=== ps2_key_sender ===
**ps2_key_sender: placement density heat map**

The die is cut into 7 by 7 equal tiles; white is low, dark blue is high, 0 to 100% covered.
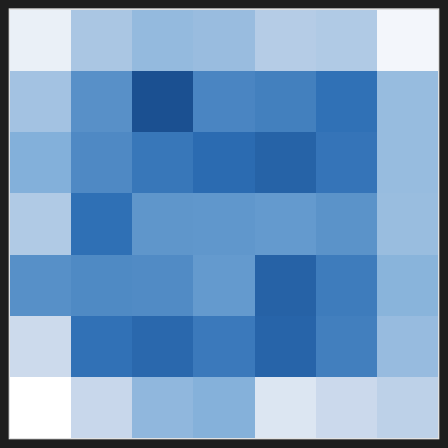

### src/rtl/ps2_pkg.sv
// ps2_pkg: shared types and constants for the device-side PS/2 sender.
// Holds the frame size, FSM state type, parity/frame helpers and scan codes.
package ps2_pkg;

   localparam int PS2_FRAME_BITS = 11;

   typedef enum logic [2:0] {
      IDLE,
      HIGH,
      LOW,
      GAP,
      INHIBIT
   } ps2_state_e;

   localparam logic [7:0] SC_ENTER = 8'h5A;
   localparam logic [7:0] SC_BREAK = 8'hF0;
   localparam logic [7:0] SC_B     = 8'h32;
   localparam logic [7:0] SC_C     = 8'h21;

   function automatic logic odd_parity(input logic [7:0] b);
      return ~^b;
   endfunction

   // Wire order, LSB first: start, data[0..7], parity, stop.
   function automatic logic [PS2_FRAME_BITS-1:0] make_frame(
      input logic [7:0] b
   );
      return {1'b1, odd_parity(b), b, 1'b0};
   endfunction

endpackage

### src/rtl/ps2_half_timer.sv
// ps2_half_timer: loadable down-counter that holds at zero.
// Ports: clk_i, reset_i (sync, active high), load_i/load_val_i (load),
//        en_i (count enable), cnt_o (current count), zero_o (count == 0).
module ps2_half_timer #(
   parameter int W = 8
) (
   input  logic         clk_i,
   input  logic         reset_i,
   input  logic         load_i,
   input  logic [W-1:0] load_val_i,
   input  logic         en_i,
   output logic [W-1:0] cnt_o,
   output logic         zero_o
);

   logic [W-1:0] cnt_q;
   logic [W-1:0] cnt_d;

   always_comb begin
      cnt_d = cnt_q;
      if (load_i) begin
         cnt_d = load_val_i;
      end else if (en_i && (cnt_q != '0)) begin
         cnt_d = cnt_q - 1'b1;
      end
   end

   always_ff @(posedge clk_i) begin
      if (reset_i) begin
         cnt_q <= '0;
      end else begin
         cnt_q <= cnt_d;
      end
   end

   assign cnt_o  = cnt_q;
   assign zero_o = (cnt_q == '0);

endmodule

### src/rtl/ps2_key_sender.sv
// ps2_key_sender: device-side PS/2 keyboard transmitter.
// Ports: clk, reset (sync, active high); in_data/in_valid/in_ready byte
//        handshake; host_inhibit (host pulls clock low); ps2clk/ps2data
//        toward host (idle high); busy (not idle); done (byte delivered).
module ps2_key_sender
   import ps2_pkg::*;
#(
   parameter int CLK_MHZ = 25,
   parameter int HALF_US = 40,
   parameter int GAP_US  = 100
) (
   input  logic       clk,
   input  logic       reset,
   input  logic [7:0] in_data,
   input  logic       in_valid,
   output logic       in_ready,
   input  logic       host_inhibit,
   output logic       ps2clk,
   output logic       ps2data,
   output logic       busy,
   output logic       done
);

   localparam int HALF_CYC = CLK_MHZ * HALF_US;
   localparam int GAP_CYC  = CLK_MHZ * GAP_US;
   localparam int MAX_CYC  = (HALF_CYC > GAP_CYC) ? HALF_CYC : GAP_CYC;
   localparam int CW       = $clog2(MAX_CYC + 1);

   // The timer reaches zero on the last cycle of an interval, so
   // an N-cycle interval is loaded with N-1.
   localparam logic [CW-1:0] HALF_LD  = CW'(HALF_CYC - 1);
   localparam logic [CW-1:0] GAP_LD   = CW'(GAP_CYC - 1);
   localparam logic [3:0]    LAST_BIT = 4'(PS2_FRAME_BITS - 1);

   ps2_state_e                state_q;
   logic [PS2_FRAME_BITS-1:0] shift_q;
   logic [7:0]                byte_q;
   logic [3:0]                bit_q;
   logic                      retry_q;
   logic                      clk_q;
   logic                      data_q;
   logic                      done_q;

   logic          accept;
   logic          abort;
   logic          last_bit;
   logic          done_d;
   logic          tmr_load;
   logic          tmr_zero;
   logic [CW-1:0] tmr_val;
   logic [CW-1:0] tmr_cnt;

   assign in_ready = (state_q == IDLE) && !host_inhibit && !reset;
   assign accept   = in_valid && in_ready;
   assign last_bit = (bit_q == LAST_BIT);

   // Inhibit during the stop bit is ignored: the host has
   // already sampled parity, so the byte counts as sent.
   assign abort = ((state_q == HIGH) || (state_q == LOW))
                  && host_inhibit && !last_bit;

   always_comb begin
      tmr_load = 1'b0;
      tmr_val  = HALF_LD;
      unique case (state_q)
         IDLE: begin
            tmr_load = accept;
         end
         HIGH: begin
            tmr_load = tmr_zero && !abort;
         end
         LOW: begin
            tmr_load = tmr_zero && !abort;
            if (last_bit) begin
               tmr_val = GAP_LD;
            end
         end
         GAP: begin
            tmr_load = tmr_zero && retry_q;
         end
         INHIBIT: begin
            tmr_load = !host_inhibit;
            tmr_val  = GAP_LD;
         end
         default: begin
            tmr_load = 1'b0;
         end
      endcase
   end

   // done is registered, so it is raised one edge ahead of the
   // final gap cycle; a one-cycle gap needs the LOW->GAP edge.
   always_comb begin
      done_d = 1'b0;
      if ((state_q == GAP) && !retry_q) begin
         done_d = (tmr_cnt == CW'(1));
      end
      if ((GAP_CYC == 1) && (state_q == LOW)
          && tmr_zero && last_bit && !abort) begin
         done_d = 1'b1;
      end
   end

   ps2_half_timer #(
      .W (CW)
   ) u_timer (
      .clk_i      (clk),
      .reset_i    (reset),
      .load_i     (tmr_load),
      .load_val_i (tmr_val),
      .en_i       (busy),
      .cnt_o      (tmr_cnt),
      .zero_o     (tmr_zero)
   );

   always_ff @(posedge clk) begin
      if (reset) begin
         state_q <= IDLE;
         shift_q <= '1;
         byte_q  <= '0;
         bit_q   <= '0;
         retry_q <= 1'b0;
         clk_q   <= 1'b1;
         data_q  <= 1'b1;
         done_q  <= 1'b0;
      end else begin
         done_q <= done_d;
         unique case (state_q)
            IDLE: begin
               if (accept) begin
                  byte_q  <= in_data;
                  shift_q <= make_frame(in_data);
                  bit_q   <= '0;
                  clk_q   <= 1'b1;
                  data_q  <= 1'b0;
                  state_q <= HIGH;
               end
            end
            HIGH: begin
               if (abort) begin
                  clk_q   <= 1'b1;
                  data_q  <= 1'b1;
                  retry_q <= 1'b1;
                  state_q <= INHIBIT;
               end else if (tmr_zero) begin
                  clk_q   <= 1'b0;
                  state_q <= LOW;
               end
            end
            LOW: begin
               if (abort) begin
                  clk_q   <= 1'b1;
                  data_q  <= 1'b1;
                  retry_q <= 1'b1;
                  state_q <= INHIBIT;
               end else if (tmr_zero) begin
                  clk_q <= 1'b1;
                  if (last_bit) begin
                     data_q  <= 1'b1;
                     state_q <= GAP;
                  end else begin
                     // Data only moves while the clock is high.
                     shift_q <= {1'b1, shift_q[PS2_FRAME_BITS-1:1]};
                     data_q  <= shift_q[1];
                     bit_q   <= bit_q + 4'd1;
                     state_q <= HIGH;
                  end
               end
            end
            GAP: begin
               if (tmr_zero) begin
                  if (retry_q) begin
                     // Resend the held byte from the start bit.
                     shift_q <= make_frame(byte_q);
                     bit_q   <= '0;
                     retry_q <= 1'b0;
                     clk_q   <= 1'b1;
                     data_q  <= 1'b0;
                     state_q <= HIGH;
                  end else begin
                     state_q <= IDLE;
                  end
               end
            end
            INHIBIT: begin
               if (!host_inhibit) begin
                  state_q <= GAP;
               end
            end
            default: begin
               state_q <= IDLE;
            end
         endcase
      end
   end

   assign ps2clk  = clk_q;
   assign ps2data = data_q;
   assign busy    = (state_q != IDLE);
   assign done    = done_q;

endmodule

### config.mk
export PLATFORM = sky130hd
export DESIGN_NAME = ps2_key_sender
export DESIGN_NICKNAME = d
export VERILOG_FILES = /design/src/rtl/ps2_pkg.sv /design/src/rtl/ps2_half_timer.sv /design/src/rtl/ps2_key_sender.sv
export SDC_FILE = /design/constraint.sdc
export NUM_CORES = 1
export LEC_CHECK = 0
export CAP_MARGIN = 20
export CORE_MARGIN = 2
export CORE_UTILIZATION = 53
export DETAILED_ROUTE_END_ITERATION = 10
export PLACE_DENSITY = 0.7
export RECOVER_POWER = 25
export SETUP_SLACK_MARGIN = 0.5
export SKIP_LAST_GASP = 1
export SYNTH_ARGS = -nofsm -noshare
export SYNTH_HDL_FRONTEND = slang
export SYNTH_SLANG_ARGS = --single-unit
### constraint.sdc
create_clock -name clk -period 3.65 [get_ports clk]
set_input_delay 0.73 -clock clk [delete_from_list [all_inputs] [get_ports clk]]
set_output_delay 0.73 -clock clk [all_outputs]
set_load 0.005 [all_outputs]
=== branch_ctrl ===
### src/rtl/branch_ctrl_pkg.sv
// Shared types and constants for the branch-resolution controller.
package branch_ctrl_pkg;

  localparam int unsigned WIDTH = 16;

  typedef enum logic [1:0] {
    IDLE = 2'd0,
    CMP  = 2'd1,
    ADDR = 2'd2,
    HOLD = 2'd3
  } state_t;

  localparam logic [1:0] OP_BEQ = 2'b00;
  localparam logic [1:0] OP_BNE = 2'b01;
  localparam logic [1:0] OP_JMP = 2'b10;
  localparam logic [1:0] OP_RSV = 2'b11;

endpackage

### src/rtl/branch_ctrl_bne.sv
// Not-equal flag unit: bitwise difference vector of two operands.
module branch_ctrl_bne #(
  parameter int unsigned WIDTH = 16
) (
  input  logic [WIDTH-1:0] x,
  input  logic [WIDTH-1:0] y,
  output logic [WIDTH-1:0] diff
);

  assign diff = x ^ y;

endmodule

### src/rtl/branch_ctrl.sv
// Multi-cycle branch resolution: latch request, compare, form next PC, hold
// the result until the fetch stage takes it.
module branch_ctrl #(
  parameter int unsigned WIDTH = branch_ctrl_pkg::WIDTH
) (
  input  logic             clk,
  input  logic             reset,
  input  logic             req_valid,
  output logic             req_ready,
  input  logic [1:0]       req_op,
  input  logic [WIDTH-1:0] req_x,
  input  logic [WIDTH-1:0] req_y,
  input  logic [WIDTH-1:0] req_pc,
  input  logic [WIDTH-1:0] req_off,
  output logic             res_valid,
  input  logic             res_ready,
  output logic             res_taken,
  output logic [WIDTH-1:0] res_next_pc,
  output logic [WIDTH-1:0] res_flag,
  output logic             busy
);

  import branch_ctrl_pkg::*;

  state_t           state, state_nx;
  logic             rst_q;
  logic [1:0]       op_q;
  logic [WIDTH-1:0] x_q, y_q, pc_q, off_q;
  logic [WIDTH-1:0] diff;
  logic             taken_c;
  logic             accept;

  branch_ctrl_bne #(.WIDTH(WIDTH)) u_bne (
    .x    (x_q),
    .y    (y_q),
    .diff (diff)
  );

  always_comb begin
    taken_c = 1'b0;
    case (op_q)
      OP_BEQ:  taken_c = ~|diff;
      OP_BNE:  taken_c = |diff;
      OP_JMP:  taken_c = 1'b1;
      default: taken_c = 1'b0;
    endcase
  end

  // rst_q keeps req_ready low for every cycle reset is held, while still
  // decoding ready purely from registers.
  always_comb begin
    state_nx  = state;
    req_ready = (state == IDLE) && !rst_q;
    busy      = (state != IDLE);
    res_valid = (state == HOLD);
    accept    = req_valid && req_ready;
    case (state)
      IDLE:    if (accept) state_nx = CMP;
      CMP:     state_nx = ADDR;
      ADDR:    state_nx = HOLD;
      HOLD:    if (res_ready) state_nx = IDLE;
      default: state_nx = IDLE;
    endcase
  end

  always_ff @(posedge clk) begin
    if (reset) begin
      state       <= IDLE;
      rst_q       <= 1'b1;
      res_taken   <= 1'b0;
      res_next_pc <= '0;
      res_flag    <= '0;
    end else begin
      state <= state_nx;
      rst_q <= 1'b0;
      case (state)
        CMP: begin
          res_flag  <= diff;
          res_taken <= taken_c;
        end
        ADDR:    res_next_pc <= pc_q + WIDTH'(1) + (res_taken ? off_q : '0);
        default: ;
      endcase
    end
  end

  always_ff @(posedge clk) begin
    if (accept) begin
      op_q  <= req_op;
      x_q   <= req_x;
      y_q   <= req_y;
      pc_q  <= req_pc;
      off_q <= req_off;
    end
  end

endmodule

### config.mk
export PLATFORM = sky130hd
export DESIGN_NAME = branch_ctrl
export DESIGN_NICKNAME = d
export VERILOG_FILES = /design/src/rtl/branch_ctrl_pkg.sv /design/src/rtl/branch_ctrl_bne.sv /design/src/rtl/branch_ctrl.sv
export SDC_FILE = /design/constraint.sdc
export NUM_CORES = 1
export LEC_CHECK = 0
export ABC_AREA = 1
export CORE_UTILIZATION = 25
export CTS_BUF_LIST = sky130_fd_sc_hd__clkbuf_8 sky130_fd_sc_hd__clkbuf_16
export DETAILED_ROUTE_END_ITERATION = 12
export PLACE_DENSITY = 0.48
export SYNTH_ARGS = -nofsm -noshare
export SYNTH_HDL_FRONTEND = slang
export SYNTH_SLANG_ARGS = --single-unit
### constraint.sdc
create_clock -name clk -period 12.5 [get_ports clk]
set_input_delay 1.875 -clock clk [delete_from_list [all_inputs] [get_ports clk]]
set_output_delay 1.875 -clock clk [all_outputs]
set_load 0.01 [all_outputs]
**branch_ctrl: placement density heat map**

The die is cut into 14 by 14 equal tiles; white is low, dark blue is high, 0 to 100% covered.
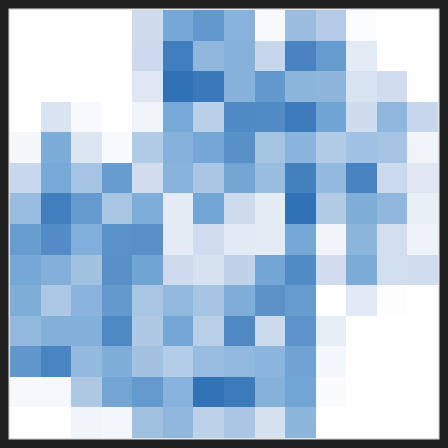
mean over tiles: 31%
fullest tile: 74%
emptiest ninth of the die: top left
nearly empty tiles: 19%

==> results.txt, branch_ctrl <==
impl run done, here's what came out: post-synthesis xor/xnor area fraction 1.51%, Bufs on Longest Clock Path 2, Logic pwr share 33.2%, CLK BUF 10, Final Hold Vio Count 0, logic area 1550 um2, Max-slew headroom 37.5%, CTS Buf Count 9, # Taps 229, DR WL met3 647 um, Final Skew 0.00898 ns, combinational power 377 uW, adder share 5.82%, first-pass GRT wire length 16900 um, simple share 20.0%, post-CTS setup repair buffer count 0, most frequent logic cell in the layout nor2_1, DRT antenna net count 0, Mux area share 0%, Final Max Tran Viols 0, pre-placement core utilization 25.7%, ClkCell Share 4.75%, status finished, violations left, Multi-In Gates 316, sequential cell area 2700 um2, placed inst area 5940 um2, #FFs+latches synth 102, Finished Cell Area 6240 um2, drt drc 7, crit path launch res_taken, P_seq 476 uW, Die ar. 19100 um2, violated checks DRC, GRT Overall Usage 11.5%
**ps2_key_sender: nets reached from selected ports**

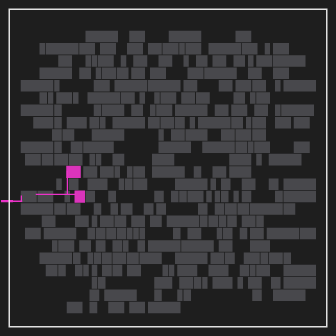
| colour | port | direction | end cells | buffers | wire |
|---|---|---|---|---|---|
| magenta | `in_valid` | input | 2 | 1 | 17.1 um |

**ps2_key_sender: M1 wires**

Supply wires on this layer in grey.
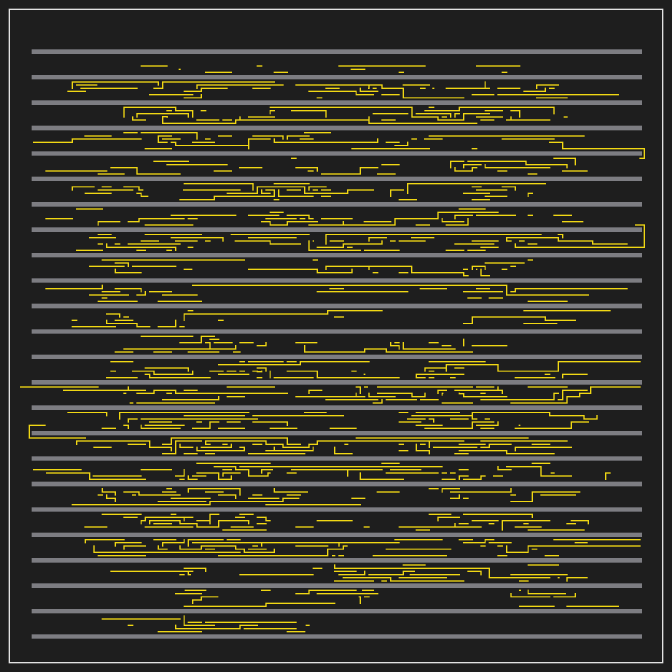
main direction: horizontal
wire length on this layer: 2430 um
share of all routed wire: 52%
longest straight run: 33.6 um

Notes on 'placement density heat map' of ps2_key_sender above:
fullest tile: 87%
mean over tiles: 51%
densest ninth of the die: middle
nearly empty tiles: 2.0%
tiles over 75% full: 12%

==> results.txt, ps2_key_sender <==
impl run done, here's what came out: status finished clean, Final HPWL DP 3260 um, Synth area leader dfxtp_1, Cell Type Count 53, share of layout cells above drive strength 1 6.18%, Final Skew 0.00459 ns, synth cell count leaders dfxtp_1 (40), nor2_1 (32), mux2i_1 (18), Filler cells 376, Routed Wire Length 4680 um, pre-placement core utilization 56.1%, pre-CTS setup slack 0.718 ns, count of final setup violators 0, Worst path depth 3, critical path, cell by cell dlygate4sd3_1 -> nor3_1 -> clkdlybuf4s50_1, Pint 746 uW, Worst EP required 2.92 ns, CP delay by family, top buffers and inverters

=== freq_meter ===
===== config.mk =====
export PLATFORM = sky130hd
export DESIGN_NAME = freq_meter
export DESIGN_NICKNAME = d
export VERILOG_FILES = /design/src/rtl/freq_meter.sv
export SDC_FILE = /design/constraint.sdc
export NUM_CORES = 1
export LEC_CHECK = 0
export CORE_AREA = 2 2 79 119
export DETAILED_ROUTE_END_ITERATION = 16
export DIE_AREA = 0 0 81 121
export GPL_TIMING_DRIVEN = 0
export PLACE_DENSITY = 0.95
export SLEW_MARGIN = 0
export SYNTH_ARGS = -nofsm -noshare
export SYNTH_HDL_FRONTEND = slang
export SYNTH_SLANG_ARGS = --single-unit
export TNS_END_PERCENT = 20

===== constraint.sdc =====
create_clock -name clk -period 4.4 [get_ports clk]
set_input_delay 1.1 -clock clk [delete_from_list [all_inputs] [get_ports clk]]
set_output_delay 1.1 -clock clk [all_outputs]
set_load 0.02 [all_outputs]

===== src/rtl/freq_meter.sv =====
// Gated frequency meter: counts synchronized rising edges of sig_in over GATE_CYCLES clk cycles.
// Define FREQ_METER_FILTER_EN to reject 1-cycle glitches (adds one cycle of latency and settle).
module freq_meter #(
  parameter int unsigned CLK_FREQ    = 50000000,
  parameter int unsigned GATE_CYCLES = CLK_FREQ,
  parameter int unsigned CNT_W       = 32
) (
  input  logic             clk,
  input  logic             rst,
  input  logic             en,
  input  logic             sig_in,
  output logic [CNT_W-1:0] freq_out,
  output logic             ovf,
  output logic             meas_valid,
  output logic             busy
);

  localparam int unsigned GateW = (GATE_CYCLES > 1) ? $clog2(GATE_CYCLES) : 1;
  localparam logic [GateW-1:0] GateLast = GateW'(GATE_CYCLES - 1);
`ifdef FREQ_METER_FILTER_EN
  localparam logic [1:0] SettleLast = 2'd2;
`else
  localparam logic [1:0] SettleLast = 2'd1;
`endif

  typedef enum logic [1:0] {StIdle, StSettle, StGate} state_e;

  state_e           state;
  logic [1:0]       settle_cnt;
  logic [GateW-1:0] gate_cnt;
  logic [CNT_W-1:0] edge_cnt;
  logic [CNT_W-1:0] edge_inc;
  logic             sat;
  logic             sat_nxt;
  logic             at_max;
  logic             s1, s2, s3;
  logic             rise;

  // Synchronizer and history flop run in every state so the chain is primed before counting.
  always_ff @(posedge clk) begin
    if (rst) begin
      s1 <= 1'b0;
      s2 <= 1'b0;
      s3 <= 1'b0;
    end else begin
      s1 <= sig_in;
      s2 <= s1;
      s3 <= s2;
    end
  end

`ifdef FREQ_METER_FILTER_EN
  logic f;
  logic f_q;

  // Filtered level follows s2 only after two matching samples.
  assign f    = (s2 == s3) ? s2 : f_q;
  assign rise = f & ~f_q;

  always_ff @(posedge clk) begin
    if (rst) begin
      f_q <= 1'b0;
    end else begin
      f_q <= f;
    end
  end
`else
  assign rise = s2 & ~s3;
`endif

  assign at_max   = &edge_cnt;
  assign edge_inc = (rise && !at_max) ? edge_cnt + 1'b1 : edge_cnt;
  assign sat_nxt  = sat | (rise & at_max);

  always_ff @(posedge clk) begin
    if (rst) begin
      state      <= StIdle;
      settle_cnt <= '0;
      gate_cnt   <= '0;
      edge_cnt   <= '0;
      sat        <= 1'b0;
      freq_out   <= '0;
      ovf        <= 1'b0;
      meas_valid <= 1'b0;
      busy       <= 1'b0;
    end else begin
      meas_valid <= 1'b0;
      if (!en) begin
        // Abort discards the partial window; freq_out and ovf keep the last result.
        state      <= StIdle;
        busy       <= 1'b0;
        settle_cnt <= '0;
        gate_cnt   <= '0;
        edge_cnt   <= '0;
        sat        <= 1'b0;
      end else begin
        busy <= 1'b1;
        case (state)
          StIdle: begin
            state      <= StSettle;
            settle_cnt <= '0;
          end
          StSettle: begin
            if (settle_cnt == SettleLast) begin
              state    <= StGate;
              gate_cnt <= '0;
              edge_cnt <= '0;
              sat      <= 1'b0;
            end else begin
              settle_cnt <= settle_cnt + 1'b1;
            end
          end
          StGate: begin
            if (gate_cnt == GateLast) begin
              // Final cycle's edge belongs to this window; next window restarts immediately.
              freq_out   <= edge_inc;
              ovf        <= sat_nxt;
              meas_valid <= 1'b1;
              gate_cnt   <= '0;
              edge_cnt   <= '0;
              sat        <= 1'b0;
            end else begin
              gate_cnt <= gate_cnt + 1'b1;
              edge_cnt <= edge_inc;
              sat      <= sat_nxt;
            end
          end
          default: state <= StIdle;
        endcase
      end
    end
  end

endmodule


=== ppm_frame_rx ===
$ cat src/rtl/ppm_pkg.sv
// Shared types and CRC-16 helpers for the PPM frame receiver.
// Reflected polynomial, LSB-first, one byte per call.
package ppm_pkg;

    typedef enum logic [1:0] {
        IDLE = 2'd0,
        RECV = 2'd1,
        DONE = 2'd2
    } state_t;

    localparam logic [15:0] CRC16_INIT    = 16'hFFFF;
    localparam logic [15:0] CRC16_POLY    = 16'h8408;
    localparam logic [15:0] CRC16_RESIDUE = 16'hF0B8;

    function automatic logic [15:0] crc16_byte(
        input logic [15:0] crc,
        input logic [7:0]  data
    );
        logic [15:0] c;
        c = crc;
        for (int i = 0; i < 8; i++) begin
            if (c[0] ^ data[i])
                c = (c >> 1) ^ CRC16_POLY;
            else
                c = c >> 1;
        end
        return c;
    endfunction

endpackage

$ cat src/rtl/ppm_crc16.sv
// Registered CRC-16 accumulator.
// Clear together with update seeds a fresh CRC with the given byte.
module ppm_crc16
    import ppm_pkg::*;
(
    input  logic        clk,
    input  logic        rst_n,
    input  logic        clear,
    input  logic        update,
    input  logic [7:0]  data,
    output logic [15:0] crc
);

    // Restart from the init value or fold in one byte.
    always_ff @(posedge clk or negedge rst_n) begin
        if (!rst_n)
            crc <= CRC16_INIT;
        else if (clear)
            crc <= update ? crc16_byte(CRC16_INIT, data) : CRC16_INIT;
        else if (update)
            crc <= crc16_byte(crc, data);
    end

endmodule

$ cat src/rtl/ppm_frame_rx.sv
// Frame collector behind the PPM decoder byte stream.
// Frames close on an idle timeout and are checked with CRC-16.
module ppm_frame_rx
    import ppm_pkg::*;
#(
    parameter int DEPTH   = 32,
    parameter int TIMEOUT = 2048
) (
    input  logic                       clk,
    input  logic                       rst_n,
    input  logic [7:0]                 din,
    input  logic                       d_en,
    input  logic                       f_en,
    input  logic                       rd_en,
    output logic [7:0]                 rd_data,
    output logic                       rd_valid,
    output logic                       frame_rdy,
    output logic [$clog2(DEPTH+1)-1:0] frame_len,
    output logic                       crc_ok,
    output logic                       ovf,
    output logic                       frame_drop
);

    localparam int LW = $clog2(DEPTH + 1);
    localparam int AW = $clog2(DEPTH);
    localparam int TW = $clog2(TIMEOUT);

    state_t          state;
    state_t          state_nx;
    logic [LW-1:0]   len;
    logic [LW-1:0]   rd_ptr;
    logic [TW-1:0]   timer;
    logic            ovf_acc;
    logic [15:0]     crc;
    logic [7:0]      mem [DEPTH];

    logic            start;
    logic            take;
    logic            store;
    logic            idle_out;
    logic            keep;
    logic            close;
    logic            rd_ok;
    logic            rd_last;
    logic            crc_good;
    logic [AW-1:0]   wr_addr;

    assign keep     = (len != '0) || ovf_acc;
    assign close    = idle_out && keep;
    assign rd_last  = rd_ok && (rd_ptr + LW'(1) == len);
    assign store    = take && (start || len < LW'(DEPTH));
    assign wr_addr  = start ? '0 : len[AW-1:0];
    assign crc_good = (crc == CRC16_RESIDUE) && !ovf_acc
                      && (len >= LW'(3));
    assign frame_len = len;

    // State register.
    always_ff @(posedge clk or negedge rst_n) begin
        if (!rst_n)
            state <= IDLE;
        else
            state <= state_nx;
    end

    // Next state and per-cycle strobes.
    always_comb begin
        state_nx = state;
        start    = 1'b0;
        take     = 1'b0;
        idle_out = 1'b0;
        rd_ok    = 1'b0;
        unique case (state)
            IDLE: begin
                start = f_en;
                take  = f_en && d_en;
                if (f_en)
                    state_nx = RECV;
            end
            RECV: begin
                start    = f_en;
                take     = d_en;
                idle_out = !f_en && !d_en
                           && (timer == TW'(TIMEOUT - 1));
                if (idle_out)
                    state_nx = keep ? DONE : IDLE;
            end
            DONE: begin
                rd_ok = rd_en && (rd_ptr < len);
                if (rd_ok && (rd_ptr + LW'(1) == len))
                    state_nx = IDLE;
            end
            default: state_nx = IDLE;
        endcase
    end

    // Byte count, overflow flag and idle timer while receiving.
    always_ff @(posedge clk or negedge rst_n) begin
        if (!rst_n) begin
            len     <= '0;
            ovf_acc <= 1'b0;
            timer   <= '0;
        end else begin
            if (start) begin
                len     <= take ? LW'(1) : '0;
                ovf_acc <= 1'b0;
            end else if (take) begin
                if (len < LW'(DEPTH))
                    len <= len + LW'(1);
                else
                    ovf_acc <= 1'b1;
            end
            if (start || take)
                timer <= '0;
            else if (state == RECV)
                timer <= timer + TW'(1);
        end
    end

    // Frame byte storage; contents are don't-care until written.
    always_ff @(posedge clk) begin
        if (store)
            mem[wr_addr] <= din;
    end

    ppm_crc16 u_crc (
        .clk    (clk),
        .rst_n  (rst_n),
        .clear  (start),
        .update (take),
        .data   (din),
        .crc    (crc)
    );

    // Frame status, held stable from close until the last read.
    always_ff @(posedge clk or negedge rst_n) begin
        if (!rst_n) begin
            frame_rdy <= 1'b0;
            crc_ok    <= 1'b0;
            ovf       <= 1'b0;
        end else if (close) begin
            frame_rdy <= 1'b1;
            crc_ok    <= crc_good;
            ovf       <= ovf_acc;
        end else if (rd_last) begin
            frame_rdy <= 1'b0;
            crc_ok    <= 1'b0;
            ovf       <= 1'b0;
        end
    end

    // Host read port and collision strobe.
    always_ff @(posedge clk or negedge rst_n) begin
        if (!rst_n) begin
            rd_ptr     <= '0;
            rd_data    <= '0;
            rd_valid   <= 1'b0;
            frame_drop <= 1'b0;
        end else begin
            rd_valid   <= rd_ok;
            frame_drop <= (state == DONE) && f_en;
            if (close)
                rd_ptr <= '0;
            else if (rd_ok) begin
                rd_ptr  <= rd_ptr + LW'(1);
                rd_data <= mem[rd_ptr[AW-1:0]];
            end
        end
    end

endmodule

$ cat config.mk
export PLATFORM = sky130hd
export DESIGN_NAME = ppm_frame_rx
export DESIGN_NICKNAME = d
export VERILOG_FILES = /design/src/rtl/ppm_pkg.sv /design/src/rtl/ppm_crc16.sv /design/src/rtl/ppm_frame_rx.sv
export SDC_FILE = /design/constraint.sdc
export NUM_CORES = 1
export LEC_CHECK = 0
export ABC_CLOCK_PERIOD_IN_PS = 2700
export CORE_MARGIN = 2
export CORE_UTILIZATION = 50
export CTS_BUF_LIST = sky130_fd_sc_hd__clkbuf_4
export DETAILED_ROUTE_END_ITERATION = 7
export GPL_ROUTABILITY_DRIVEN = 0
export PLACE_DENSITY_LB_ADDON = 0.12
export SLEW_MARGIN = 25
export SYNTH_ARGS = -nofsm -noshare
export SYNTH_HDL_FRONTEND = slang
export SYNTH_HIERARCHICAL = 1
export SYNTH_SLANG_ARGS = --single-unit
$ cat constraint.sdc
create_clock -name clk -period 2.7 [get_ports clk]
set_input_delay 0.27 -clock clk [delete_from_list [all_inputs] [get_ports clk]]
set_output_delay 0.27 -clock clk [all_outputs]
set_load 0.05 [all_outputs]
**freq_meter: M1 wires**

Supply wires on this layer in grey.
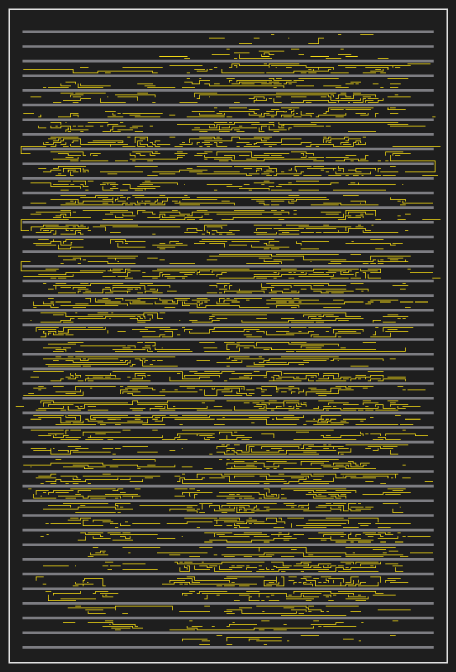
nets with wire on the layer: 668
share of all routed wire: 36%
main direction: horizontal
wire length on this layer: 6090 um

==> results.txt, freq_meter <==
impl run done, here's what came out: status finished clean, Via Count 5772, GRT Overall Usage 35.5%, Multi-In Gates 479, LEAKAGE 1.87 nW, WHS Endpoint s2, initial antenna violation count 0, Post-synth EDFFs 0, CTS Root Cell clkbuf_16, RSZ-0062 raised after global routing no, Clock Latency Late Sink 0.36 ns, Regs by FF count edge_cnt: 32 flops, freq_out: 32 flops, gate_cnt: 26 flops, Reg2Reg Setup Slack 1.54 ns, HP Start s1, Largest area class, layout combinational gates, Critical Path Source Type input port, Max-slew headroom 43.4%, Synth top area share 37.6%, post-synthesis xor/xnor area fraction 1.14%, vias in the first global route 5418, Plain + repair buffers 94, worst reg-to-reg path cell count 7, Buf/Inv on CP 4, post-CTS setup repair buffer count 0, ClkCell Share 4.32%, worst-path fanout max 10, Pint 1.35 mW, logic area 3000 um2, Highest Signal Layer met4, Worst path depth 9, Worst EP required 4.68 ns, NumNets Final 710, GRT overflow 0, YS warnings 0, DRT Pass-1 Iters 7, CP max-delay cell buf_1
**ppm_frame_rx: placement density heat map**

The die is cut into 17 by 17 equal tiles; white is low, dark blue is high, 0 to 100% covered.
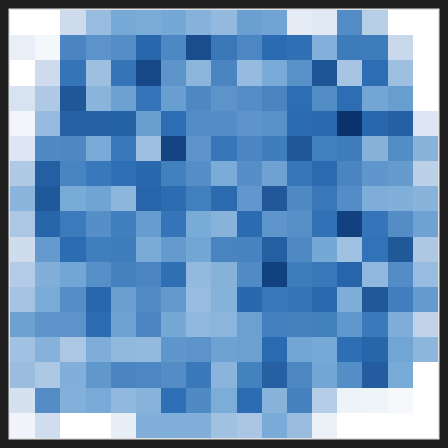
mean over tiles: 53%
fullest tile: 99%
tiles over 75% full: 16%
nearly empty tiles: 5.5%

==> results.txt, ppm_frame_rx <==
impl run done, here's what came out: status finished clean, Clock power frac 36.8%, CP endpoint crc_ok, LEAKAGE 5.45 nW, Switching Power 3.03 mW, Highest Signal Layer met5, peak supply drop 0.396 mV, Largest Register mem, most frequent logic cell in the layout edfxtp_1, Synth top area share 56.6%, Flops 311, Logic pwr share 14.5%, worst slew pin tran 0.746 ns, clk sinks 311, DR WL met3 2000 um, Worst EP required 3.25 ns, worst-path fanout max 12, Worst path depth 6

==> gallery <==
Placed cells, one colour a class.
(a)
Scale bar: 50 um. Fill, decap, tap and diode cells in grey.
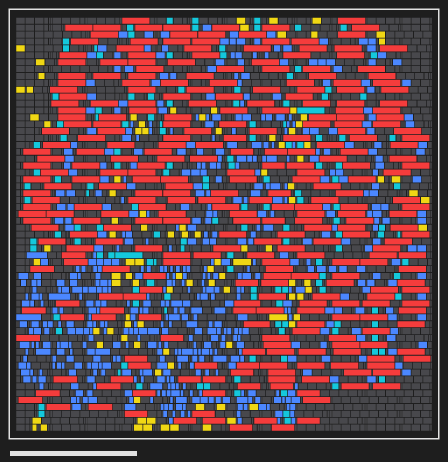
(b)
Scale bar: 20 um. Fill, decap, tap and diode cells in grey.
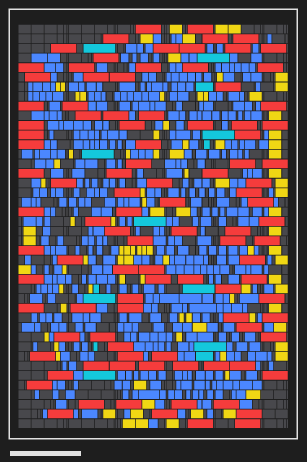
- largest die: (a)
- highest utilization: (b)
- ppm_frame_rx = (a)
- freq_meter = (b)

Key to (a):
| colour | class | cells | share of their area |
|---|---|---|---|
| cyan | clock drivers and dummy loads | 144 | 7.2% |
| red | flops | 311 | 60% |
| blue | combinational and other logic | 570 | 27% |
| yellow | other buffers and delay cells | 103 | 5.7% |


=== product_accumulator ===
**product_accumulator: signal wires on met4**

Scale bar: 50 um. Supply wires on this layer in grey.
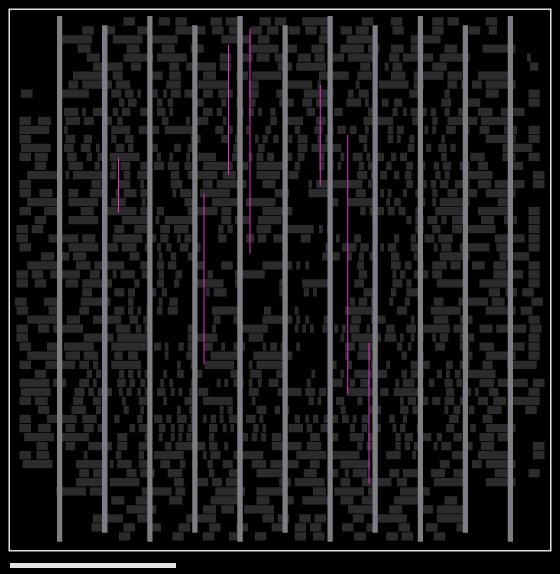

`config.mk`:
```
export PLATFORM = sky130hd
export DESIGN_NAME = product_accumulator
export DESIGN_NICKNAME = d
export VERILOG_FILES = /design/src/rtl/product_acc_pkg.sv /design/src/rtl/product_accumulator_delay.sv /design/src/rtl/product_accumulator.sv
export SDC_FILE = /design/constraint.sdc
export NUM_CORES = 1
export LEC_CHECK = 0
export CELL_PAD_IN_SITES_DETAIL_PLACEMENT = 1
export CELL_PAD_IN_SITES_GLOBAL_PLACEMENT = 1
export CORE_UTILIZATION = 35
export CTS_CLUSTER_SIZE = 16
export DETAILED_ROUTE_END_ITERATION = 8
export GPL_TIMING_DRIVEN = 0
export PLACE_DENSITY_LB_ADDON = 0.1
export SLEW_MARGIN = 20
export SYNTH_ARGS = -nofsm -noshare
export SYNTH_HDL_FRONTEND = slang
export SYNTH_SLANG_ARGS = --single-unit
```
`constraint.sdc`:
```
create_clock -name clk -period 4.7 [get_ports clk]
set_clock_uncertainty 0.15 [all_clocks]
set_input_delay 0.94 -clock clk [delete_from_list [all_inputs] [get_ports clk]]
set_output_delay 0.94 -clock clk [all_outputs]
set_load 0.02 [all_outputs]
```
`src/rtl/product_acc_pkg.sv`:
```
// -----------------------------------------------------------------------------
// product_acc_pkg
//   Shared types and constants for the product accumulator slice.
//   PROD_W      : width of the signed multiplier product stream.
//   ACC_W_MAX   : widest accumulator the slice supports (LEN up to 1024).
//   acc_state_t : output-side state of the accumulator (ACC / HOLD).
//   sext_to_acc : sign-extends a product to ACC_W_MAX; callers narrow it to
//                 their own ACC_W with a size cast.
// -----------------------------------------------------------------------------
package product_acc_pkg;

    localparam int PROD_W       = 64;
    localparam int LEN_MAX_LOG2 = 10;
    localparam int ACC_W_MAX    = PROD_W + LEN_MAX_LOG2;

    typedef enum logic {
        ACC  = 1'b0,
        HOLD = 1'b1
    } acc_state_t;

    typedef logic signed [ACC_W_MAX-1:0] acc_max_t;

    localparam logic signed [PROD_W-1:0] PROD_MAX = {1'b0, {(PROD_W-1){1'b1}}};
    localparam logic signed [PROD_W-1:0] PROD_MIN = {1'b1, {(PROD_W-1){1'b0}}};

    function automatic acc_max_t sext_to_acc(input logic signed [PROD_W-1:0] p);
        return {{(ACC_W_MAX-PROD_W){p[PROD_W-1]}}, p};
    endfunction

endpackage

```
`src/rtl/product_accumulator_delay.sv`:
```
// -----------------------------------------------------------------------------
// valid_delay_line
//   Single-bit shift register that delays the operand-issue strobe so it lines
//   up with the product leaving the (stall-free) multiplier pipeline.
//   Ports:
//     clk   : rising-edge clock
//     rst   : asynchronous active-high reset, empties the line
//     clear : synchronous flush, empties the line
//     d     : strobe in
//     q     : strobe out, exactly DEPTH cycles after d
// -----------------------------------------------------------------------------
module valid_delay_line #(
    parameter int DEPTH = 4
) (
    input  logic clk,
    input  logic rst,
    input  logic clear,
    input  logic d,
    output logic q
);

    logic [DEPTH-1:0] sr;

    generate
        if (DEPTH == 1) begin : g_single
            always_ff @(posedge clk or posedge rst) begin
                if (rst) begin
                    sr <= '0;
                end else if (clear) begin
                    sr <= '0;
                end else begin
                    sr <= d;
                end
            end
        end else begin : g_multi
            always_ff @(posedge clk or posedge rst) begin
                if (rst) begin
                    sr <= '0;
                end else if (clear) begin
                    sr <= '0;
                end else begin
                    sr <= {sr[DEPTH-2:0], d};
                end
            end
        end
    endgenerate

    assign q = sr[DEPTH-1];

endmodule

```
`src/rtl/product_accumulator.sv`:
```
// -----------------------------------------------------------------------------
// product_accumulator
//   Sums LEN consecutive valid products from a pipelined 32x32 multiplier into
//   one signed frame result and presents it on a valid/ready port. The
//   multiplier has no valid of its own, so the issue strobe is carried through
//   a MUL_LAT-deep delay line (pv) to mark which prod values are real.
//   The accumulator and the output register are separate, so the next frame
//   keeps accumulating while the previous one waits for the consumer.
//
//   Ports:
//     clk       : rising-edge clock
//     rst       : asynchronous active-high reset
//     issue     : operands driven into the multiplier this cycle
//     prod      : signed multiplier product (PROD_W bits)
//     clear     : synchronous flush of delay line, accumulator and flags
//     out_valid : sum holds a completed frame
//     out_ready : consumer accepts sum
//     sum       : signed frame sum (ACC_W bits)
//     count     : products accumulated in the current frame
//     sat_hit   : presented sum was clamped
//     drop_err  : sticky, a completed frame was lost to backpressure
//
//   Build option:
//     PRODUCT_ACC_SAT_EN : clamp completed frames to the signed 64-bit range
//                          and report it on sat_hit. Undefined: full-width
//                          sum, sat_hit stays 0.
//
//   state | meaning
//   ------+-----------------------------------------------------------------
//   ACC   | output register empty; next completed frame loads it
//   HOLD  | output register holds a frame (out_valid=1), waiting for out_ready
// -----------------------------------------------------------------------------
module product_accumulator
    import product_acc_pkg::*;
#(
    parameter int MUL_LAT = 4,
    parameter int LEN     = 4,
    parameter int ACC_W   = PROD_W + $clog2(LEN)
) (
    input  logic                     clk,
    input  logic                     rst,
    input  logic                     issue,
    input  logic signed [PROD_W-1:0] prod,
    input  logic                     clear,
    output logic                     out_valid,
    input  logic                     out_ready,
    output logic signed [ACC_W-1:0]  sum,
    output logic [$clog2(LEN)-1:0]   count,
    output logic                     sat_hit,
    output logic                     drop_err
);

    localparam int               CNT_W = $clog2(LEN);
    localparam logic [CNT_W-1:0] LAST  = CNT_W'(LEN - 1);

    logic pv;

    valid_delay_line #(
        .DEPTH (MUL_LAT)
    ) u_align (
        .clk   (clk),
        .rst   (rst),
        .clear (clear),
        .d     (issue),
        .q     (pv)
    );

    acc_state_t              state, state_n;
    logic signed [ACC_W-1:0] acc, acc_n;
    logic signed [ACC_W-1:0] prod_ext;
    logic signed [ACC_W-1:0] frame;
    logic signed [ACC_W-1:0] frame_out;
    logic signed [ACC_W-1:0] sum_n;
    logic [CNT_W-1:0]        count_n;
    logic                    complete;
    logic                    frame_sat;
    logic                    sat_n;
    logic                    drop_n;

    assign prod_ext = ACC_W'(sext_to_acc(prod));
    assign frame    = acc + prod_ext;
    assign complete = pv && (count == LAST);

`ifdef PRODUCT_ACC_SAT_EN
    // The frame fits in PROD_W bits only if every bit from the PROD_W sign
    // position upward agrees.
    logic [ACC_W-PROD_W:0] frame_hi;
    logic                  frame_ovf;

    assign frame_hi  = frame[ACC_W-1:PROD_W-1];
    assign frame_ovf = !((&frame_hi) || !(|frame_hi));
    assign frame_out = frame_ovf
                     ? (frame[ACC_W-1] ? ACC_W'(sext_to_acc(PROD_MIN))
                                       : ACC_W'(sext_to_acc(PROD_MAX)))
                     : frame;
    assign frame_sat = frame_ovf;
`else
    assign frame_out = frame;
    assign frame_sat = 1'b0;
`endif

    always_comb begin
        state_n = state;
        acc_n   = acc;
        count_n = count;
        sum_n   = sum;
        sat_n   = sat_hit;
        drop_n  = drop_err;

        if (clear) begin
            state_n = ACC;
            acc_n   = '0;
            count_n = '0;
            sat_n   = 1'b0;
            drop_n  = 1'b0;
        end else begin
            if (complete) begin
                acc_n   = '0;
                count_n = '0;
            end else if (pv) begin
                acc_n   = acc + prod_ext;
                count_n = count + 1'b1;
            end

            case (state)
                ACC: begin
                    if (complete) begin
                        sum_n   = frame_out;
                        sat_n   = frame_sat;
                        state_n = HOLD;
                    end
                end
                HOLD: begin
                    if (out_ready) begin
                        if (complete) begin
                            // back-to-back handoff, no bubble
                            sum_n = frame_out;
                            sat_n = frame_sat;
                        end else begin
                            state_n = ACC;
                        end
                    end else if (complete) begin
                        // output register still owned by the consumer
                        drop_n = 1'b1;
                    end
                end
                default: state_n = ACC;
            endcase
        end
    end

    always_ff @(posedge clk or posedge rst) begin
        if (rst) begin
            state    <= ACC;
            acc      <= '0;
            count    <= '0;
            sum      <= '0;
            sat_hit  <= 1'b0;
            drop_err <= 1'b0;
        end else begin
            state    <= state_n;
            acc      <= acc_n;
            count    <= count_n;
            sum      <= sum_n;
            sat_hit  <= sat_n;
            drop_err <= drop_n;
        end
    end

    assign out_valid = (state == HOLD);

endmodule

```
=== fetch_sequencer ===
**config.mk**
```make
export PLATFORM = sky130hd
export DESIGN_NAME = fetch_sequencer
export DESIGN_NICKNAME = d
export VERILOG_FILES = /design/src/rtl/fetch_sequencer_pkg.sv /design/src/rtl/fetch_next_pc.sv /design/src/rtl/fetch_sequencer.sv
export SDC_FILE = /design/constraint.sdc
export NUM_CORES = 1
export LEC_CHECK = 0
export CORE_UTILIZATION = 35
export CTS_CLUSTER_DIAMETER = 50
export CTS_CLUSTER_SIZE = 30
export DETAILED_ROUTE_END_ITERATION = 7
export MAX_ROUTING_LAYER = met4
export PLACE_DENSITY = 0.79
export SYNTH_ARGS = -nofsm -noshare
export SYNTH_HDL_FRONTEND = slang
export SYNTH_SLANG_ARGS = --single-unit
```
**constraint.sdc**
```tcl
create_clock -name CLK -period 4.3 [get_ports CLK]
set_clock_uncertainty 0.05 [all_clocks]
set_input_delay 0.86 -clock CLK [delete_from_list [all_inputs] [get_ports CLK]]
set_output_delay 0.86 -clock CLK [all_outputs]
set_load 0.03 [all_outputs]
```
**src/rtl/fetch_sequencer_pkg.sv**
```systemverilog
// fetch_sequencer_pkg: shared fetch FSM states and fetch constants.
package fetch_sequencer_pkg;
    typedef enum logic [1:0] {IDLE, REQ, HOLD, FAULT} state_t;
    localparam int PC_INCR = 4;
    localparam int INSTR_W = 32;
endpackage

```
**src/rtl/fetch_next_pc.sv**
```systemverilog
// fetch_next_pc: combinational next-PC select (jump > branch > sequential), word aligned.
module fetch_next_pc
    import fetch_sequencer_pkg::*;
#(
    parameter int WIDTH = 32
) (
    input  logic [WIDTH-1:0] pc,
    input  logic             commit,
    input  logic             jump,
    input  logic             branch_taken,
    input  logic [WIDTH-1:0] jump_target,
    input  logic [WIDTH-1:0] branch_target,
    output logic [WIDTH-1:0] pc_next
);
    logic [WIDTH-1:0] sel;
    always_comb begin
        sel = !commit      ? pc :
              jump         ? jump_target :
              branch_taken ? branch_target :
                             pc + WIDTH'(PC_INCR);
        pc_next = sel & ~WIDTH'(3);
    end
endmodule

```
**src/rtl/fetch_sequencer.sv**
```systemverilog
// fetch_sequencer: fetch FSM issuing imem requests, holding the instruction until
// decode commits it, and flagging a sticky fault when memory never acknowledges.
module fetch_sequencer
    import fetch_sequencer_pkg::*;
#(
    parameter int WIDTH   = 32,
    parameter int TIMEOUT = 255
) (
    input  logic               CLK,
    input  logic               RST,
    input  logic [WIDTH-1:0]   pc,
    output logic [WIDTH-1:0]   pc_next,
    output logic               imem_req,
    output logic [WIDTH-1:0]   imem_addr,
    input  logic               imem_ack,
    input  logic [INSTR_W-1:0] imem_rdata,
    output logic [INSTR_W-1:0] instr,
    output logic               instr_valid,
    input  logic               instr_ready,
    input  logic               jump,
    input  logic               branch_taken,
    input  logic [WIDTH-1:0]   jump_target,
    input  logic [WIDTH-1:0]   branch_target,
    output logic               fetch_fault
);
    localparam int CW = $clog2(TIMEOUT + 1);

    state_t             state_q, state_d;
    logic [CW-1:0]      cnt_q, cnt_d;
    logic [INSTR_W-1:0] instr_q, instr_d;
    logic               commit;
    logic [WIDTH-1:0]   np;

    always_ff @(posedge CLK) begin
        if (RST) begin
            state_q <= IDLE;
            cnt_q   <= '0;
            instr_q <= '0;
        end else begin
            state_q <= state_d;
            cnt_q   <= cnt_d;
            instr_q <= instr_d;
        end
    end

    // Counter is zero in every state but REQ, so each REQ entry starts a fresh wait.
    always_comb begin
        state_d = state_q;
        cnt_d   = '0;
        instr_d = instr_q;
        case (state_q)
            IDLE: state_d = REQ;
            REQ: begin
                if (imem_ack) begin
                    instr_d = imem_rdata;
                    state_d = HOLD;
                end else if (cnt_q == CW'(TIMEOUT - 1)) begin
                    state_d = FAULT;
                end else begin
                    cnt_d = cnt_q + CW'(1);
                end
            end
            HOLD:    state_d = instr_ready ? REQ : HOLD;
            default: state_d = FAULT;
        endcase
    end

    assign commit      = state_q == HOLD && instr_ready;
    assign imem_req    = state_q == REQ && !RST;
    assign imem_addr   = pc;
    assign instr       = instr_q;
    assign instr_valid = state_q == HOLD;
    assign fetch_fault = state_q == FAULT;
    assign pc_next     = RST ? '0 : np;

    fetch_next_pc #(.WIDTH(WIDTH)) u_next_pc (
        .pc            (pc),
        .commit        (commit),
        .jump          (jump),
        .branch_taken  (branch_taken),
        .jump_target   (jump_target),
        .branch_target (branch_target),
        .pc_next       (np)
    );
endmodule

```
=== write_fifo ===
--- config.mk ---
export PLATFORM = sky130hd
export DESIGN_NAME = write_fifo
export DESIGN_NICKNAME = d
export VERILOG_FILES = /design/src/rtl/fifo_mem.sv /design/src/rtl/write_fifo.sv
export SDC_FILE = /design/constraint.sdc
export NUM_CORES = 1
export LEC_CHECK = 0
export CORE_MARGIN = 2
export CORE_UTILIZATION = 59
export CTS_BUF_LIST = sky130_fd_sc_hd__clkbuf_8
export CTS_CLUSTER_DIAMETER = 150
export DETAILED_ROUTE_END_ITERATION = 10
export PLACE_DENSITY = 0.81
export SLEW_MARGIN = 10
export SYNTH_ARGS = -nofsm -noshare
export SYNTH_HDL_FRONTEND = slang
export SYNTH_SLANG_ARGS = --single-unit
--- constraint.sdc ---
create_clock -name i_clk -period 2.5 [get_ports i_clk]
set_input_delay 0.375 -clock i_clk [delete_from_list [all_inputs] [get_ports i_clk]]
set_output_delay 0.375 -clock i_clk [all_outputs]
set_load 0.01 [all_outputs]
--- src/rtl/fifo_mem.sv ---
// fifo_mem: simple dual-port register array with a registered read port.
//   clk   : rising-edge clock
//   reset : synchronous active-high reset; clears only the read-data register
//   we    : write enable
//   waddr : write address
//   wdata : write data
//   re    : read enable; loads rdata from mem[raddr]
//   raddr : read address
//   rdata : registered read data, holds its value when re is low
module fifo_mem #(
    parameter int unsigned DEPTH  = 8,
    parameter int unsigned DATA_W = 8,
    parameter int unsigned AW     = $clog2(DEPTH)
) (
    input  logic              clk,
    input  logic              reset,
    input  logic              we,
    input  logic [AW-1:0]     waddr,
    input  logic [DATA_W-1:0] wdata,
    input  logic              re,
    input  logic [AW-1:0]     raddr,
    output logic [DATA_W-1:0] rdata
);

    logic [DATA_W-1:0] mem_q [DEPTH];
    logic [DATA_W-1:0] rdata_q;

    // Storage is deliberately left out of reset.
    always_ff @(posedge clk) begin
        if (we) begin
            mem_q[waddr] <= wdata;
        end
    end

    always_ff @(posedge clk) begin
        if (reset) begin
            rdata_q <= '0;
        end else if (re) begin
            rdata_q <= mem_q[raddr];
        end
    end

    assign rdata = rdata_q;

endmodule

--- src/rtl/write_fifo.sv ---
// write_fifo: buffers the arbiter's write stream without ever stalling it.
//   i_clk      : rising-edge clock
//   i_reset    : synchronous active-high reset
//   i_we       : write strobe from the arbiter
//   i_data     : write data, sampled when i_we=1
//   i_re       : read request from the consumer
//   o_data     : registered read data, held until the next accepted read
//   o_rvalid   : o_data carries a newly read word this cycle
//   o_records  : number of stored words
//   o_empty    : o_records == 0 (registered)
//   o_full     : o_records == DEPTH (registered)
//   o_overflow : sticky, a write was dropped since reset
module write_fifo #(
    parameter int unsigned DEPTH  = 8,
    parameter int unsigned DATA_W = 8
) (
    input  logic                       i_clk,
    input  logic                       i_reset,
    input  logic                       i_we,
    input  logic [DATA_W-1:0]          i_data,
    input  logic                       i_re,
    output logic [DATA_W-1:0]          o_data,
    output logic                       o_rvalid,
    output logic [$clog2(DEPTH+1)-1:0] o_records,
    output logic                       o_empty,
    output logic                       o_full,
    output logic                       o_overflow
);

    localparam int unsigned AW = $clog2(DEPTH);
    localparam int unsigned CW = $clog2(DEPTH + 1);
    localparam logic [CW-1:0] FullCnt = CW'(DEPTH);

    logic [AW-1:0] wptr_q, rptr_q;
    logic [CW-1:0] records_q, records_d;
    logic          empty_q, full_q, overflow_q, rvalid_q;
    logic          wr_ok, rd_ok;

    // A read while full frees a slot, so the write is still accepted.
    assign rd_ok = i_re && !empty_q;
    assign wr_ok = i_we && (!full_q || rd_ok);

    always_comb begin
        records_d = records_q;
        unique case ({wr_ok, rd_ok})
            2'b10:   records_d = records_q + CW'(1);
            2'b01:   records_d = records_q - CW'(1);
            default: records_d = records_q;
        endcase
    end

    always_ff @(posedge i_clk) begin
        if (i_reset) begin
            wptr_q     <= '0;
            rptr_q     <= '0;
            records_q  <= '0;
            empty_q    <= 1'b1;
            full_q     <= 1'b0;
            overflow_q <= 1'b0;
            rvalid_q   <= 1'b0;
        end else begin
            if (wr_ok) begin
                wptr_q <= wptr_q + AW'(1);
            end
            if (rd_ok) begin
                rptr_q <= rptr_q + AW'(1);
            end
            records_q <= records_d;
            empty_q   <= (records_d == '0);
            full_q    <= (records_d == FullCnt);
            rvalid_q  <= rd_ok;
            if (i_we && !wr_ok) begin
                overflow_q <= 1'b1;
            end
        end
    end

    fifo_mem #(
        .DEPTH  (DEPTH),
        .DATA_W (DATA_W),
        .AW     (AW)
    ) u_mem (
        .clk   (i_clk),
        .reset (i_reset),
        .we    (wr_ok && !i_reset),
        .waddr (wptr_q),
        .wdata (i_data),
        .re    (rd_ok && !i_reset),
        .raddr (rptr_q),
        .rdata (o_data)
    );

    assign o_rvalid   = rvalid_q;
    assign o_records  = records_q;
    assign o_empty    = empty_q;
    assign o_full     = full_q;
    assign o_overflow = overflow_q;

endmodule

=== gpu_program_loader ===
### config.mk
export PLATFORM = sky130hd
export DESIGN_NAME = gpu_program_loader
export DESIGN_NICKNAME = d
export VERILOG_FILES = /design/src/rtl/gpu_pkg.sv /design/src/rtl/gpu_program_loader.sv
export SDC_FILE = /design/constraint.sdc
export NUM_CORES = 1
export LEC_CHECK = 0
export CELL_PAD_IN_SITES_DETAIL_PLACEMENT = 0
export CELL_PAD_IN_SITES_GLOBAL_PLACEMENT = 1
export CORE_ASPECT_RATIO = 1.25
export CORE_MARGIN = 3
export CORE_UTILIZATION = 30
export CTS_CLUSTER_DIAMETER = 30
export DETAILED_ROUTE_END_ITERATION = 10
export GPL_ROUTABILITY_DRIVEN = 1
export PLACE_DENSITY = 0.91
export SLEW_MARGIN = 25
export SYNTH_ARGS = -nofsm -noshare
export SYNTH_HDL_FRONTEND = slang
export SYNTH_SLANG_ARGS = --single-unit
### constraint.sdc
create_clock -name clk -period 3.98 [get_ports clk]
set_clock_uncertainty 0.2 [all_clocks]
set_input_delay 0.796 -clock clk [delete_from_list [all_inputs] [get_ports clk]]
set_output_delay 0.796 -clock clk [all_outputs]
set_load 0.1 [all_outputs]
### src/rtl/gpu_pkg.sv
// Types and constants shared between the program loader and the SIMD core decode.
package gpu_pkg;

   localparam int unsigned INSTR_W = 16;

   // Opcode field location inside an instruction word.
   localparam int unsigned OPC_MSB = 15;
   localparam int unsigned OPC_LSB = 12;
   localparam int unsigned OPC_W   = OPC_MSB - OPC_LSB + 1;

   localparam logic [OPC_W-1:0] OP_NOP = 4'h0;
   localparam logic [OPC_W-1:0] OP_ADD = 4'h4;
   localparam logic [OPC_W-1:0] OP_SUB = 4'h5;
   localparam logic [OPC_W-1:0] OP_LDI = 4'h6;
   localparam logic [OPC_W-1:0] OP_MUL = 4'h7;

   typedef enum logic [1:0] {
      LOAD = 2'd0,
      RUN  = 2'd1,
      DONE = 2'd2
   } loader_state_t;

   function automatic logic [OPC_W-1:0] opcode_of(input logic [INSTR_W-1:0] instr);
      return instr[OPC_MSB:OPC_LSB];
   endfunction

endpackage

### src/rtl/gpu_program_loader.sv
// Streams host instruction words into the core's instruction memory, holds the
// core in reset while loading, then releases it for a bounded run window.
module gpu_program_loader #(
   parameter int unsigned IMEM_DEPTH = 8,
   parameter int unsigned INSTR_W    = gpu_pkg::INSTR_W,
   parameter int unsigned PIPE_SLACK = 2
) (
   input  logic                          clk,
   input  logic                          reset,
   input  logic                          host_valid,
   output logic                          host_ready,
   input  logic [INSTR_W-1:0]            host_data,
   input  logic                          host_last,
   output logic                          imem_we,
   output logic [$clog2(IMEM_DEPTH)-1:0] imem_waddr,
   output logic [INSTR_W-1:0]            imem_wdata,
   output logic                          core_reset,
   output logic                          busy,
   output logic                          done,
   output logic                          trunc
);
   import gpu_pkg::*;

   localparam int unsigned AW = $clog2(IMEM_DEPTH);
   localparam int unsigned NW = AW + 1;
   localparam int unsigned RW = $clog2(IMEM_DEPTH + PIPE_SLACK + 1);

   loader_state_t state_q, state_d;
   logic [AW-1:0] wptr_q, wptr_d;
   logic [NW-1:0] nwords_q, nwords_d;
   logic [RW-1:0] run_cnt_q, run_cnt_d;
   logic          trunc_q, trunc_d;
   logic          core_reset_q;
   logic          accept;

   // State and datapath registers
   always_ff @(posedge clk) begin
      if (reset) begin
         state_q      <= LOAD;
         wptr_q       <= '0;
         nwords_q     <= '0;
         run_cnt_q    <= '0;
         trunc_q      <= 1'b0;
         core_reset_q <= 1'b1;
      end else begin
         state_q      <= state_d;
         wptr_q       <= wptr_d;
         nwords_q     <= nwords_d;
         run_cnt_q    <= run_cnt_d;
         trunc_q      <= trunc_d;
         // Registered from the next state so the core leaves reset on the accepting edge.
         core_reset_q <= (state_d != RUN);
      end
   end

   // Next-state and datapath update
   always_comb begin
      state_d   = state_q;
      wptr_d    = wptr_q;
      nwords_d  = nwords_q;
      run_cnt_d = run_cnt_q;
      trunc_d   = trunc_q;
      accept    = host_valid && (state_q == LOAD);

      case (state_q)
         LOAD: begin
            if (accept) begin
               wptr_d   = wptr_q + AW'(1);
               nwords_d = nwords_q + NW'(1);
               if (nwords_q == '0) begin
                  trunc_d = 1'b0;
               end
               // A full memory ends the load; without host_last the tail is lost.
               if (wptr_q == AW'(IMEM_DEPTH - 1)) begin
                  state_d = RUN;
                  if (!host_last) begin
                     trunc_d = 1'b1;
                  end
               end else if (host_last) begin
                  state_d = RUN;
               end
               if (state_d == RUN) begin
                  run_cnt_d = RW'(nwords_d) + RW'(PIPE_SLACK);
               end
            end
         end
         RUN: begin
            run_cnt_d = run_cnt_q - RW'(1);
            if (run_cnt_q == RW'(1)) begin
               state_d = DONE;
            end
         end
         DONE: begin
            wptr_d   = '0;
            nwords_d = '0;
            state_d  = LOAD;
         end
         default: begin
            state_d = LOAD;
         end
      endcase
   end

   assign host_ready = (state_q == LOAD);
   assign imem_we    = accept;
   assign imem_waddr = wptr_q;
   assign imem_wdata = host_data;
   assign core_reset = core_reset_q;
   assign busy       = (state_q != LOAD);
   assign done       = (state_q == DONE);
   assign trunc      = trunc_q;

endmodule

=== apu_mixer_sequencer ===
$ cat src/rtl/apu_mixer_pkg.sv
// Shared types for the APU mixer sequencer: mixer width, FSM states and the
// command word layout {frames, mask} stored in the command FIFO.
package apu_mixer_pkg;

  localparam int MIXER_W = 4;

  typedef enum logic {
    IDLE = 1'b0,
    HOLD = 1'b1
  } state_e;

endpackage

$ cat src/rtl/mixer_cmd_fifo.sv
// Synchronous command FIFO for the mixer sequencer; flush clears it like reset.
// Head entry is presented combinationally from the storage array.
module mixer_cmd_fifo #(
  parameter int WIDTH = 12,
  parameter int DEPTH = 4
) (
  input  logic                     i_clk,
  input  logic                     i_rst,
  input  logic                     i_flush,
  input  logic                     i_push,
  input  logic [WIDTH-1:0]         i_wdata,
  input  logic                     i_pop,
  output logic [WIDTH-1:0]         o_rdata,
  output logic [$clog2(DEPTH):0]   o_count,
  output logic                     o_full,
  output logic                     o_empty
);

  localparam int PW = $clog2(DEPTH);
  localparam int CW = PW + 1;

  logic [WIDTH-1:0] mem_q [DEPTH];
  logic [WIDTH-1:0] mem_d [DEPTH];
  logic [PW-1:0]    wr_ptr_q, wr_ptr_d;
  logic [PW-1:0]    rd_ptr_q, rd_ptr_d;
  logic [CW-1:0]    count_q, count_d;
  logic             do_push, do_pop;

  assign o_full  = (count_q == CW'(DEPTH));
  assign o_empty = (count_q == '0);
  assign o_count = count_q;
  assign o_rdata = mem_q[rd_ptr_q];

  assign do_push = i_push && !o_full && !i_flush;
  assign do_pop  = i_pop && !o_empty && !i_flush;

  // DEPTH is a power of two, so pointers wrap naturally.
  always_comb begin
    mem_d    = mem_q;
    wr_ptr_d = wr_ptr_q;
    rd_ptr_d = rd_ptr_q;
    count_d  = count_q;
    if (i_flush) begin
      wr_ptr_d = '0;
      rd_ptr_d = '0;
      count_d  = '0;
    end else begin
      if (do_push) begin
        mem_d[wr_ptr_q] = i_wdata;
        wr_ptr_d        = wr_ptr_q + 1'b1;
      end
      if (do_pop) begin
        rd_ptr_d = rd_ptr_q + 1'b1;
      end
      case ({do_push, do_pop})
        2'b10:   count_d = count_q + 1'b1;
        2'b01:   count_d = count_q - 1'b1;
        default: count_d = count_q;
      endcase
    end
  end

  always_ff @(posedge i_clk) begin
    if (i_rst) begin
      wr_ptr_q <= '0;
      rd_ptr_q <= '0;
      count_q  <= '0;
    end else begin
      wr_ptr_q <= wr_ptr_d;
      rd_ptr_q <= rd_ptr_d;
      count_q  <= count_d;
    end
  end

  always_ff @(posedge i_clk) begin
    mem_q <= mem_d;
  end

endmodule

$ cat src/rtl/apu_mixer_sequencer.sv
// Frame-synchronous mixer mask sequencer for the APU channel-enable input.
// APU_MIXER_SEQ_HOLD_LAST_EN: keep the last mask after the final command expires.
module apu_mixer_sequencer
  import apu_mixer_pkg::*;
#(
  parameter int                 DEPTH        = 4,
  parameter int                 FRAME_W      = 8,
  parameter logic [MIXER_W-1:0] DEFAULT_MASK = 4'b1111
) (
  input  logic                   i_clk,
  input  logic                   i_rst,
  input  logic                   i_flush,
  input  logic                   i_cmd_valid,
  output logic                   o_cmd_ready,
  input  logic [MIXER_W-1:0]     i_cmd_mask,
  input  logic [FRAME_W-1:0]     i_cmd_frames,
  input  logic                   i_frame_pulse,
  output logic [MIXER_W-1:0]     o_mixer,
  output logic                   o_busy,
  output logic [$clog2(DEPTH):0] o_count
);

  localparam int CMD_W = FRAME_W + MIXER_W;

  // Command handshake: a command transfers on a rising clock edge when
  // i_cmd_valid && o_cmd_ready; ready depends only on the registered fill
  // level and i_flush, never on i_cmd_valid.
  logic [CMD_W-1:0]   head;
  logic               fifo_full, fifo_empty;
  logic               push, pop, slot_free;
  state_e             state_q, state_d;
  logic [FRAME_W-1:0] remain_q, remain_d;
  logic [MIXER_W-1:0] mixer_q, mixer_d;

  assign o_cmd_ready = !fifo_full && !i_flush;
  assign push        = i_cmd_valid && o_cmd_ready;
  assign slot_free   = (state_q == IDLE) || (remain_q == '0);
  assign pop         = i_frame_pulse && !i_flush && !fifo_empty && slot_free;

  mixer_cmd_fifo #(
    .WIDTH (CMD_W),
    .DEPTH (DEPTH)
  ) u_fifo (
    .i_clk   (i_clk),
    .i_rst   (i_rst),
    .i_flush (i_flush),
    .i_push  (push),
    .i_wdata ({i_cmd_frames, i_cmd_mask}),
    .i_pop   (pop),
    .o_rdata (head),
    .o_count (o_count),
    .o_full  (fifo_full),
    .o_empty (fifo_empty)
  );

  always_comb begin
    state_d  = state_q;
    remain_d = remain_q;
    mixer_d  = mixer_q;
    if (i_flush) begin
      state_d  = IDLE;
      remain_d = '0;
      mixer_d  = DEFAULT_MASK;
    end else if (i_frame_pulse) begin
      if (pop) begin
        // Back-to-back commands chain here with no gap frame.
        mixer_d  = head[MIXER_W-1:0];
        remain_d = head[CMD_W-1:MIXER_W];
        state_d  = HOLD;
      end else if (state_q == HOLD) begin
        if (remain_q != '0) begin
          remain_d = remain_q - 1'b1;
        end else begin
          state_d = IDLE;
`ifdef APU_MIXER_SEQ_HOLD_LAST_EN
          mixer_d = mixer_q;
`else
          mixer_d = DEFAULT_MASK;
`endif
        end
      end
    end
  end

  always_ff @(posedge i_clk) begin
    if (i_rst) begin
      state_q  <= IDLE;
      remain_q <= '0;
      mixer_q  <= DEFAULT_MASK;
    end else begin
      state_q  <= state_d;
      remain_q <= remain_d;
      mixer_q  <= mixer_d;
    end
  end

  assign o_mixer = mixer_q;
  assign o_busy  = (state_q == HOLD) || (o_count != '0);

endmodule

$ cat config.mk
export PLATFORM = sky130hd
export DESIGN_NAME = apu_mixer_sequencer
export DESIGN_NICKNAME = d
export VERILOG_FILES = /design/src/rtl/apu_mixer_pkg.sv /design/src/rtl/mixer_cmd_fifo.sv /design/src/rtl/apu_mixer_sequencer.sv
export SDC_FILE = /design/constraint.sdc
export NUM_CORES = 1
export LEC_CHECK = 0
export ABC_CLOCK_PERIOD_IN_PS = 3000
export CAP_MARGIN = 15
export CORE_ASPECT_RATIO = 1.75
export CORE_MARGIN = 2
export CORE_UTILIZATION = 37
export CTS_BUF_LIST = sky130_fd_sc_hd__clkbuf_8
export CTS_CLUSTER_SIZE = 24
export DETAILED_ROUTE_END_ITERATION = 7
export GPL_ROUTABILITY_DRIVEN = 1
export SLEW_MARGIN = 25
export SYNTH_ARGS = -nofsm -noshare
export SYNTH_HDL_FRONTEND = slang
export SYNTH_SLANG_ARGS = --single-unit
$ cat constraint.sdc
create_clock -name i_clk -period 3 [get_ports i_clk]
set_clock_uncertainty 0.2 [all_clocks]
set_input_delay 0.3 -clock i_clk [delete_from_list [all_inputs] [get_ports i_clk]]
set_output_delay 0.3 -clock i_clk [all_outputs]
set_load 0.01 [all_outputs]
**apu_mixer_sequencer: routing congestion map**

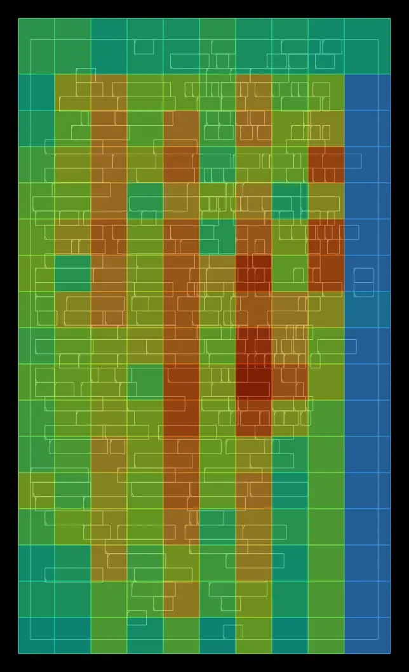
WL per Instance: 16.7 um
GR peak layer: met2
final core area utilization: 46.7%
GR Util met1: 16.0%

==> results.txt, apu_mixer_sequencer <==
impl run done, here's what came out: status finished clean, logic share of the area 27.5%, worst slew pin tran 0.672 ns, DR WL met3 171 um, CP delay by family, top simple AND/OR/NAND/NOR gates, combinational power 96.1 uW, crit path launch remain_q[3], Worst-path clk slew 0.07 ns, max cap viols 0, Post-synth EDFFs 48, Multi-In Gates 109, Top cells by area edfxtp_1 (50%), dfxtp_1 (14%), mux4_2 (9.3%), ha_1 (2.6%), o21ai_0 (1.9%), Vias/cell 5.16, Switching Power 379 uW, post-CTS resize count 0
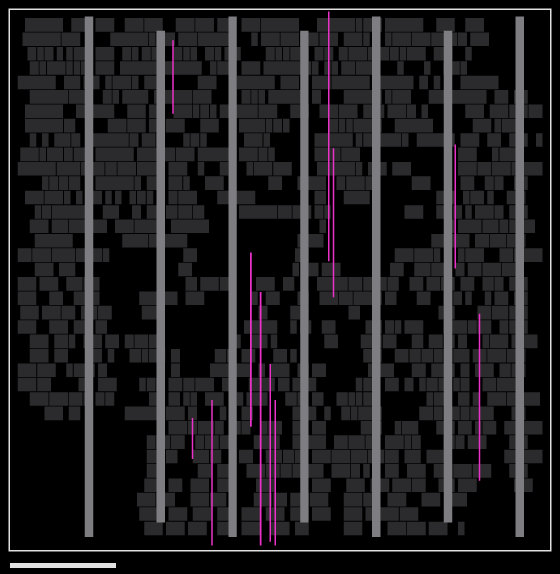
**Above:** fetch_sequencer (signal wires on met4).
Scale bar: 20 um. Supply wires on this layer in grey.
longest straight run: 47.6 um
main direction: vertical
nets with wire on the layer: 11
Via Count: 4428
Routed Wire Length: 13600 um

==> results.txt, fetch_sequencer <==
impl run done, here's what came out: status finished clean, logic share of the area 38.3%, GP Congestion 0.847, WHS Endpoint instr[11], Vias/cell 5.33, Final Max Tran Viols 0, Mux area share 1.71%, P_seq 415 uW, Largest area class, layout buffers, Crit path largest cell delay 0.69 ns, most frequent logic cell in the layout clkdlybuf4s50_1, DRT Pass-1 Iters 5, met2 usage 42.7%, fraction of registers with async set/reset 0%, power density cells 208 nW/um2, post-synthesis xor/xnor area fraction 3.25%, combinational power 507 uW, NumNets Final 834, YS warnings 0, worst-path fanout max 5, final core area utilization 58.9%, Non-clk invs 19, synthesis-to-finish area growth 63.4%, Setup CP Type in -> out, Finished Cell Area 5730 um2, # Cells Yosys 510, Max-slew headroom 19.1%, Final Hold Vio Count 0, Flop pwr share 34.8%, Worst path depth 7, peak supply drop 0.199 mV, worst slew pin tran 1.21 ns, Plain + repair buffers 250, M1 WL 5660 um, Bufs on Longest Clock Path 2, Top cells by area dfxtp_1 (24%), nand2_1 (10%), a21oi_1 (8.6%), buf_4 (7.3%), o21ai_0 (3.1%), port bufs 222, CLK BUF 6, Die W 102 um, Sw Ratio 34.8%, # IOs 233, yosys stat area 3510 um2, ClkCell Share 1.66%, met3 usage 4.79%, Flops 42, # H-tree levels 2, count of final setup violators 0, sequential cell area 841 um2, TNS Setup 0 ns, Cell Type Count 59, Highest Signal Layer met4, Buf/Inv on CP 2, RSZ-0062 raised after global routing no, drt drc 0, Clock Latency Late Sink 0.29 ns, area of the mapped netlist 3510 um2
**write_fifo: placement density heat map**

The die is cut into 8 by 8 equal tiles; white is low, dark blue is high, 0 to 100% covered.
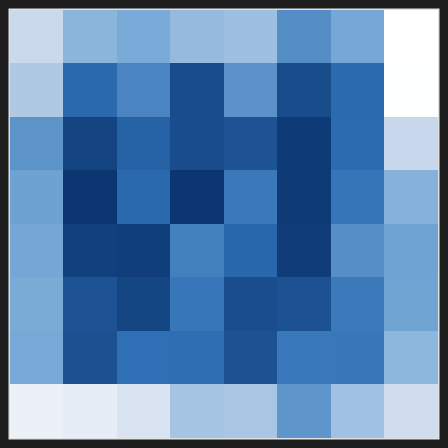
mean over tiles: 62%
nearly empty tiles: 3.1%
tiles over 75% full: 38%
fullest tile: 98%
final core area utilization: 73.2%
pre-placement core utilization: 61.2%

==> results.txt, write_fifo <==
impl run done, here's what came out: diode count 0, Clock power frac 30.0%, Worst path depth 12, Post-synth EDFFs 64, Final Hold Vio Count 0, Power Clock 986 uW, Finished Cell Area 4030 um2, Multi-In Gates 104, Clock Latency Late Sink 0.35 ns, Pint 2.45 mW, vias in the first global route 1818, worst-path fanout max 3, DRT antenna net count 0, Via Count 1802, CLK BUF 10, # IOs 28, Top Layout Cells edfxtp_1 (64), clkdlybuf4s50_1 (27), nor2_1 (25), Synth top area share 57.0%, Seq share, synth 70.1%, # Taps 72, Final min period 2.28 ns, port bufs 27, status finished clean, GRT Overall Usage 20.9%, WHS Endpoint u_mem.rdata[1], core area 5510 um2, Die W 79.6 um, Crit path largest cell delay 0.45 ns, post-CTS setup repair buffer count 0, Filler cells 326, ClkCell Share 5.09%, CTS Buf Count 9, HP Start u_mem.rdata[1], Dominant flop cell edfxtp_1
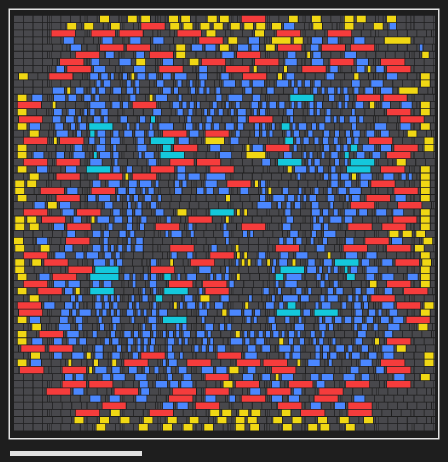
**Above:** product_accumulator (placed cells, one colour a class).
Scale bar: 50 um. Fill, decap, tap and diode cells in grey.
| colour | class | cells | share of their area |
|---|---|---|---|
| red | flops | 140 | 32% |
| blue | combinational and other logic | 719 | 48% |
| yellow | other buffers and delay cells | 192 | 15% |
| cyan | clock drivers and dummy loads | 32 | 5.0% |

About 'signal wires on met4' of product_accumulator:
nets with wire on the layer: 5
wire length on this layer: 323 um
longest straight run: 77.5 um
Routed Wire Length: 26500 um
Via Count: 7559

==> results.txt, product_accumulator <==
impl run done, here's what came out: status finished clean, Vias/cell 5.35, GP Congestion 0.828, Final min period 4.28 ns, Cell Type Count 72, max frequency 0.234 GHz, diode count 0, area of the mapped netlist 9020 um2, met3 usage 3.06%, Pwr Total 3.06 mW, M1 WL 13400 um, Complex Gates by Area 23.0%, Filler cells 2881, simple share 11.4%, vias in the first global route 8032, Finished Cell Area 11500 um2, Final HPWL DP 20800 um, Die W 163 um, Post-synth EDFFs 0, max cap viols 0, Clock power frac 42.7%, Hold Slack 0.315 ns, # Taps 330, Mux area share 8.50%, HP Start u_align.sr[0], P_seq 1.26 mW, port bufs 138, TNS Setup 0 ns, Worst R2R Start acc[0], pre-placement core utilization 35.7%, GRT Overall Usage 21.0%, Die ar. 26400 um2, sequential cell area 3500 um2, most frequent logic cell in the layout dfrtp_1, Arrival @ worst endpoint 4.44 ns, largest net degree at the start of global routing 33, synth cell count leaders dfrtp_1 (140), a21oi_1 (80), ha_1 (66), CTS Root Cell clkbuf_16, Dominant flop cell dfrtp_1, total placed cells including tap cells 1381, first-pass GRT wire length 43300 um, Multi-In Gates 705, Bufs on Longest Clock Path 2, Final Hold Vio Count 0, Largest area class, layout combinational gates, chip height 163 um, ClkCell Share 4.82%, fin worst setup slack 0.420 ns, Buf/Inv on CP 1, fin cells 1413, Switching Power 866 uW
**gpu_program_loader: placement density heat map**

The die is cut into 6 by 7 equal tiles; white is low, dark blue is high, 0 to 100% covered.
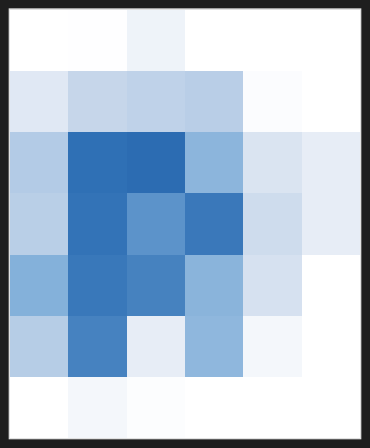
nearly empty tiles: 33%
densest ninth of the die: middle
tiles over 75% full: 2.4%

**gpu_program_loader: placed cells, one colour a class**

Scale bar: 20 um. Fill, decap, tap and diode cells in grey.
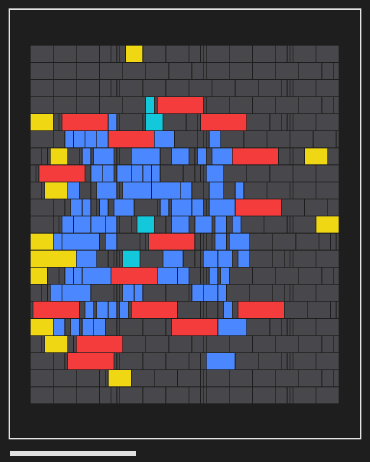
| colour | class | cells | share of their area |
|---|---|---|---|
| blue | combinational and other logic | 78 | 52% |
| red | flops | 15 | 32% |
| yellow | other buffers and delay cells | 12 | 13% |
| cyan | clock drivers and dummy loads | 4 | 2.8% |
Seq area share: 30.6%
FP Rows: 21
final core area utilization: 34.9%

==> results.txt, gpu_program_loader <==
impl run done, here's what came out: Filler cells 297, GRT Overall Usage 9.95%, Mux area share 0%, worst reg-to-reg path cell count 6, Vias/cell 5.08, max frequency 0.317 GHz, TritonCTS clock tree built, status finished clean, diode count 0, syn_area_per_cell 8.29 um2, post-CTS resize count 0, fin cells 143, Power Clock 83.9 uW, ClkCell Share 2.68%, Clock power frac 22.7%, Arrival @ worst endpoint 2.16 ns, met2 usage 17.6%, Clock Latency Late Sink 0.27 ns, initial antenna violation count 0, Max-slew headroom 34.9%, GRT overflow 0, Dominant flop cell dfxtp_1, Bufs on Longest Clock Path 2, Hold Slack 0.300 ns, post-CTS setup repair buffer count 0, synth cell count leaders buf_4 (16), dfxtp_1 (15), a21oi_1 (11), # H-tree levels 1, Flops 15, Largest logic family simple AND/OR/NAND/NOR gates

==> notes/layouts.md <==
Pictures saved along the way, in no particular order.

Nets reached from selected ports.
panel A
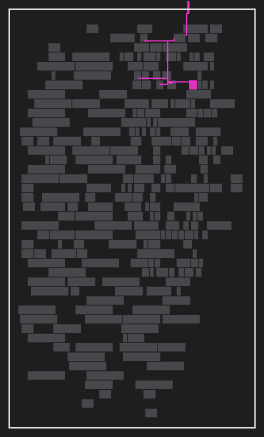
panel B
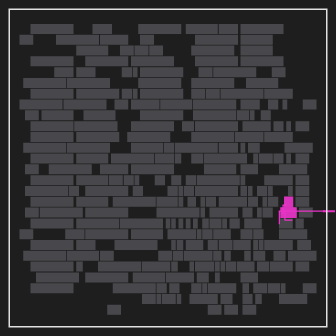
panel C
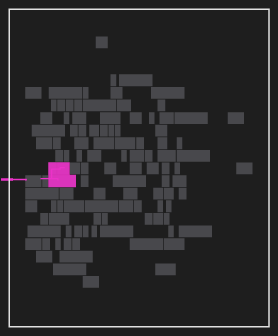
panel C -> gpu_program_loader
panel B -> write_fifo
panel A -> apu_mixer_sequencer
Of these, fewest cells: panel C

Key to panel A:
| colour | port | direction | end cells | buffers | wire |
|---|---|---|---|---|---|
| magenta | `o_cmd_ready` | output | 1 | 2 | 50.2 um |


=== mux_rd_arbiter ===
### config.mk
export PLATFORM = sky130hd
export DESIGN_NAME = mux_rd_arbiter
export DESIGN_NICKNAME = d
export VERILOG_FILES = /design/src/rtl/mux_rd_arbiter_pkg.sv /design/src/rtl/rr_arbiter.sv /design/src/rtl/mux_rd_arbiter.sv
export SDC_FILE = /design/constraint.sdc
export NUM_CORES = 1
export LEC_CHECK = 0
export CAP_MARGIN = 20
export CORE_UTILIZATION = 50
export CTS_CLUSTER_DIAMETER = 100
export DETAILED_ROUTE_END_ITERATION = 12
export PLACE_DENSITY = 0.8
export SLEW_MARGIN = 15
export SYNTH_ARGS = -nofsm -noshare
export SYNTH_HDL_FRONTEND = slang
export SYNTH_SLANG_ARGS = --single-unit
export TNS_END_PERCENT = 20
### constraint.sdc
create_clock -name clk -period 3.94 [get_ports clk]
set_input_delay 0.788 -clock clk [delete_from_list [all_inputs] [get_ports clk]]
set_output_delay 0.788 -clock clk [all_outputs]
set_load 0.01 [all_outputs]
### src/rtl/mux_rd_arbiter_pkg.sv
// Shared constants and FSM state type for the 16:1 read-mux sequencer/arbiter.
package mux_rd_arbiter_pkg;

    localparam int SEL_W = 4;
    localparam int N_IN  = 16;

    typedef enum logic [1:0] {
        IDLE = 2'd0,
        SCAN = 2'd1,
        DONE = 2'd2
    } state_t;

endpackage

### src/rtl/rr_arbiter.sv
// Round-robin arbiter: search starts one past ptr, yields a one-hot grant and its index.
module rr_arbiter #(
    parameter int NREQ = 4,
    localparam int IDX_W = $clog2(NREQ)
) (
    input  logic [NREQ-1:0]  req,
    input  logic [IDX_W-1:0] ptr,
    input  logic             en,
    output logic [NREQ-1:0]  grant,
    output logic [IDX_W-1:0] idx
);

    always_comb begin
        int               cand;
        logic [IDX_W-1:0] cidx;
        logic             found;
        grant = '0;
        idx   = '0;
        found = 1'b0;
        cand  = 0;
        cidx  = '0;
        for (int k = 1; k <= NREQ; k++) begin
            cand = int'(ptr) + k;
            if (cand >= NREQ) cand = cand - NREQ;
            cidx = IDX_W'(cand);
            if (en && !found && req[cidx]) begin
                found       = 1'b1;
                grant[cidx] = 1'b1;
                idx         = cidx;
            end
        end
    end

endmodule

### src/rtl/mux_rd_arbiter.sv
// Shares an external 16:1 bit mux between NREQ requesters (round-robin, one grant per cycle)
// and provides a scan mode that walks all 16 selects into a snapshot word.
module mux_rd_arbiter
    import mux_rd_arbiter_pkg::*;
#(
    parameter int NREQ = 4
) (
    input  logic                  clk,
    input  logic                  rst_n,
    input  logic [NREQ-1:0]       req_valid,
    input  logic [SEL_W*NREQ-1:0] req_addr,
    output logic [NREQ-1:0]       req_ready,
    output logic [NREQ-1:0]       resp_valid,
    output logic                  resp_data,
    input  logic                  scan_start,
    output logic                  scan_busy,
    output logic                  scan_done,
    output logic [N_IN-1:0]       scan_word,
    output logic [SEL_W-1:0]      mux_sel,
    input  logic                  mux_out,
    output state_t                fsm_state
);

    localparam int IDX_W = $clog2(NREQ);

    state_t           state, state_nx;
    logic [IDX_W-1:0] last_grant, win_idx, s1_owner;
    logic             s1_valid;
    logic [SEL_W-1:0] cnt;
    logic [SEL_W-1:0] win_addr;
    logic [NREQ-1:0]  grant;
    logic             arb_en, hs;

    // Handshake: requester i transfers at an edge where req_valid[i] & req_ready[i];
    // the grant is forced off in reset, outside IDLE, and when a scan is being requested.
    assign arb_en = rst_n && (state == IDLE) && !scan_start;

    rr_arbiter #(.NREQ(NREQ)) u_arb (
        .req   (req_valid),
        .ptr   (last_grant),
        .en    (arb_en),
        .grant (grant),
        .idx   (win_idx)
    );

    assign req_ready = grant;
    assign hs        = |(req_valid & grant);
    assign win_addr  = req_addr[int'(win_idx)*SEL_W +: SEL_W];
    assign scan_busy = (state == SCAN);
    assign scan_done = (state == DONE);
    assign fsm_state = state;

    always_comb begin
        state_nx = state;
        case (state)
            IDLE:    if (scan_start) state_nx = SCAN;
            SCAN:    if (cnt == SEL_W'(N_IN - 1)) state_nx = DONE;
            DONE:    state_nx = IDLE;
            default: state_nx = IDLE;
        endcase
    end

    always_ff @(posedge clk) begin
        if (!rst_n) begin
            state      <= IDLE;
            mux_sel    <= '0;
            cnt        <= '0;
            s1_valid   <= 1'b0;
            s1_owner   <= '0;
            last_grant <= IDX_W'(NREQ - 1);
            resp_valid <= '0;
            resp_data  <= 1'b0;
            scan_word  <= '0;
        end else begin
            state      <= state_nx;
            s1_valid   <= hs;
            resp_valid <= '0;
            // Stage 2 samples the mux while mux_sel still holds the granted address.
            if (s1_valid) begin
                resp_valid <= NREQ'(1) << s1_owner;
                resp_data  <= mux_out;
            end
            if (hs) begin
                s1_owner   <= win_idx;
                last_grant <= win_idx;
                mux_sel    <= win_addr;
            end
            case (state)
                IDLE: begin
                    if (scan_start) begin
                        mux_sel <= '0;
                        cnt     <= '0;
                    end
                end
                SCAN: begin
                    scan_word[cnt] <= mux_out;
                    if (cnt != SEL_W'(N_IN - 1)) begin
                        mux_sel <= mux_sel + 1'b1;
                        cnt     <= cnt + 1'b1;
                    end
                end
                default: ;
            endcase
        end
    end

endmodule
=== prog_bus_mach ===
**config.mk**
```make
export PLATFORM = sky130hd
export DESIGN_NAME = prog_bus_mach
export DESIGN_NICKNAME = d
export VERILOG_FILES = /design/src/rtl/prog_bus_mach_pkg.sv /design/src/rtl/prog_bus_mach_prog_counter.sv /design/src/rtl/prog_bus_mach.sv
export SDC_FILE = /design/constraint.sdc
export NUM_CORES = 1
export LEC_CHECK = 0
export ABC_AREA = 1
export CAP_MARGIN = 15
export CORE_MARGIN = 2
export CORE_UTILIZATION = 38
export CTS_CLUSTER_SIZE = 25
export DETAILED_ROUTE_END_ITERATION = 16
export GPL_TIMING_DRIVEN = 0
export PLACE_DENSITY = 0.74
export SYNTH_ARGS = -nofsm -noshare
export SYNTH_HDL_FRONTEND = slang
export SYNTH_SLANG_ARGS = --single-unit
```
**constraint.sdc**
```tcl
create_clock -name clk -period 1.3 [get_ports clk]
set_input_delay 0.195 -clock clk [delete_from_list [all_inputs] [get_ports clk]]
set_output_delay 0.195 -clock clk [all_outputs]
set_load 0.02 [all_outputs]
```
**src/rtl/prog_bus_mach_pkg.sv**
```systemverilog
// rtl/prog_bus_mach_pkg.sv - shared state encodings and constants for the Tiny DSP program-bus machine
package prog_bus_mach_pkg;

   localparam int MSB = 15;
   localparam int PROG_ADDR_W = 12;
   localparam logic [MSB:0] NOP = 16'h7F80;

   typedef enum logic [1:0] {
      IDLE   = 2'd0,
      ADDR   = 2'd1,
      STROBE = 2'd2,
      LATCH  = 2'd3
   } bus_state_t;

   // A table write always claims the bus; go_prog alone (read_prog low) is a no-op.
   function automatic logic is_request(input logic tbl_wr_req, input logic go_prog,
                                       input logic read_prog);
      return tbl_wr_req | (go_prog & read_prog);
   endfunction

endpackage

```
**src/rtl/prog_bus_mach_prog_counter.sv**
```systemverilog
// rtl/prog_bus_mach_prog_counter.sv - program counter with branch load and wrapping increment at phi_5
module prog_bus_mach_prog_counter #(
   parameter int ADDR_W = 12
) (
   input  logic              clk,
   input  logic              reset,
   input  logic              phi_5,
   input  logic              load_pc,
   input  logic [ADDR_W-1:0] branch_addr,
   input  logic              inc_en,
   output logic [ADDR_W-1:0] pc
);

   always_ff @(posedge clk or negedge reset) begin
      if (!reset) begin
         pc <= '0;
      end else if (phi_5) begin
         // A taken branch wins over the fetch increment; the add wraps naturally.
         if (load_pc)
            pc <= branch_addr;
         else if (inc_en)
            pc <= pc + ADDR_W'(1);
      end
   end

endmodule

```
**src/rtl/prog_bus_mach.sv**
```systemverilog
// rtl/prog_bus_mach.sv - program-bus machine (fetch, TBLR, TBLW); optional PROG_WAIT_EN adds p_ready stall
module prog_bus_mach
   import prog_bus_mach_pkg::*;
#(
   parameter int ADDR_W = 12,
   parameter int DATA_W = 16
) (
   input  logic              clk,
   input  logic              reset,
   input  logic              phi_1,
   input  logic              phi_5,
   input  logic              go_prog,
   input  logic              read_prog,
   input  logic              tbl_sel,
   input  logic              tbl_wr_req,
   input  logic [ADDR_W-1:0] tbl_addr,
   input  logic [DATA_W-1:0] tbl_wdata,
   input  logic              load_pc,
   input  logic [ADDR_W-1:0] branch_addr,
   input  logic [DATA_W-1:0] p_rdata,
`ifdef PROG_WAIT_EN
   input  logic              p_ready,
`endif
   output logic [ADDR_W-1:0] p_address,
   output logic              p_read,
   output logic              p_write,
   output logic [DATA_W-1:0] p_wdata,
   output logic [DATA_W-1:0] p_data_out,
   output logic [ADDR_W-1:0] pc,
   output logic              prog_busy,
   output logic              prog_err
);

   bus_state_t state, state_next;
   logic       accept;
   logic       is_wr;
   logic       fetch_pend;

   always_ff @(posedge clk or negedge reset) begin
      if (!reset)
         state <= IDLE;
      else
         state <= state_next;
   end

   always_comb begin
      state_next = state;
      accept     = 1'b0;
      case (state)
         IDLE: begin
            if (phi_1 && is_request(tbl_wr_req, go_prog, read_prog)) begin
               accept     = 1'b1;
               state_next = ADDR;
            end
         end
         ADDR:   state_next = STROBE;
         STROBE: begin
`ifdef PROG_WAIT_EN
            if (p_ready)
               state_next = LATCH;
`else
            state_next = LATCH;
`endif
         end
         LATCH:  state_next = IDLE;
         default: state_next = IDLE;
      endcase
   end

   // Strobes decode straight from the state register so reset kills them immediately.
   assign p_read    = (state == STROBE) && !is_wr;
   assign p_write   = (state == STROBE) &&  is_wr;
   assign prog_busy = (state != IDLE);

   always_ff @(posedge clk or negedge reset) begin
      if (!reset) begin
         p_address  <= '0;
         p_wdata    <= '0;
         p_data_out <= DATA_W'(NOP);
         is_wr      <= 1'b0;
         fetch_pend <= 1'b0;
         prog_err   <= 1'b0;
      end else begin
         if (accept) begin
            p_address  <= (tbl_sel || tbl_wr_req) ? tbl_addr : pc;
            p_wdata    <= tbl_wdata;
            is_wr      <= tbl_wr_req;
            fetch_pend <= !tbl_wr_req && !tbl_sel;
         end else if (phi_5) begin
            // The increment is consumed once per fetch, even when a branch overrides it.
            fetch_pend <= 1'b0;
         end
         if (state == LATCH && !is_wr)
            p_data_out <= p_rdata;
         if (phi_1 && (tbl_wr_req || go_prog) && state != IDLE)
            prog_err <= 1'b1;
      end
   end

   prog_bus_mach_prog_counter #(
      .ADDR_W (ADDR_W)
   ) u_prog_counter (
      .clk         (clk),
      .reset       (reset),
      .phi_5       (phi_5),
      .load_pc     (load_pc),
      .branch_addr (branch_addr),
      .inc_en      (fetch_pend),
      .pc          (pc)
   );

endmodule

```
=== fetch_ctrl ===
**src/rtl/fetch_ctrl.sv**
```systemverilog
// fetch_ctrl: fetch-side controller for the multicycle CPU.
//
// It samples the PC and reads one instruction word from instruction memory
// over a req/ack handshake, then latches the word into IR. It then writes
// the next PC (sequential +4 or a branch/jump redirect) back to the PC
// register through new_PC/PC_enable. Any illegal address (misaligned or
// outside the instruction memory window) parks the block in a sticky
// FAULT state that only reset clears.
//
// Ports
//   clk             system clock, rising edge
//   rst_n           asynchronous reset, ACTIVE HIGH despite the name
//   PC_Addr         current PC from the PC register
//   new_PC          next PC value to the PC register
//   PC_enable       one-cycle PC load pulse
//   fetch_start     control FSM request to fetch at PC_Addr
//   redirect_valid  branch/jump taken this cycle
//   redirect_target branch/jump target byte address
//   imem_req        instruction memory read request (held until ack)
//   imem_addr       instruction memory byte address
//   imem_ack        read data valid this cycle
//   imem_rdata      instruction word
//   IR              instruction register
//   ir_valid        one-cycle pulse: IR updated
//   fetch_busy      high while in REQ or UPDATE
//   fetch_fault     sticky alignment/range fault
//   fault_addr      offending address
module fetch_ctrl #(
  parameter logic [31:0] IMEM_BASE  = 32'h0000_3000,
  parameter int unsigned IMEM_WORDS = 1024
) (
  input  logic        clk,
  input  logic        rst_n,
  input  logic [31:0] PC_Addr,
  output logic [31:0] new_PC,
  output logic        PC_enable,
  input  logic        fetch_start,
  input  logic        redirect_valid,
  input  logic [31:0] redirect_target,
  output logic        imem_req,
  output logic [31:0] imem_addr,
  input  logic        imem_ack,
  input  logic [31:0] imem_rdata,
  output logic [31:0] IR,
  output logic        ir_valid,
  output logic        fetch_busy,
  output logic        fetch_fault,
  output logic [31:0] fault_addr
);

  // Byte address of the last legal instruction word.
  localparam logic [31:0] IMEM_LAST = IMEM_BASE + 32'(4 * (IMEM_WORDS - 1));

  typedef enum logic [1:0] {
    S_IDLE   = 2'd0,
    S_REQ    = 2'd1,
    S_UPDATE = 2'd2,
    S_FAULT  = 2'd3
  } state_e;

  // Every output is a flop; they travel together as one registered bundle.
  typedef struct packed {
    logic [31:0] new_pc;
    logic        pc_en;
    logic        req;
    logic [31:0] addr;
    logic [31:0] ir;
    logic        ir_vld;
    logic        busy;
    logic        fault;
    logic [31:0] fault_addr;
  } out_t;

  state_e      state_q, state_d;
  out_t        out_q, out_d;
  logic        pend_q, pend_d;
  logic [31:0] pend_tgt_q, pend_tgt_d;

  logic        redir_any;
  logic [31:0] redir_tgt;
  logic [31:0] ack_next_pc;

  function automatic logic addr_legal(input logic [31:0] a);
    return (a[1:0] == 2'b00) && (a >= IMEM_BASE) && (a <= IMEM_LAST);
  endfunction

  // A live redirect is newer than a parked one, so it wins when both exist.
  assign redir_any   = redirect_valid | pend_q;
  assign redir_tgt   = redirect_valid ? redirect_target : pend_tgt_q;
  // Next PC chosen at the ack edge; the +4 wraps silently at 32 bits.
  assign ack_next_pc = redir_any ? redir_tgt : (out_q.addr + 32'd4);

  always_comb begin
    state_d      = state_q;
    out_d        = out_q;
    out_d.pc_en  = 1'b0;
    out_d.ir_vld = 1'b0;
    pend_d       = pend_q;
    pend_tgt_d   = pend_tgt_q;

    unique case (state_q)
      S_IDLE: begin
        if (redir_any) begin
          // Redirect has priority; a simultaneous fetch_start is dropped.
          pend_d = 1'b0;
          if (addr_legal(redir_tgt)) begin
            out_d.new_pc = redir_tgt;
            out_d.pc_en  = 1'b1;
            state_d      = S_UPDATE;
          end else begin
            out_d.fault      = 1'b1;
            out_d.fault_addr = redir_tgt;
            state_d          = S_FAULT;
          end
        end else if (fetch_start) begin
          if (addr_legal(PC_Addr)) begin
            out_d.addr = PC_Addr;
            out_d.req  = 1'b1;
            state_d    = S_REQ;
          end else begin
            out_d.fault      = 1'b1;
            out_d.fault_addr = PC_Addr;
            state_d          = S_FAULT;
          end
        end
      end

      S_REQ: begin
        if (imem_ack) begin
          // IR is captured even when the next PC turns out to be illegal.
          out_d.ir     = imem_rdata;
          out_d.ir_vld = 1'b1;
          out_d.req    = 1'b0;
          pend_d       = 1'b0;
          if (addr_legal(ack_next_pc)) begin
            out_d.new_pc = ack_next_pc;
            out_d.pc_en  = 1'b1;
            state_d      = S_UPDATE;
          end else begin
            out_d.fault      = 1'b1;
            out_d.fault_addr = ack_next_pc;
            state_d          = S_FAULT;
          end
        end else if (redirect_valid) begin
          // Park the redirect; it replaces the +4 at the ack edge.
          pend_d     = 1'b1;
          pend_tgt_d = redirect_target;
        end
      end

      S_UPDATE: begin
        // PC_Addr is stale this cycle, so fetch_start is ignored. A redirect
        // here is parked and served from IDLE on the next cycle.
        if (redirect_valid) begin
          pend_d     = 1'b1;
          pend_tgt_d = redirect_target;
        end
        state_d = S_IDLE;
      end

      S_FAULT: begin
        out_d.req = 1'b0;
      end

      default: state_d = S_IDLE;
    endcase

    out_d.busy = (state_d == S_REQ) || (state_d == S_UPDATE);
  end

  always_ff @(posedge clk or posedge rst_n) begin
    if (rst_n) begin
      state_q    <= S_IDLE;
      out_q      <= '0;
      pend_q     <= 1'b0;
      pend_tgt_q <= '0;
    end else begin
      state_q    <= state_d;
      out_q      <= out_d;
      pend_q     <= pend_d;
      pend_tgt_q <= pend_tgt_d;
    end
  end

  assign new_PC      = out_q.new_pc;
  assign PC_enable   = out_q.pc_en;
  assign imem_req    = out_q.req;
  assign imem_addr   = out_q.addr;
  assign IR          = out_q.ir;
  assign ir_valid    = out_q.ir_vld;
  assign fetch_busy  = out_q.busy;
  assign fetch_fault = out_q.fault;
  assign fault_addr  = out_q.fault_addr;

endmodule
```
**config.mk**
```make
export PLATFORM = sky130hd
export DESIGN_NAME = fetch_ctrl
export DESIGN_NICKNAME = d
export VERILOG_FILES = /design/src/rtl/fetch_ctrl.sv
export SDC_FILE = /design/constraint.sdc
export NUM_CORES = 1
export LEC_CHECK = 0
export CORE_MARGIN = 1.5
export CORE_UTILIZATION = 40
export DETAILED_ROUTE_END_ITERATION = 10
export PLACE_DENSITY_LB_ADDON = 0.15
export RECOVER_POWER = 25
export SLEW_MARGIN = 0
export SYNTH_ARGS = -nofsm -noshare
export SYNTH_HDL_FRONTEND = slang
export SYNTH_SLANG_ARGS = --single-unit
export TNS_END_PERCENT = 30
```
**constraint.sdc**
```tcl
create_clock -name clk -period 7.9 [get_ports clk]
set_clock_uncertainty 0.2 [all_clocks]
set_input_delay 2.37 -clock clk [delete_from_list [all_inputs] [get_ports clk]]
set_output_delay 2.37 -clock clk [all_outputs]
set_load 0.02 [all_outputs]
```
=== muldiv_unit ===
--- src/rtl/muldiv_unit.sv ---
// muldiv_unit: iterative 16-bit unsigned multiply/divide unit.
// Shift-add multiply and restoring divide share one accumulator/shift-register
// pair and finish in 16 iterations, then raise a one-cycle write-back strobe
// that drives the register file write port directly.
module muldiv_unit #(
  parameter int WIDTH = 16
) (
  input  logic             clk,
  input  logic             rst_n,
  input  logic             start,
  input  logic [1:0]       op,
  input  logic [WIDTH-1:0] opa,
  input  logic [WIDTH-1:0] opb,
  input  logic [2:0]       dest,
  output logic             busy,
  output logic             wb_en,
  output logic [2:0]       wb_reg,
  output logic [WIDTH-1:0] wb_data
);

  typedef enum logic [1:0] {
    S_IDLE = 2'b00,
    S_RUN  = 2'b01,
    S_DONE = 2'b10
  } state_t;

  state_t           r_state;
  logic [1:0]       r_op;
  logic [WIDTH-1:0] r_opa;
  logic [WIDTH-1:0] r_opb;
  logic [2:0]       r_dest;
  logic [4:0]       r_cnt;
  // Accumulator: multiply high half / divide partial remainder. The 17th bit
  // of either algorithm is always zero between iterations (the multiply carry
  // is shifted down, the remainder stays below the divisor), so it exists only
  // as a carry/borrow inside the step logic below.
  logic [WIDTH-1:0] r_acc;
  // Shift register: multiply low half / divide quotient.
  logic [WIDTH-1:0] r_sh;
  logic             r_busy;
  logic             r_wb_en;
  logic [2:0]       r_wb_reg;
  logic [WIDTH-1:0] r_wb_data;

  logic             w_div0;
  logic             w_accept;
  logic [WIDTH:0]   w_sum;
  logic [WIDTH:0]   w_rem_sh;
  logic [WIDTH:0]   w_trial;
  logic [WIDTH-1:0] w_acc_nxt;
  logic [WIDTH-1:0] w_sh_nxt;

  assign w_div0 = op[1] && (opb == '0);

  // Accept in IDLE, or on the exit edge of DONE so a held start reissues
  // every 17 cycles. A divide-by-zero seen in DONE waits for the IDLE edge,
  // otherwise its immediate strobe would abut the previous one.
  assign w_accept = start &&
                    ((r_state == S_IDLE) || ((r_state == S_DONE) && !w_div0));

  // One iteration of shift-add multiply or restoring divide.
  always_comb begin
    // NOTE: every combinational output gets a default first so no path can leave it unassigned and infer a latch.
    w_acc_nxt = r_acc;
    w_sh_nxt  = r_sh;
    w_sum     = {1'b0, r_acc} + (r_sh[0] ? {1'b0, r_opa} : {(WIDTH+1){1'b0}});
    w_rem_sh  = {r_acc, r_sh[WIDTH-1]};
    w_trial   = w_rem_sh - {1'b0, r_opb};
    if (!r_op[1]) begin
      // Carry from the add lands in the top bit of the shifted high half.
      w_acc_nxt = w_sum[WIDTH:1];
      w_sh_nxt  = {w_sum[0], r_sh[WIDTH-1:1]};
    end else if (w_trial[WIDTH]) begin
      // Borrow out means the trial went negative: restore.
      w_acc_nxt = w_rem_sh[WIDTH-1:0];
      w_sh_nxt  = {r_sh[WIDTH-2:0], 1'b0};
    end else begin
      w_acc_nxt = w_trial[WIDTH-1:0];
      w_sh_nxt  = {r_sh[WIDTH-2:0], 1'b1};
    end
  end

  // Control FSM, datapath registers and registered write-back outputs.
  always_ff @(posedge clk) begin
    // NOTE: sequential state uses non-blocking assignments so every register samples pre-edge values.
    if (!rst_n) begin
      r_state   <= S_IDLE;
      r_op      <= '0;
      r_opa     <= '0;
      r_opb     <= '0;
      r_dest    <= '0;
      r_cnt     <= '0;
      r_acc     <= '0;
      r_sh      <= '0;
      r_busy    <= 1'b0;
      r_wb_en   <= 1'b0;
      r_wb_reg  <= '0;
      r_wb_data <= '0;
    end else begin
      r_wb_en <= 1'b0;
      if (w_accept) begin
        r_op   <= op;
        r_opa  <= opa;
        r_opb  <= opb;
        r_dest <= dest;
        r_cnt  <= '0;
        r_acc  <= '0;
        r_sh   <= op[1] ? opa : opb;
        r_busy <= 1'b1;
        if (w_div0) begin
          r_state   <= S_DONE;
          r_wb_en   <= 1'b1;
          r_wb_reg  <= dest;
          r_wb_data <= op[0] ? opa : '1;
        end else begin
          r_state <= S_RUN;
        end
      end else begin
        case (r_state)
          S_RUN: begin
            r_acc <= w_acc_nxt;
            r_sh  <= w_sh_nxt;
            r_cnt <= r_cnt + 5'd1;
            if (r_cnt == 5'd15) begin
              r_state   <= S_DONE;
              r_wb_en   <= 1'b1;
              r_wb_reg  <= r_dest;
              // op[0] picks the accumulator half (MULHI/REMU) or the shift
              // register half (MULLO/DIVU).
              r_wb_data <= r_op[0] ? w_acc_nxt : w_sh_nxt;
            end
          end
          S_DONE: begin
            r_state <= S_IDLE;
            r_busy  <= 1'b0;
          end
          default: begin
            r_state <= S_IDLE;
            r_busy  <= 1'b0;
          end
        endcase
      end
    end
  end

  assign busy    = r_busy;
  assign wb_en   = r_wb_en;
  assign wb_reg  = r_wb_reg;
  assign wb_data = r_wb_data;

endmodule
--- config.mk ---
export PLATFORM = sky130hd
export DESIGN_NAME = muldiv_unit
export DESIGN_NICKNAME = d
export VERILOG_FILES = /design/src/rtl/muldiv_unit.sv
export SDC_FILE = /design/constraint.sdc
export NUM_CORES = 1
export LEC_CHECK = 0
export CORE_MARGIN = 5
export CORE_UTILIZATION = 46
export CTS_BUF_LIST = sky130_fd_sc_hd__clkbuf_8
export DETAILED_ROUTE_END_ITERATION = 8
export GPL_ROUTABILITY_DRIVEN = 1
export PLACE_DENSITY = 0.74
export SYNTH_ARGS = -nofsm -noshare
export SYNTH_HDL_FRONTEND = slang
export SYNTH_SLANG_ARGS = --single-unit
--- constraint.sdc ---
create_clock -name clk -period 7.62 [get_ports clk]
set_input_delay 2.286 -clock clk [delete_from_list [all_inputs] [get_ports clk]]
set_output_delay 2.286 -clock clk [all_outputs]
set_load 0.03 [all_outputs]

==> gallery <==
Placement density heat map.
shot_01.png
The die is cut into 13 by 13 equal tiles; white is low, dark blue is high, 0 to 100% covered.
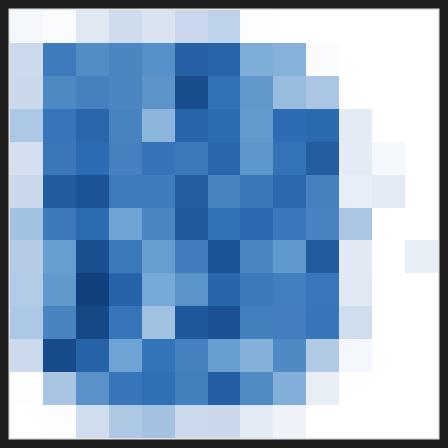
shot_02.png
The die is cut into 15 by 15 equal tiles; white is low, dark blue is high, 0 to 100% covered.
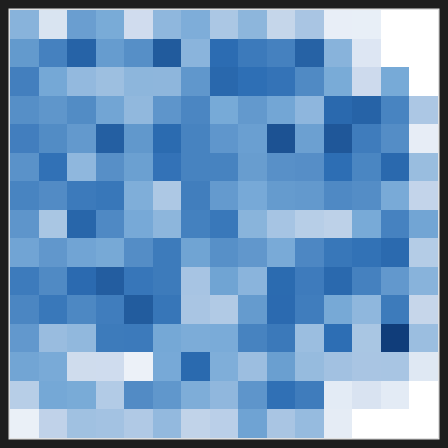
shot_03.png
The die is cut into 9 by 9 equal tiles; white is low, dark blue is high, 0 to 100% covered.
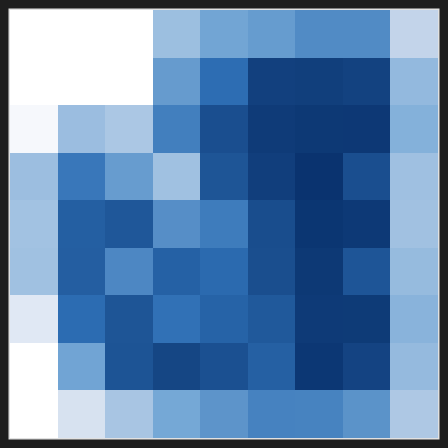
shot_04.png
The die is cut into 7 by 7 equal tiles; white is low, dark blue is high, 0 to 100% covered.
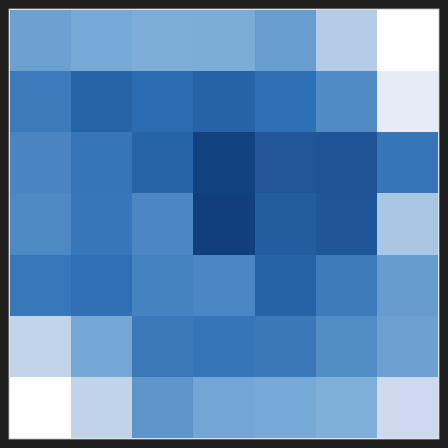
shot_02.png: fetch_ctrl
shot_03.png: prog_bus_mach
shot_01.png: muldiv_unit
shot_04.png: mux_rd_arbiter

Key to shot_03.png:
fullest tile: 99%
tiles over 75% full: 43%
mean over tiles: 60%
emptiest ninth of the die: top left
nearly empty tiles: 9.9%

**mux_rd_arbiter: placed cells, one colour a class**

Scale bar: 20 um. Fill, decap, tap and diode cells in grey.
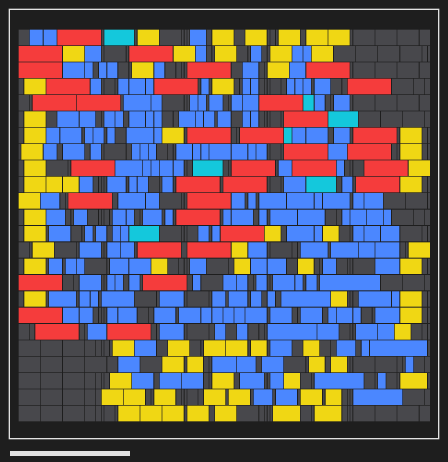
| colour | class | cells | share of their area |
|---|---|---|---|
| red | flops | 36 | 24% |
| cyan | clock drivers and dummy loads | 7 | 2.6% |
| yellow | other buffers and delay cells | 73 | 23% |
| blue | combinational and other logic | 211 | 51% |
core area: 4470 um2
Finished Cell Area: 3100 um2

**mux_rd_arbiter: M1 wires**

Supply wires on this layer in grey.
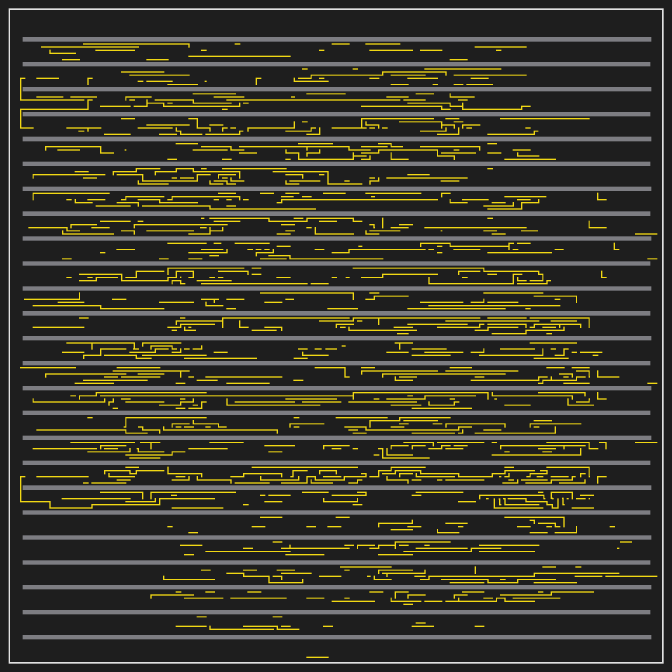
wire length on this layer: 2460 um
nets with wire on the layer: 325
share of all routed wire: 46%
main direction: horizontal
Via Count: 2104
GR Util met1: 30.3%
Routed Wire Length: 5380 um

==> results.txt, mux_rd_arbiter <==
impl run done, here's what came out: violated checks DRC, count of final setup violators 0, post-synthesis xor/xnor area fraction 0.366%, critical path, cell by cell clkdlybuf4s50_1 -> buf_4 -> mux4_2 -> nand3b_1 -> a21oi_1 -> a221o_2 -> clkdlybuf4s50_1, Dominant flop cell dfxtp_1, Final Skew 0.00487 ns, Top Layout Cells clkdlybuf4s50_1 (53), dfxtp_1 (36), nand2_1 (30), CP max-delay cell mux4_2, fraction of registers with async set/reset 0%, CP delay by family, top buffers and inverters, synth cell count leaders dfxtp_1 (36), nand2_1 (30), mux2i_1 (21), WL per Instance 14.2 um, syn_area_per_cell 9.04 um2, LEAKAGE 1.21 nW, CP endpoint req_ready[1], reg-to-reg endpoint mux_sel[2], fin cells 379, status finished, violations left, drt drc 4, Bufs on Longest Clock Path 2, DR WL met3 204 um, DRT Pass-1 Iters 9, Most Frequent Cell on Critical Path clkdlybuf4s50_1, Worst R2R Start last_grant[0], worst slew pin tran 0.595 ns, Flops 36, placed inst area 3000 um2, Arrival @ worst endpoint 3.06 ns, Top cells by area dfxtp_1 (30%), mux2i_1 (8.8%), ha_1 (6.8%), nand2_1 (4.7%), a21boi_0 (3.8%)
**muldiv_unit: signal wires on met4**

Scale bar: 50 um. Supply wires on this layer in grey.
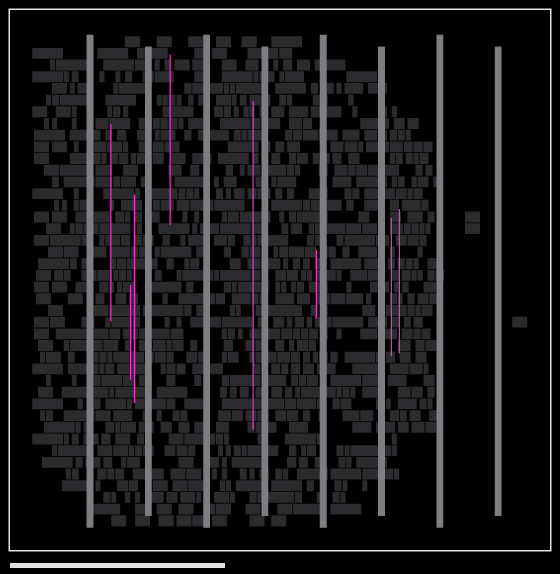
longest straight run: 76.2 um
main direction: vertical
share of all routed wire: 1.8%
nets with wire on the layer: 6

==> results.txt, muldiv_unit <==
impl run done, here's what came out: Bufs on Longest Clock Path 2, chip height 126 um, Flops 97, CLK BUF 11, Final min period 5.37 ns, Worst R2R Start r_sh[15], worst hold path class reg -> reg, CTS Root Cell clkbuf_8, max frequency 0.186 GHz, clk sinks 97, fin worst setup slack 2.25 ns, worst-path fanout max 28, Post-synth EDFFs 0, adder share 7.56%, logic area 3930 um2, DR WL met3 1230 um, Largest logic family AND-OR/OR-AND gates, WL per Instance 17.8 um, count of final setup violators 0, # Cells Yosys 790, largest net degree at the start of global routing 54, tool warning count 26, synth cell count leaders nand2_1 (117), dfxtp_1 (97), a21oi_1 (87), peak supply drop 0.133 mV, Largest area class, layout combinational gates, area of the mapped netlist 6160 um2, initial antenna violation count 0, fraction of registers with async set/reset 0%, ClkCell Share 2.78%, #FFs+latches synth 97, Hold-fix buffers, CTS 0, LEAKAGE 2.79 nW, Non-clk invs 27, status finished clean, DRT iter0 DRCs 601, Filler cells 1259, vias in the first global route 5431, Synth top area share 31.5%, YS warnings 0, logic share of the area 55.7%
**fetch_ctrl: placed cells, one colour a class**

Scale bar: 50 um. Fill, decap, tap and diode cells in grey.
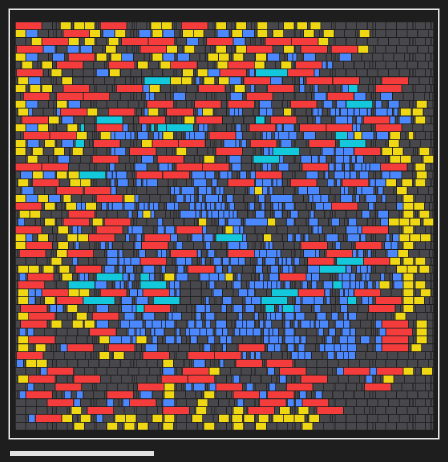
| colour | class | cells | share of their area |
|---|---|---|---|
| cyan | clock drivers and dummy loads | 32 | 5.3% |
| blue | combinational and other logic | 605 | 36% |
| red | flops | 168 | 37% |
| yellow | other buffers and delay cells | 243 | 21% |
FP Rows: 52
core area: 20500 um2

==> results.txt, fetch_ctrl <==
impl run done, here's what came out: pre-placement core utilization 41.2%, reg-to-reg endpoint fault_addr[22], met2 WL 12200 um, Synth top area share 49.8%, Logic pwr share 44.3%, status finished, violations left, CP endpoint fault_addr[14], CLK BUF 19, GP Congestion 0.936, Plain + repair buffers 243, Worst R2R Start imem_addr[2], Non-clk invs 15, Sw Ratio 38.3%, Largest logic family simple AND/OR/NAND/NOR gates, Die ar. 22000 um2, met2 usage 37.9%, TritonCTS clock tree built, Hold Slack 0.273 ns, Hold-fix buffers, CTS 0, Worst setup EP type flop, post-CTS setup repair buffer count 0, worst hold path class reg -> reg, met3 usage 6.72%, HP Start fetch_fault, GRT overflow 0, max cap viols 2, # IOs 234, violated checks capacitance limit, slew limit, fin worst setup slack 1.87 ns, Synth area leader dfrtp_1, Final min period 6.03 ns, chip height 148 um, Flop pwr share 33.7%, Complex Gates by Area 13.4%, Final Max Tran Viols 140, fraction of registers with async set/reset 100%, Routed Wire Length 25900 um, adder share 0.890%, worst reg-to-reg path cell count 10, largest net degree at the start of global routing 95, peak supply drop 0.223 mV, crit path launch redirect_valid, synthesis-to-finish area growth 37.1%, WL per Instance 19.6 um, placed inst area 11000 um2, logic share of the area 34.4%, Dominant flop cell dfrtp_1, worst slew pin tran 3.63 ns
**prog_bus_mach: placed cells, one colour a class**

Scale bar: 20 um. Fill, decap, tap and diode cells in grey.
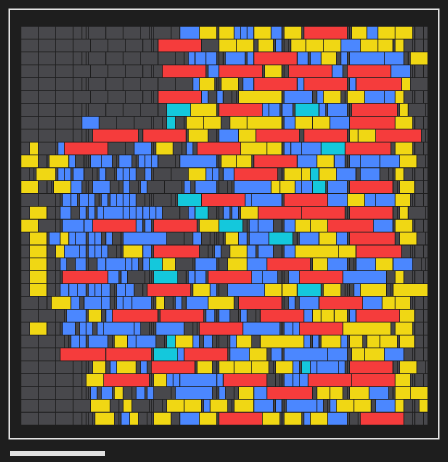
| colour | class | cells | share of their area |
|---|---|---|---|
| blue | combinational and other logic | 248 | 35% |
| cyan | clock drivers and dummy loads | 16 | 3.4% |
| yellow | other buffers and delay cells | 156 | 31% |
| red | flops | 61 | 31% |
Finished Cell Area: 5070 um2
Seq area share: 30.5%
FP Rows: 31

==> results.txt, prog_bus_mach <==
impl run done, here's what came out: CTS Root Cell clkbuf_8, adder share 1.76%, NumNets Final 545, worst reg-to-reg path cell count 7, Pwr Total 10.4 mW, Top cells by area dfrtp_1 (47%), nand2_1 (15%), dfstp_2 (7.4%), mux2_2 (6.3%), nor2_1 (4.5%), Arrival @ worst endpoint 1.30 ns, GRT Overall Usage 21.3%, DRT iter0 DRCs 88, Bufs on Longest Clock Path 2, post-synthesis xor/xnor area fraction 0%, Sw Ratio 42.8%, largest net degree at the start of global routing 27, Vias/cell 5.01, Max-slew headroom 74.5%, Setup CP Type reg -> out, CLK BUF 9, # Cells Yosys 318, diode count 0, pre-CTS setup slack -0.383 ns, GR Util met1 27.2%, Final Max Tran Viols 0, Die ar. 8180 um2, Flop pwr share 33.7%, Mux area share 6.34%, Worst EP required 1.11 ns, placed inst area 4250 um2, fin cells 580, post-synthesis cell type with the largest instance count nand2_1, peak supply drop 0.844 mV, Syn Inst Count 318, Reg2Reg Setup Slack -0.13 ns, count of final setup violators 49, WHS Endpoint u_prog_counter.pc[1], DRT antenna net count 0, logic share of the area 31.8%, Logic pwr share 52.5%, Worst setup EP type output port, hold depth 3, Synth area leader dfrtp_1, tool warning count 30, Filler cells 507, critical path, cell by cell inv_2 -> ha_4 -> inv_2 -> nor2_1 -> buf_4, Complex Gates by Area 9.03%, port bufs 123, fraction of registers with async set/reset 100%, DRT Pass-1 Iters 4, crit path launch state[0], fin worst setup slack -0.199 ns, sequential cell area 1550 um2, vias in the first global route 2650, DR WL met3 603 um, Seq share, synth 54.1%, simple share 23.7%, Non-clk invs 20, violated checks setup timing, max frequency 0.667 GHz, status finished, violations left, max cap viols 0, post-CTS setup repair buffer count 7, syn_nets 387, core area 7250 um2, Dominant flop cell dfrtp_1


## Gallery

Placed cells, one colour a class.
image #1
Scale bar: 20 um. Fill, decap, tap and diode cells in grey.
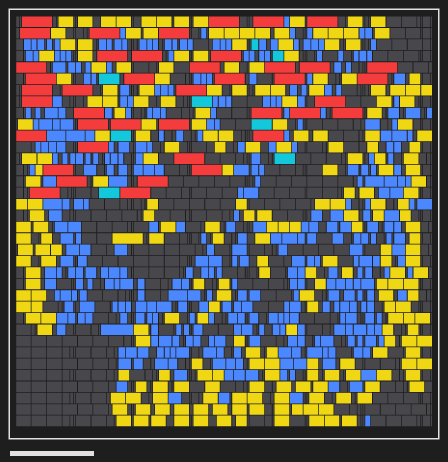
image #2
Scale bar: 20 um. Fill, decap, tap and diode cells in grey.
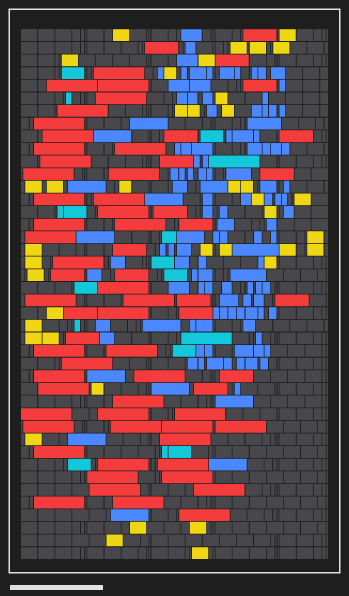
image #3
Scale bar: 50 um. Fill, decap, tap and diode cells in grey.
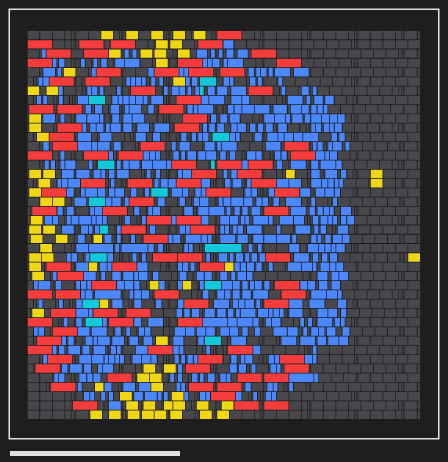
image #4
Scale bar: 50 um. Fill, decap, tap and diode cells in grey.
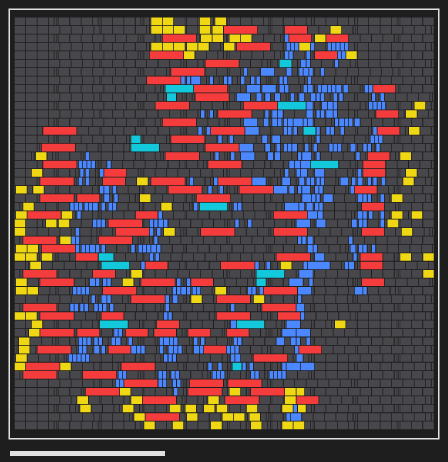
image #5
Scale bar: 20 um. Fill, decap, tap and diode cells in grey.
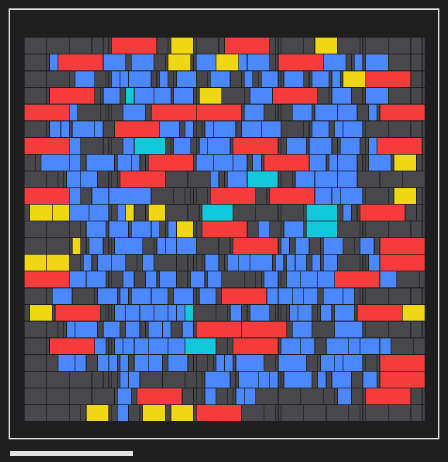
image #6
Scale bar: 20 um. Fill, decap, tap and diode cells in grey.
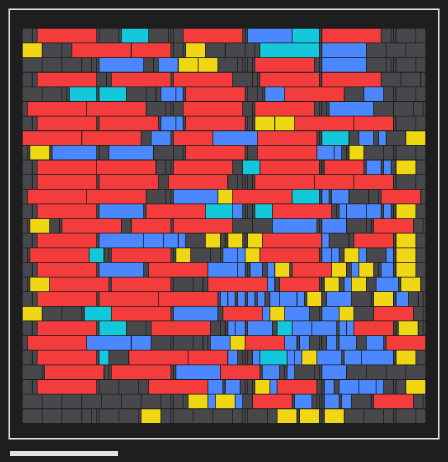
Of these, smallest die: image #5
Of these, highest utilization: image #6
Image #1 is fetch_sequencer.
Image #4 is branch_ctrl.
Image #3 is muldiv_unit.
Image #2 is apu_mixer_sequencer.
Image #5 is ps2_key_sender.
Image #6 is write_fifo.


==> notes/layouts.md <==
Pictures saved along the way, in no particular order.

Routing congestion map.
Plate I
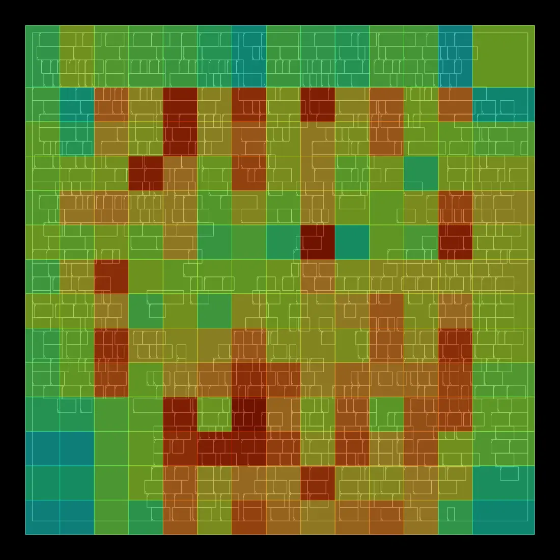
Plate II
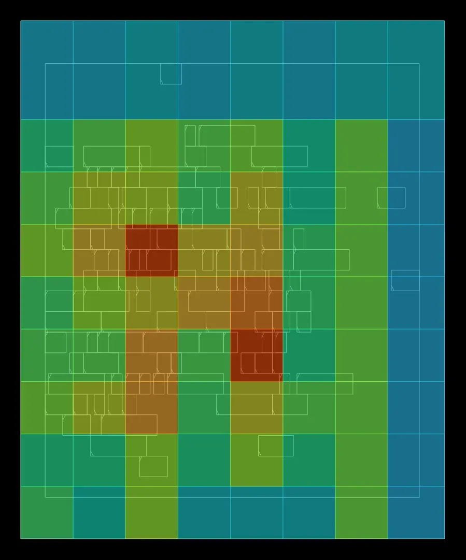
Plate III
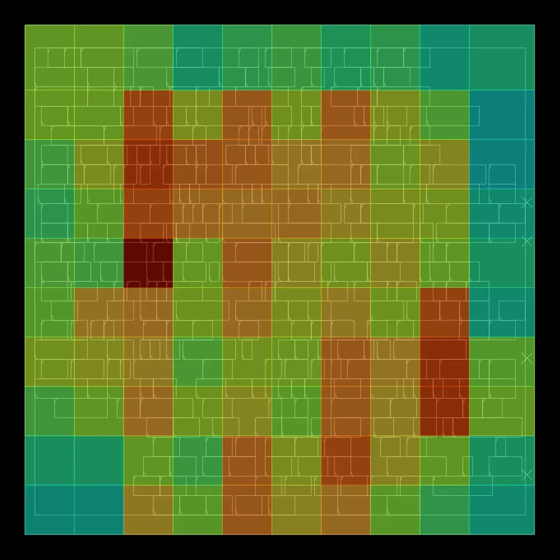
Plate IV
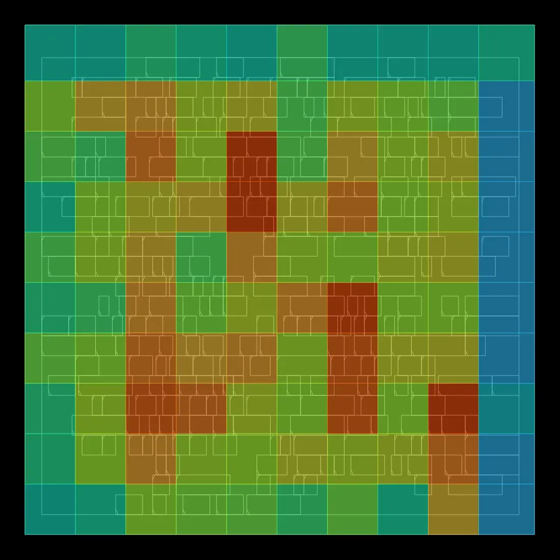
Plate V
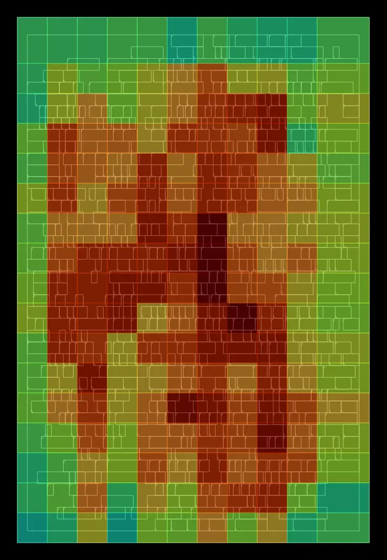
Plate VI
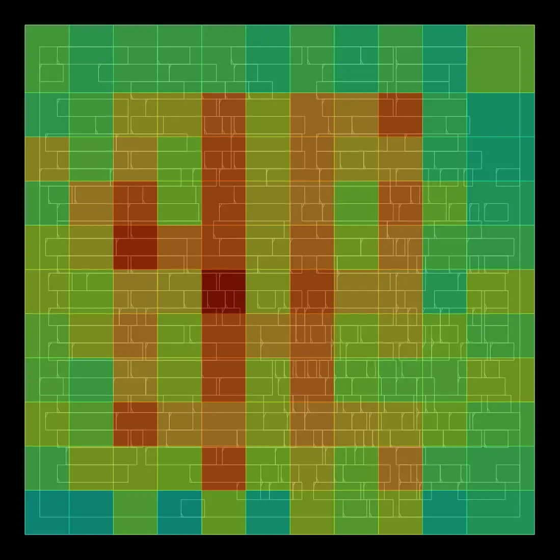
mux_rd_arbiter is Plate III.
ps2_key_sender is Plate IV.
write_fifo is Plate VI.
gpu_program_loader is Plate II.
fetch_sequencer is Plate I.
freq_meter is Plate V.

Power is estimated from default activity; no workload was simulated.
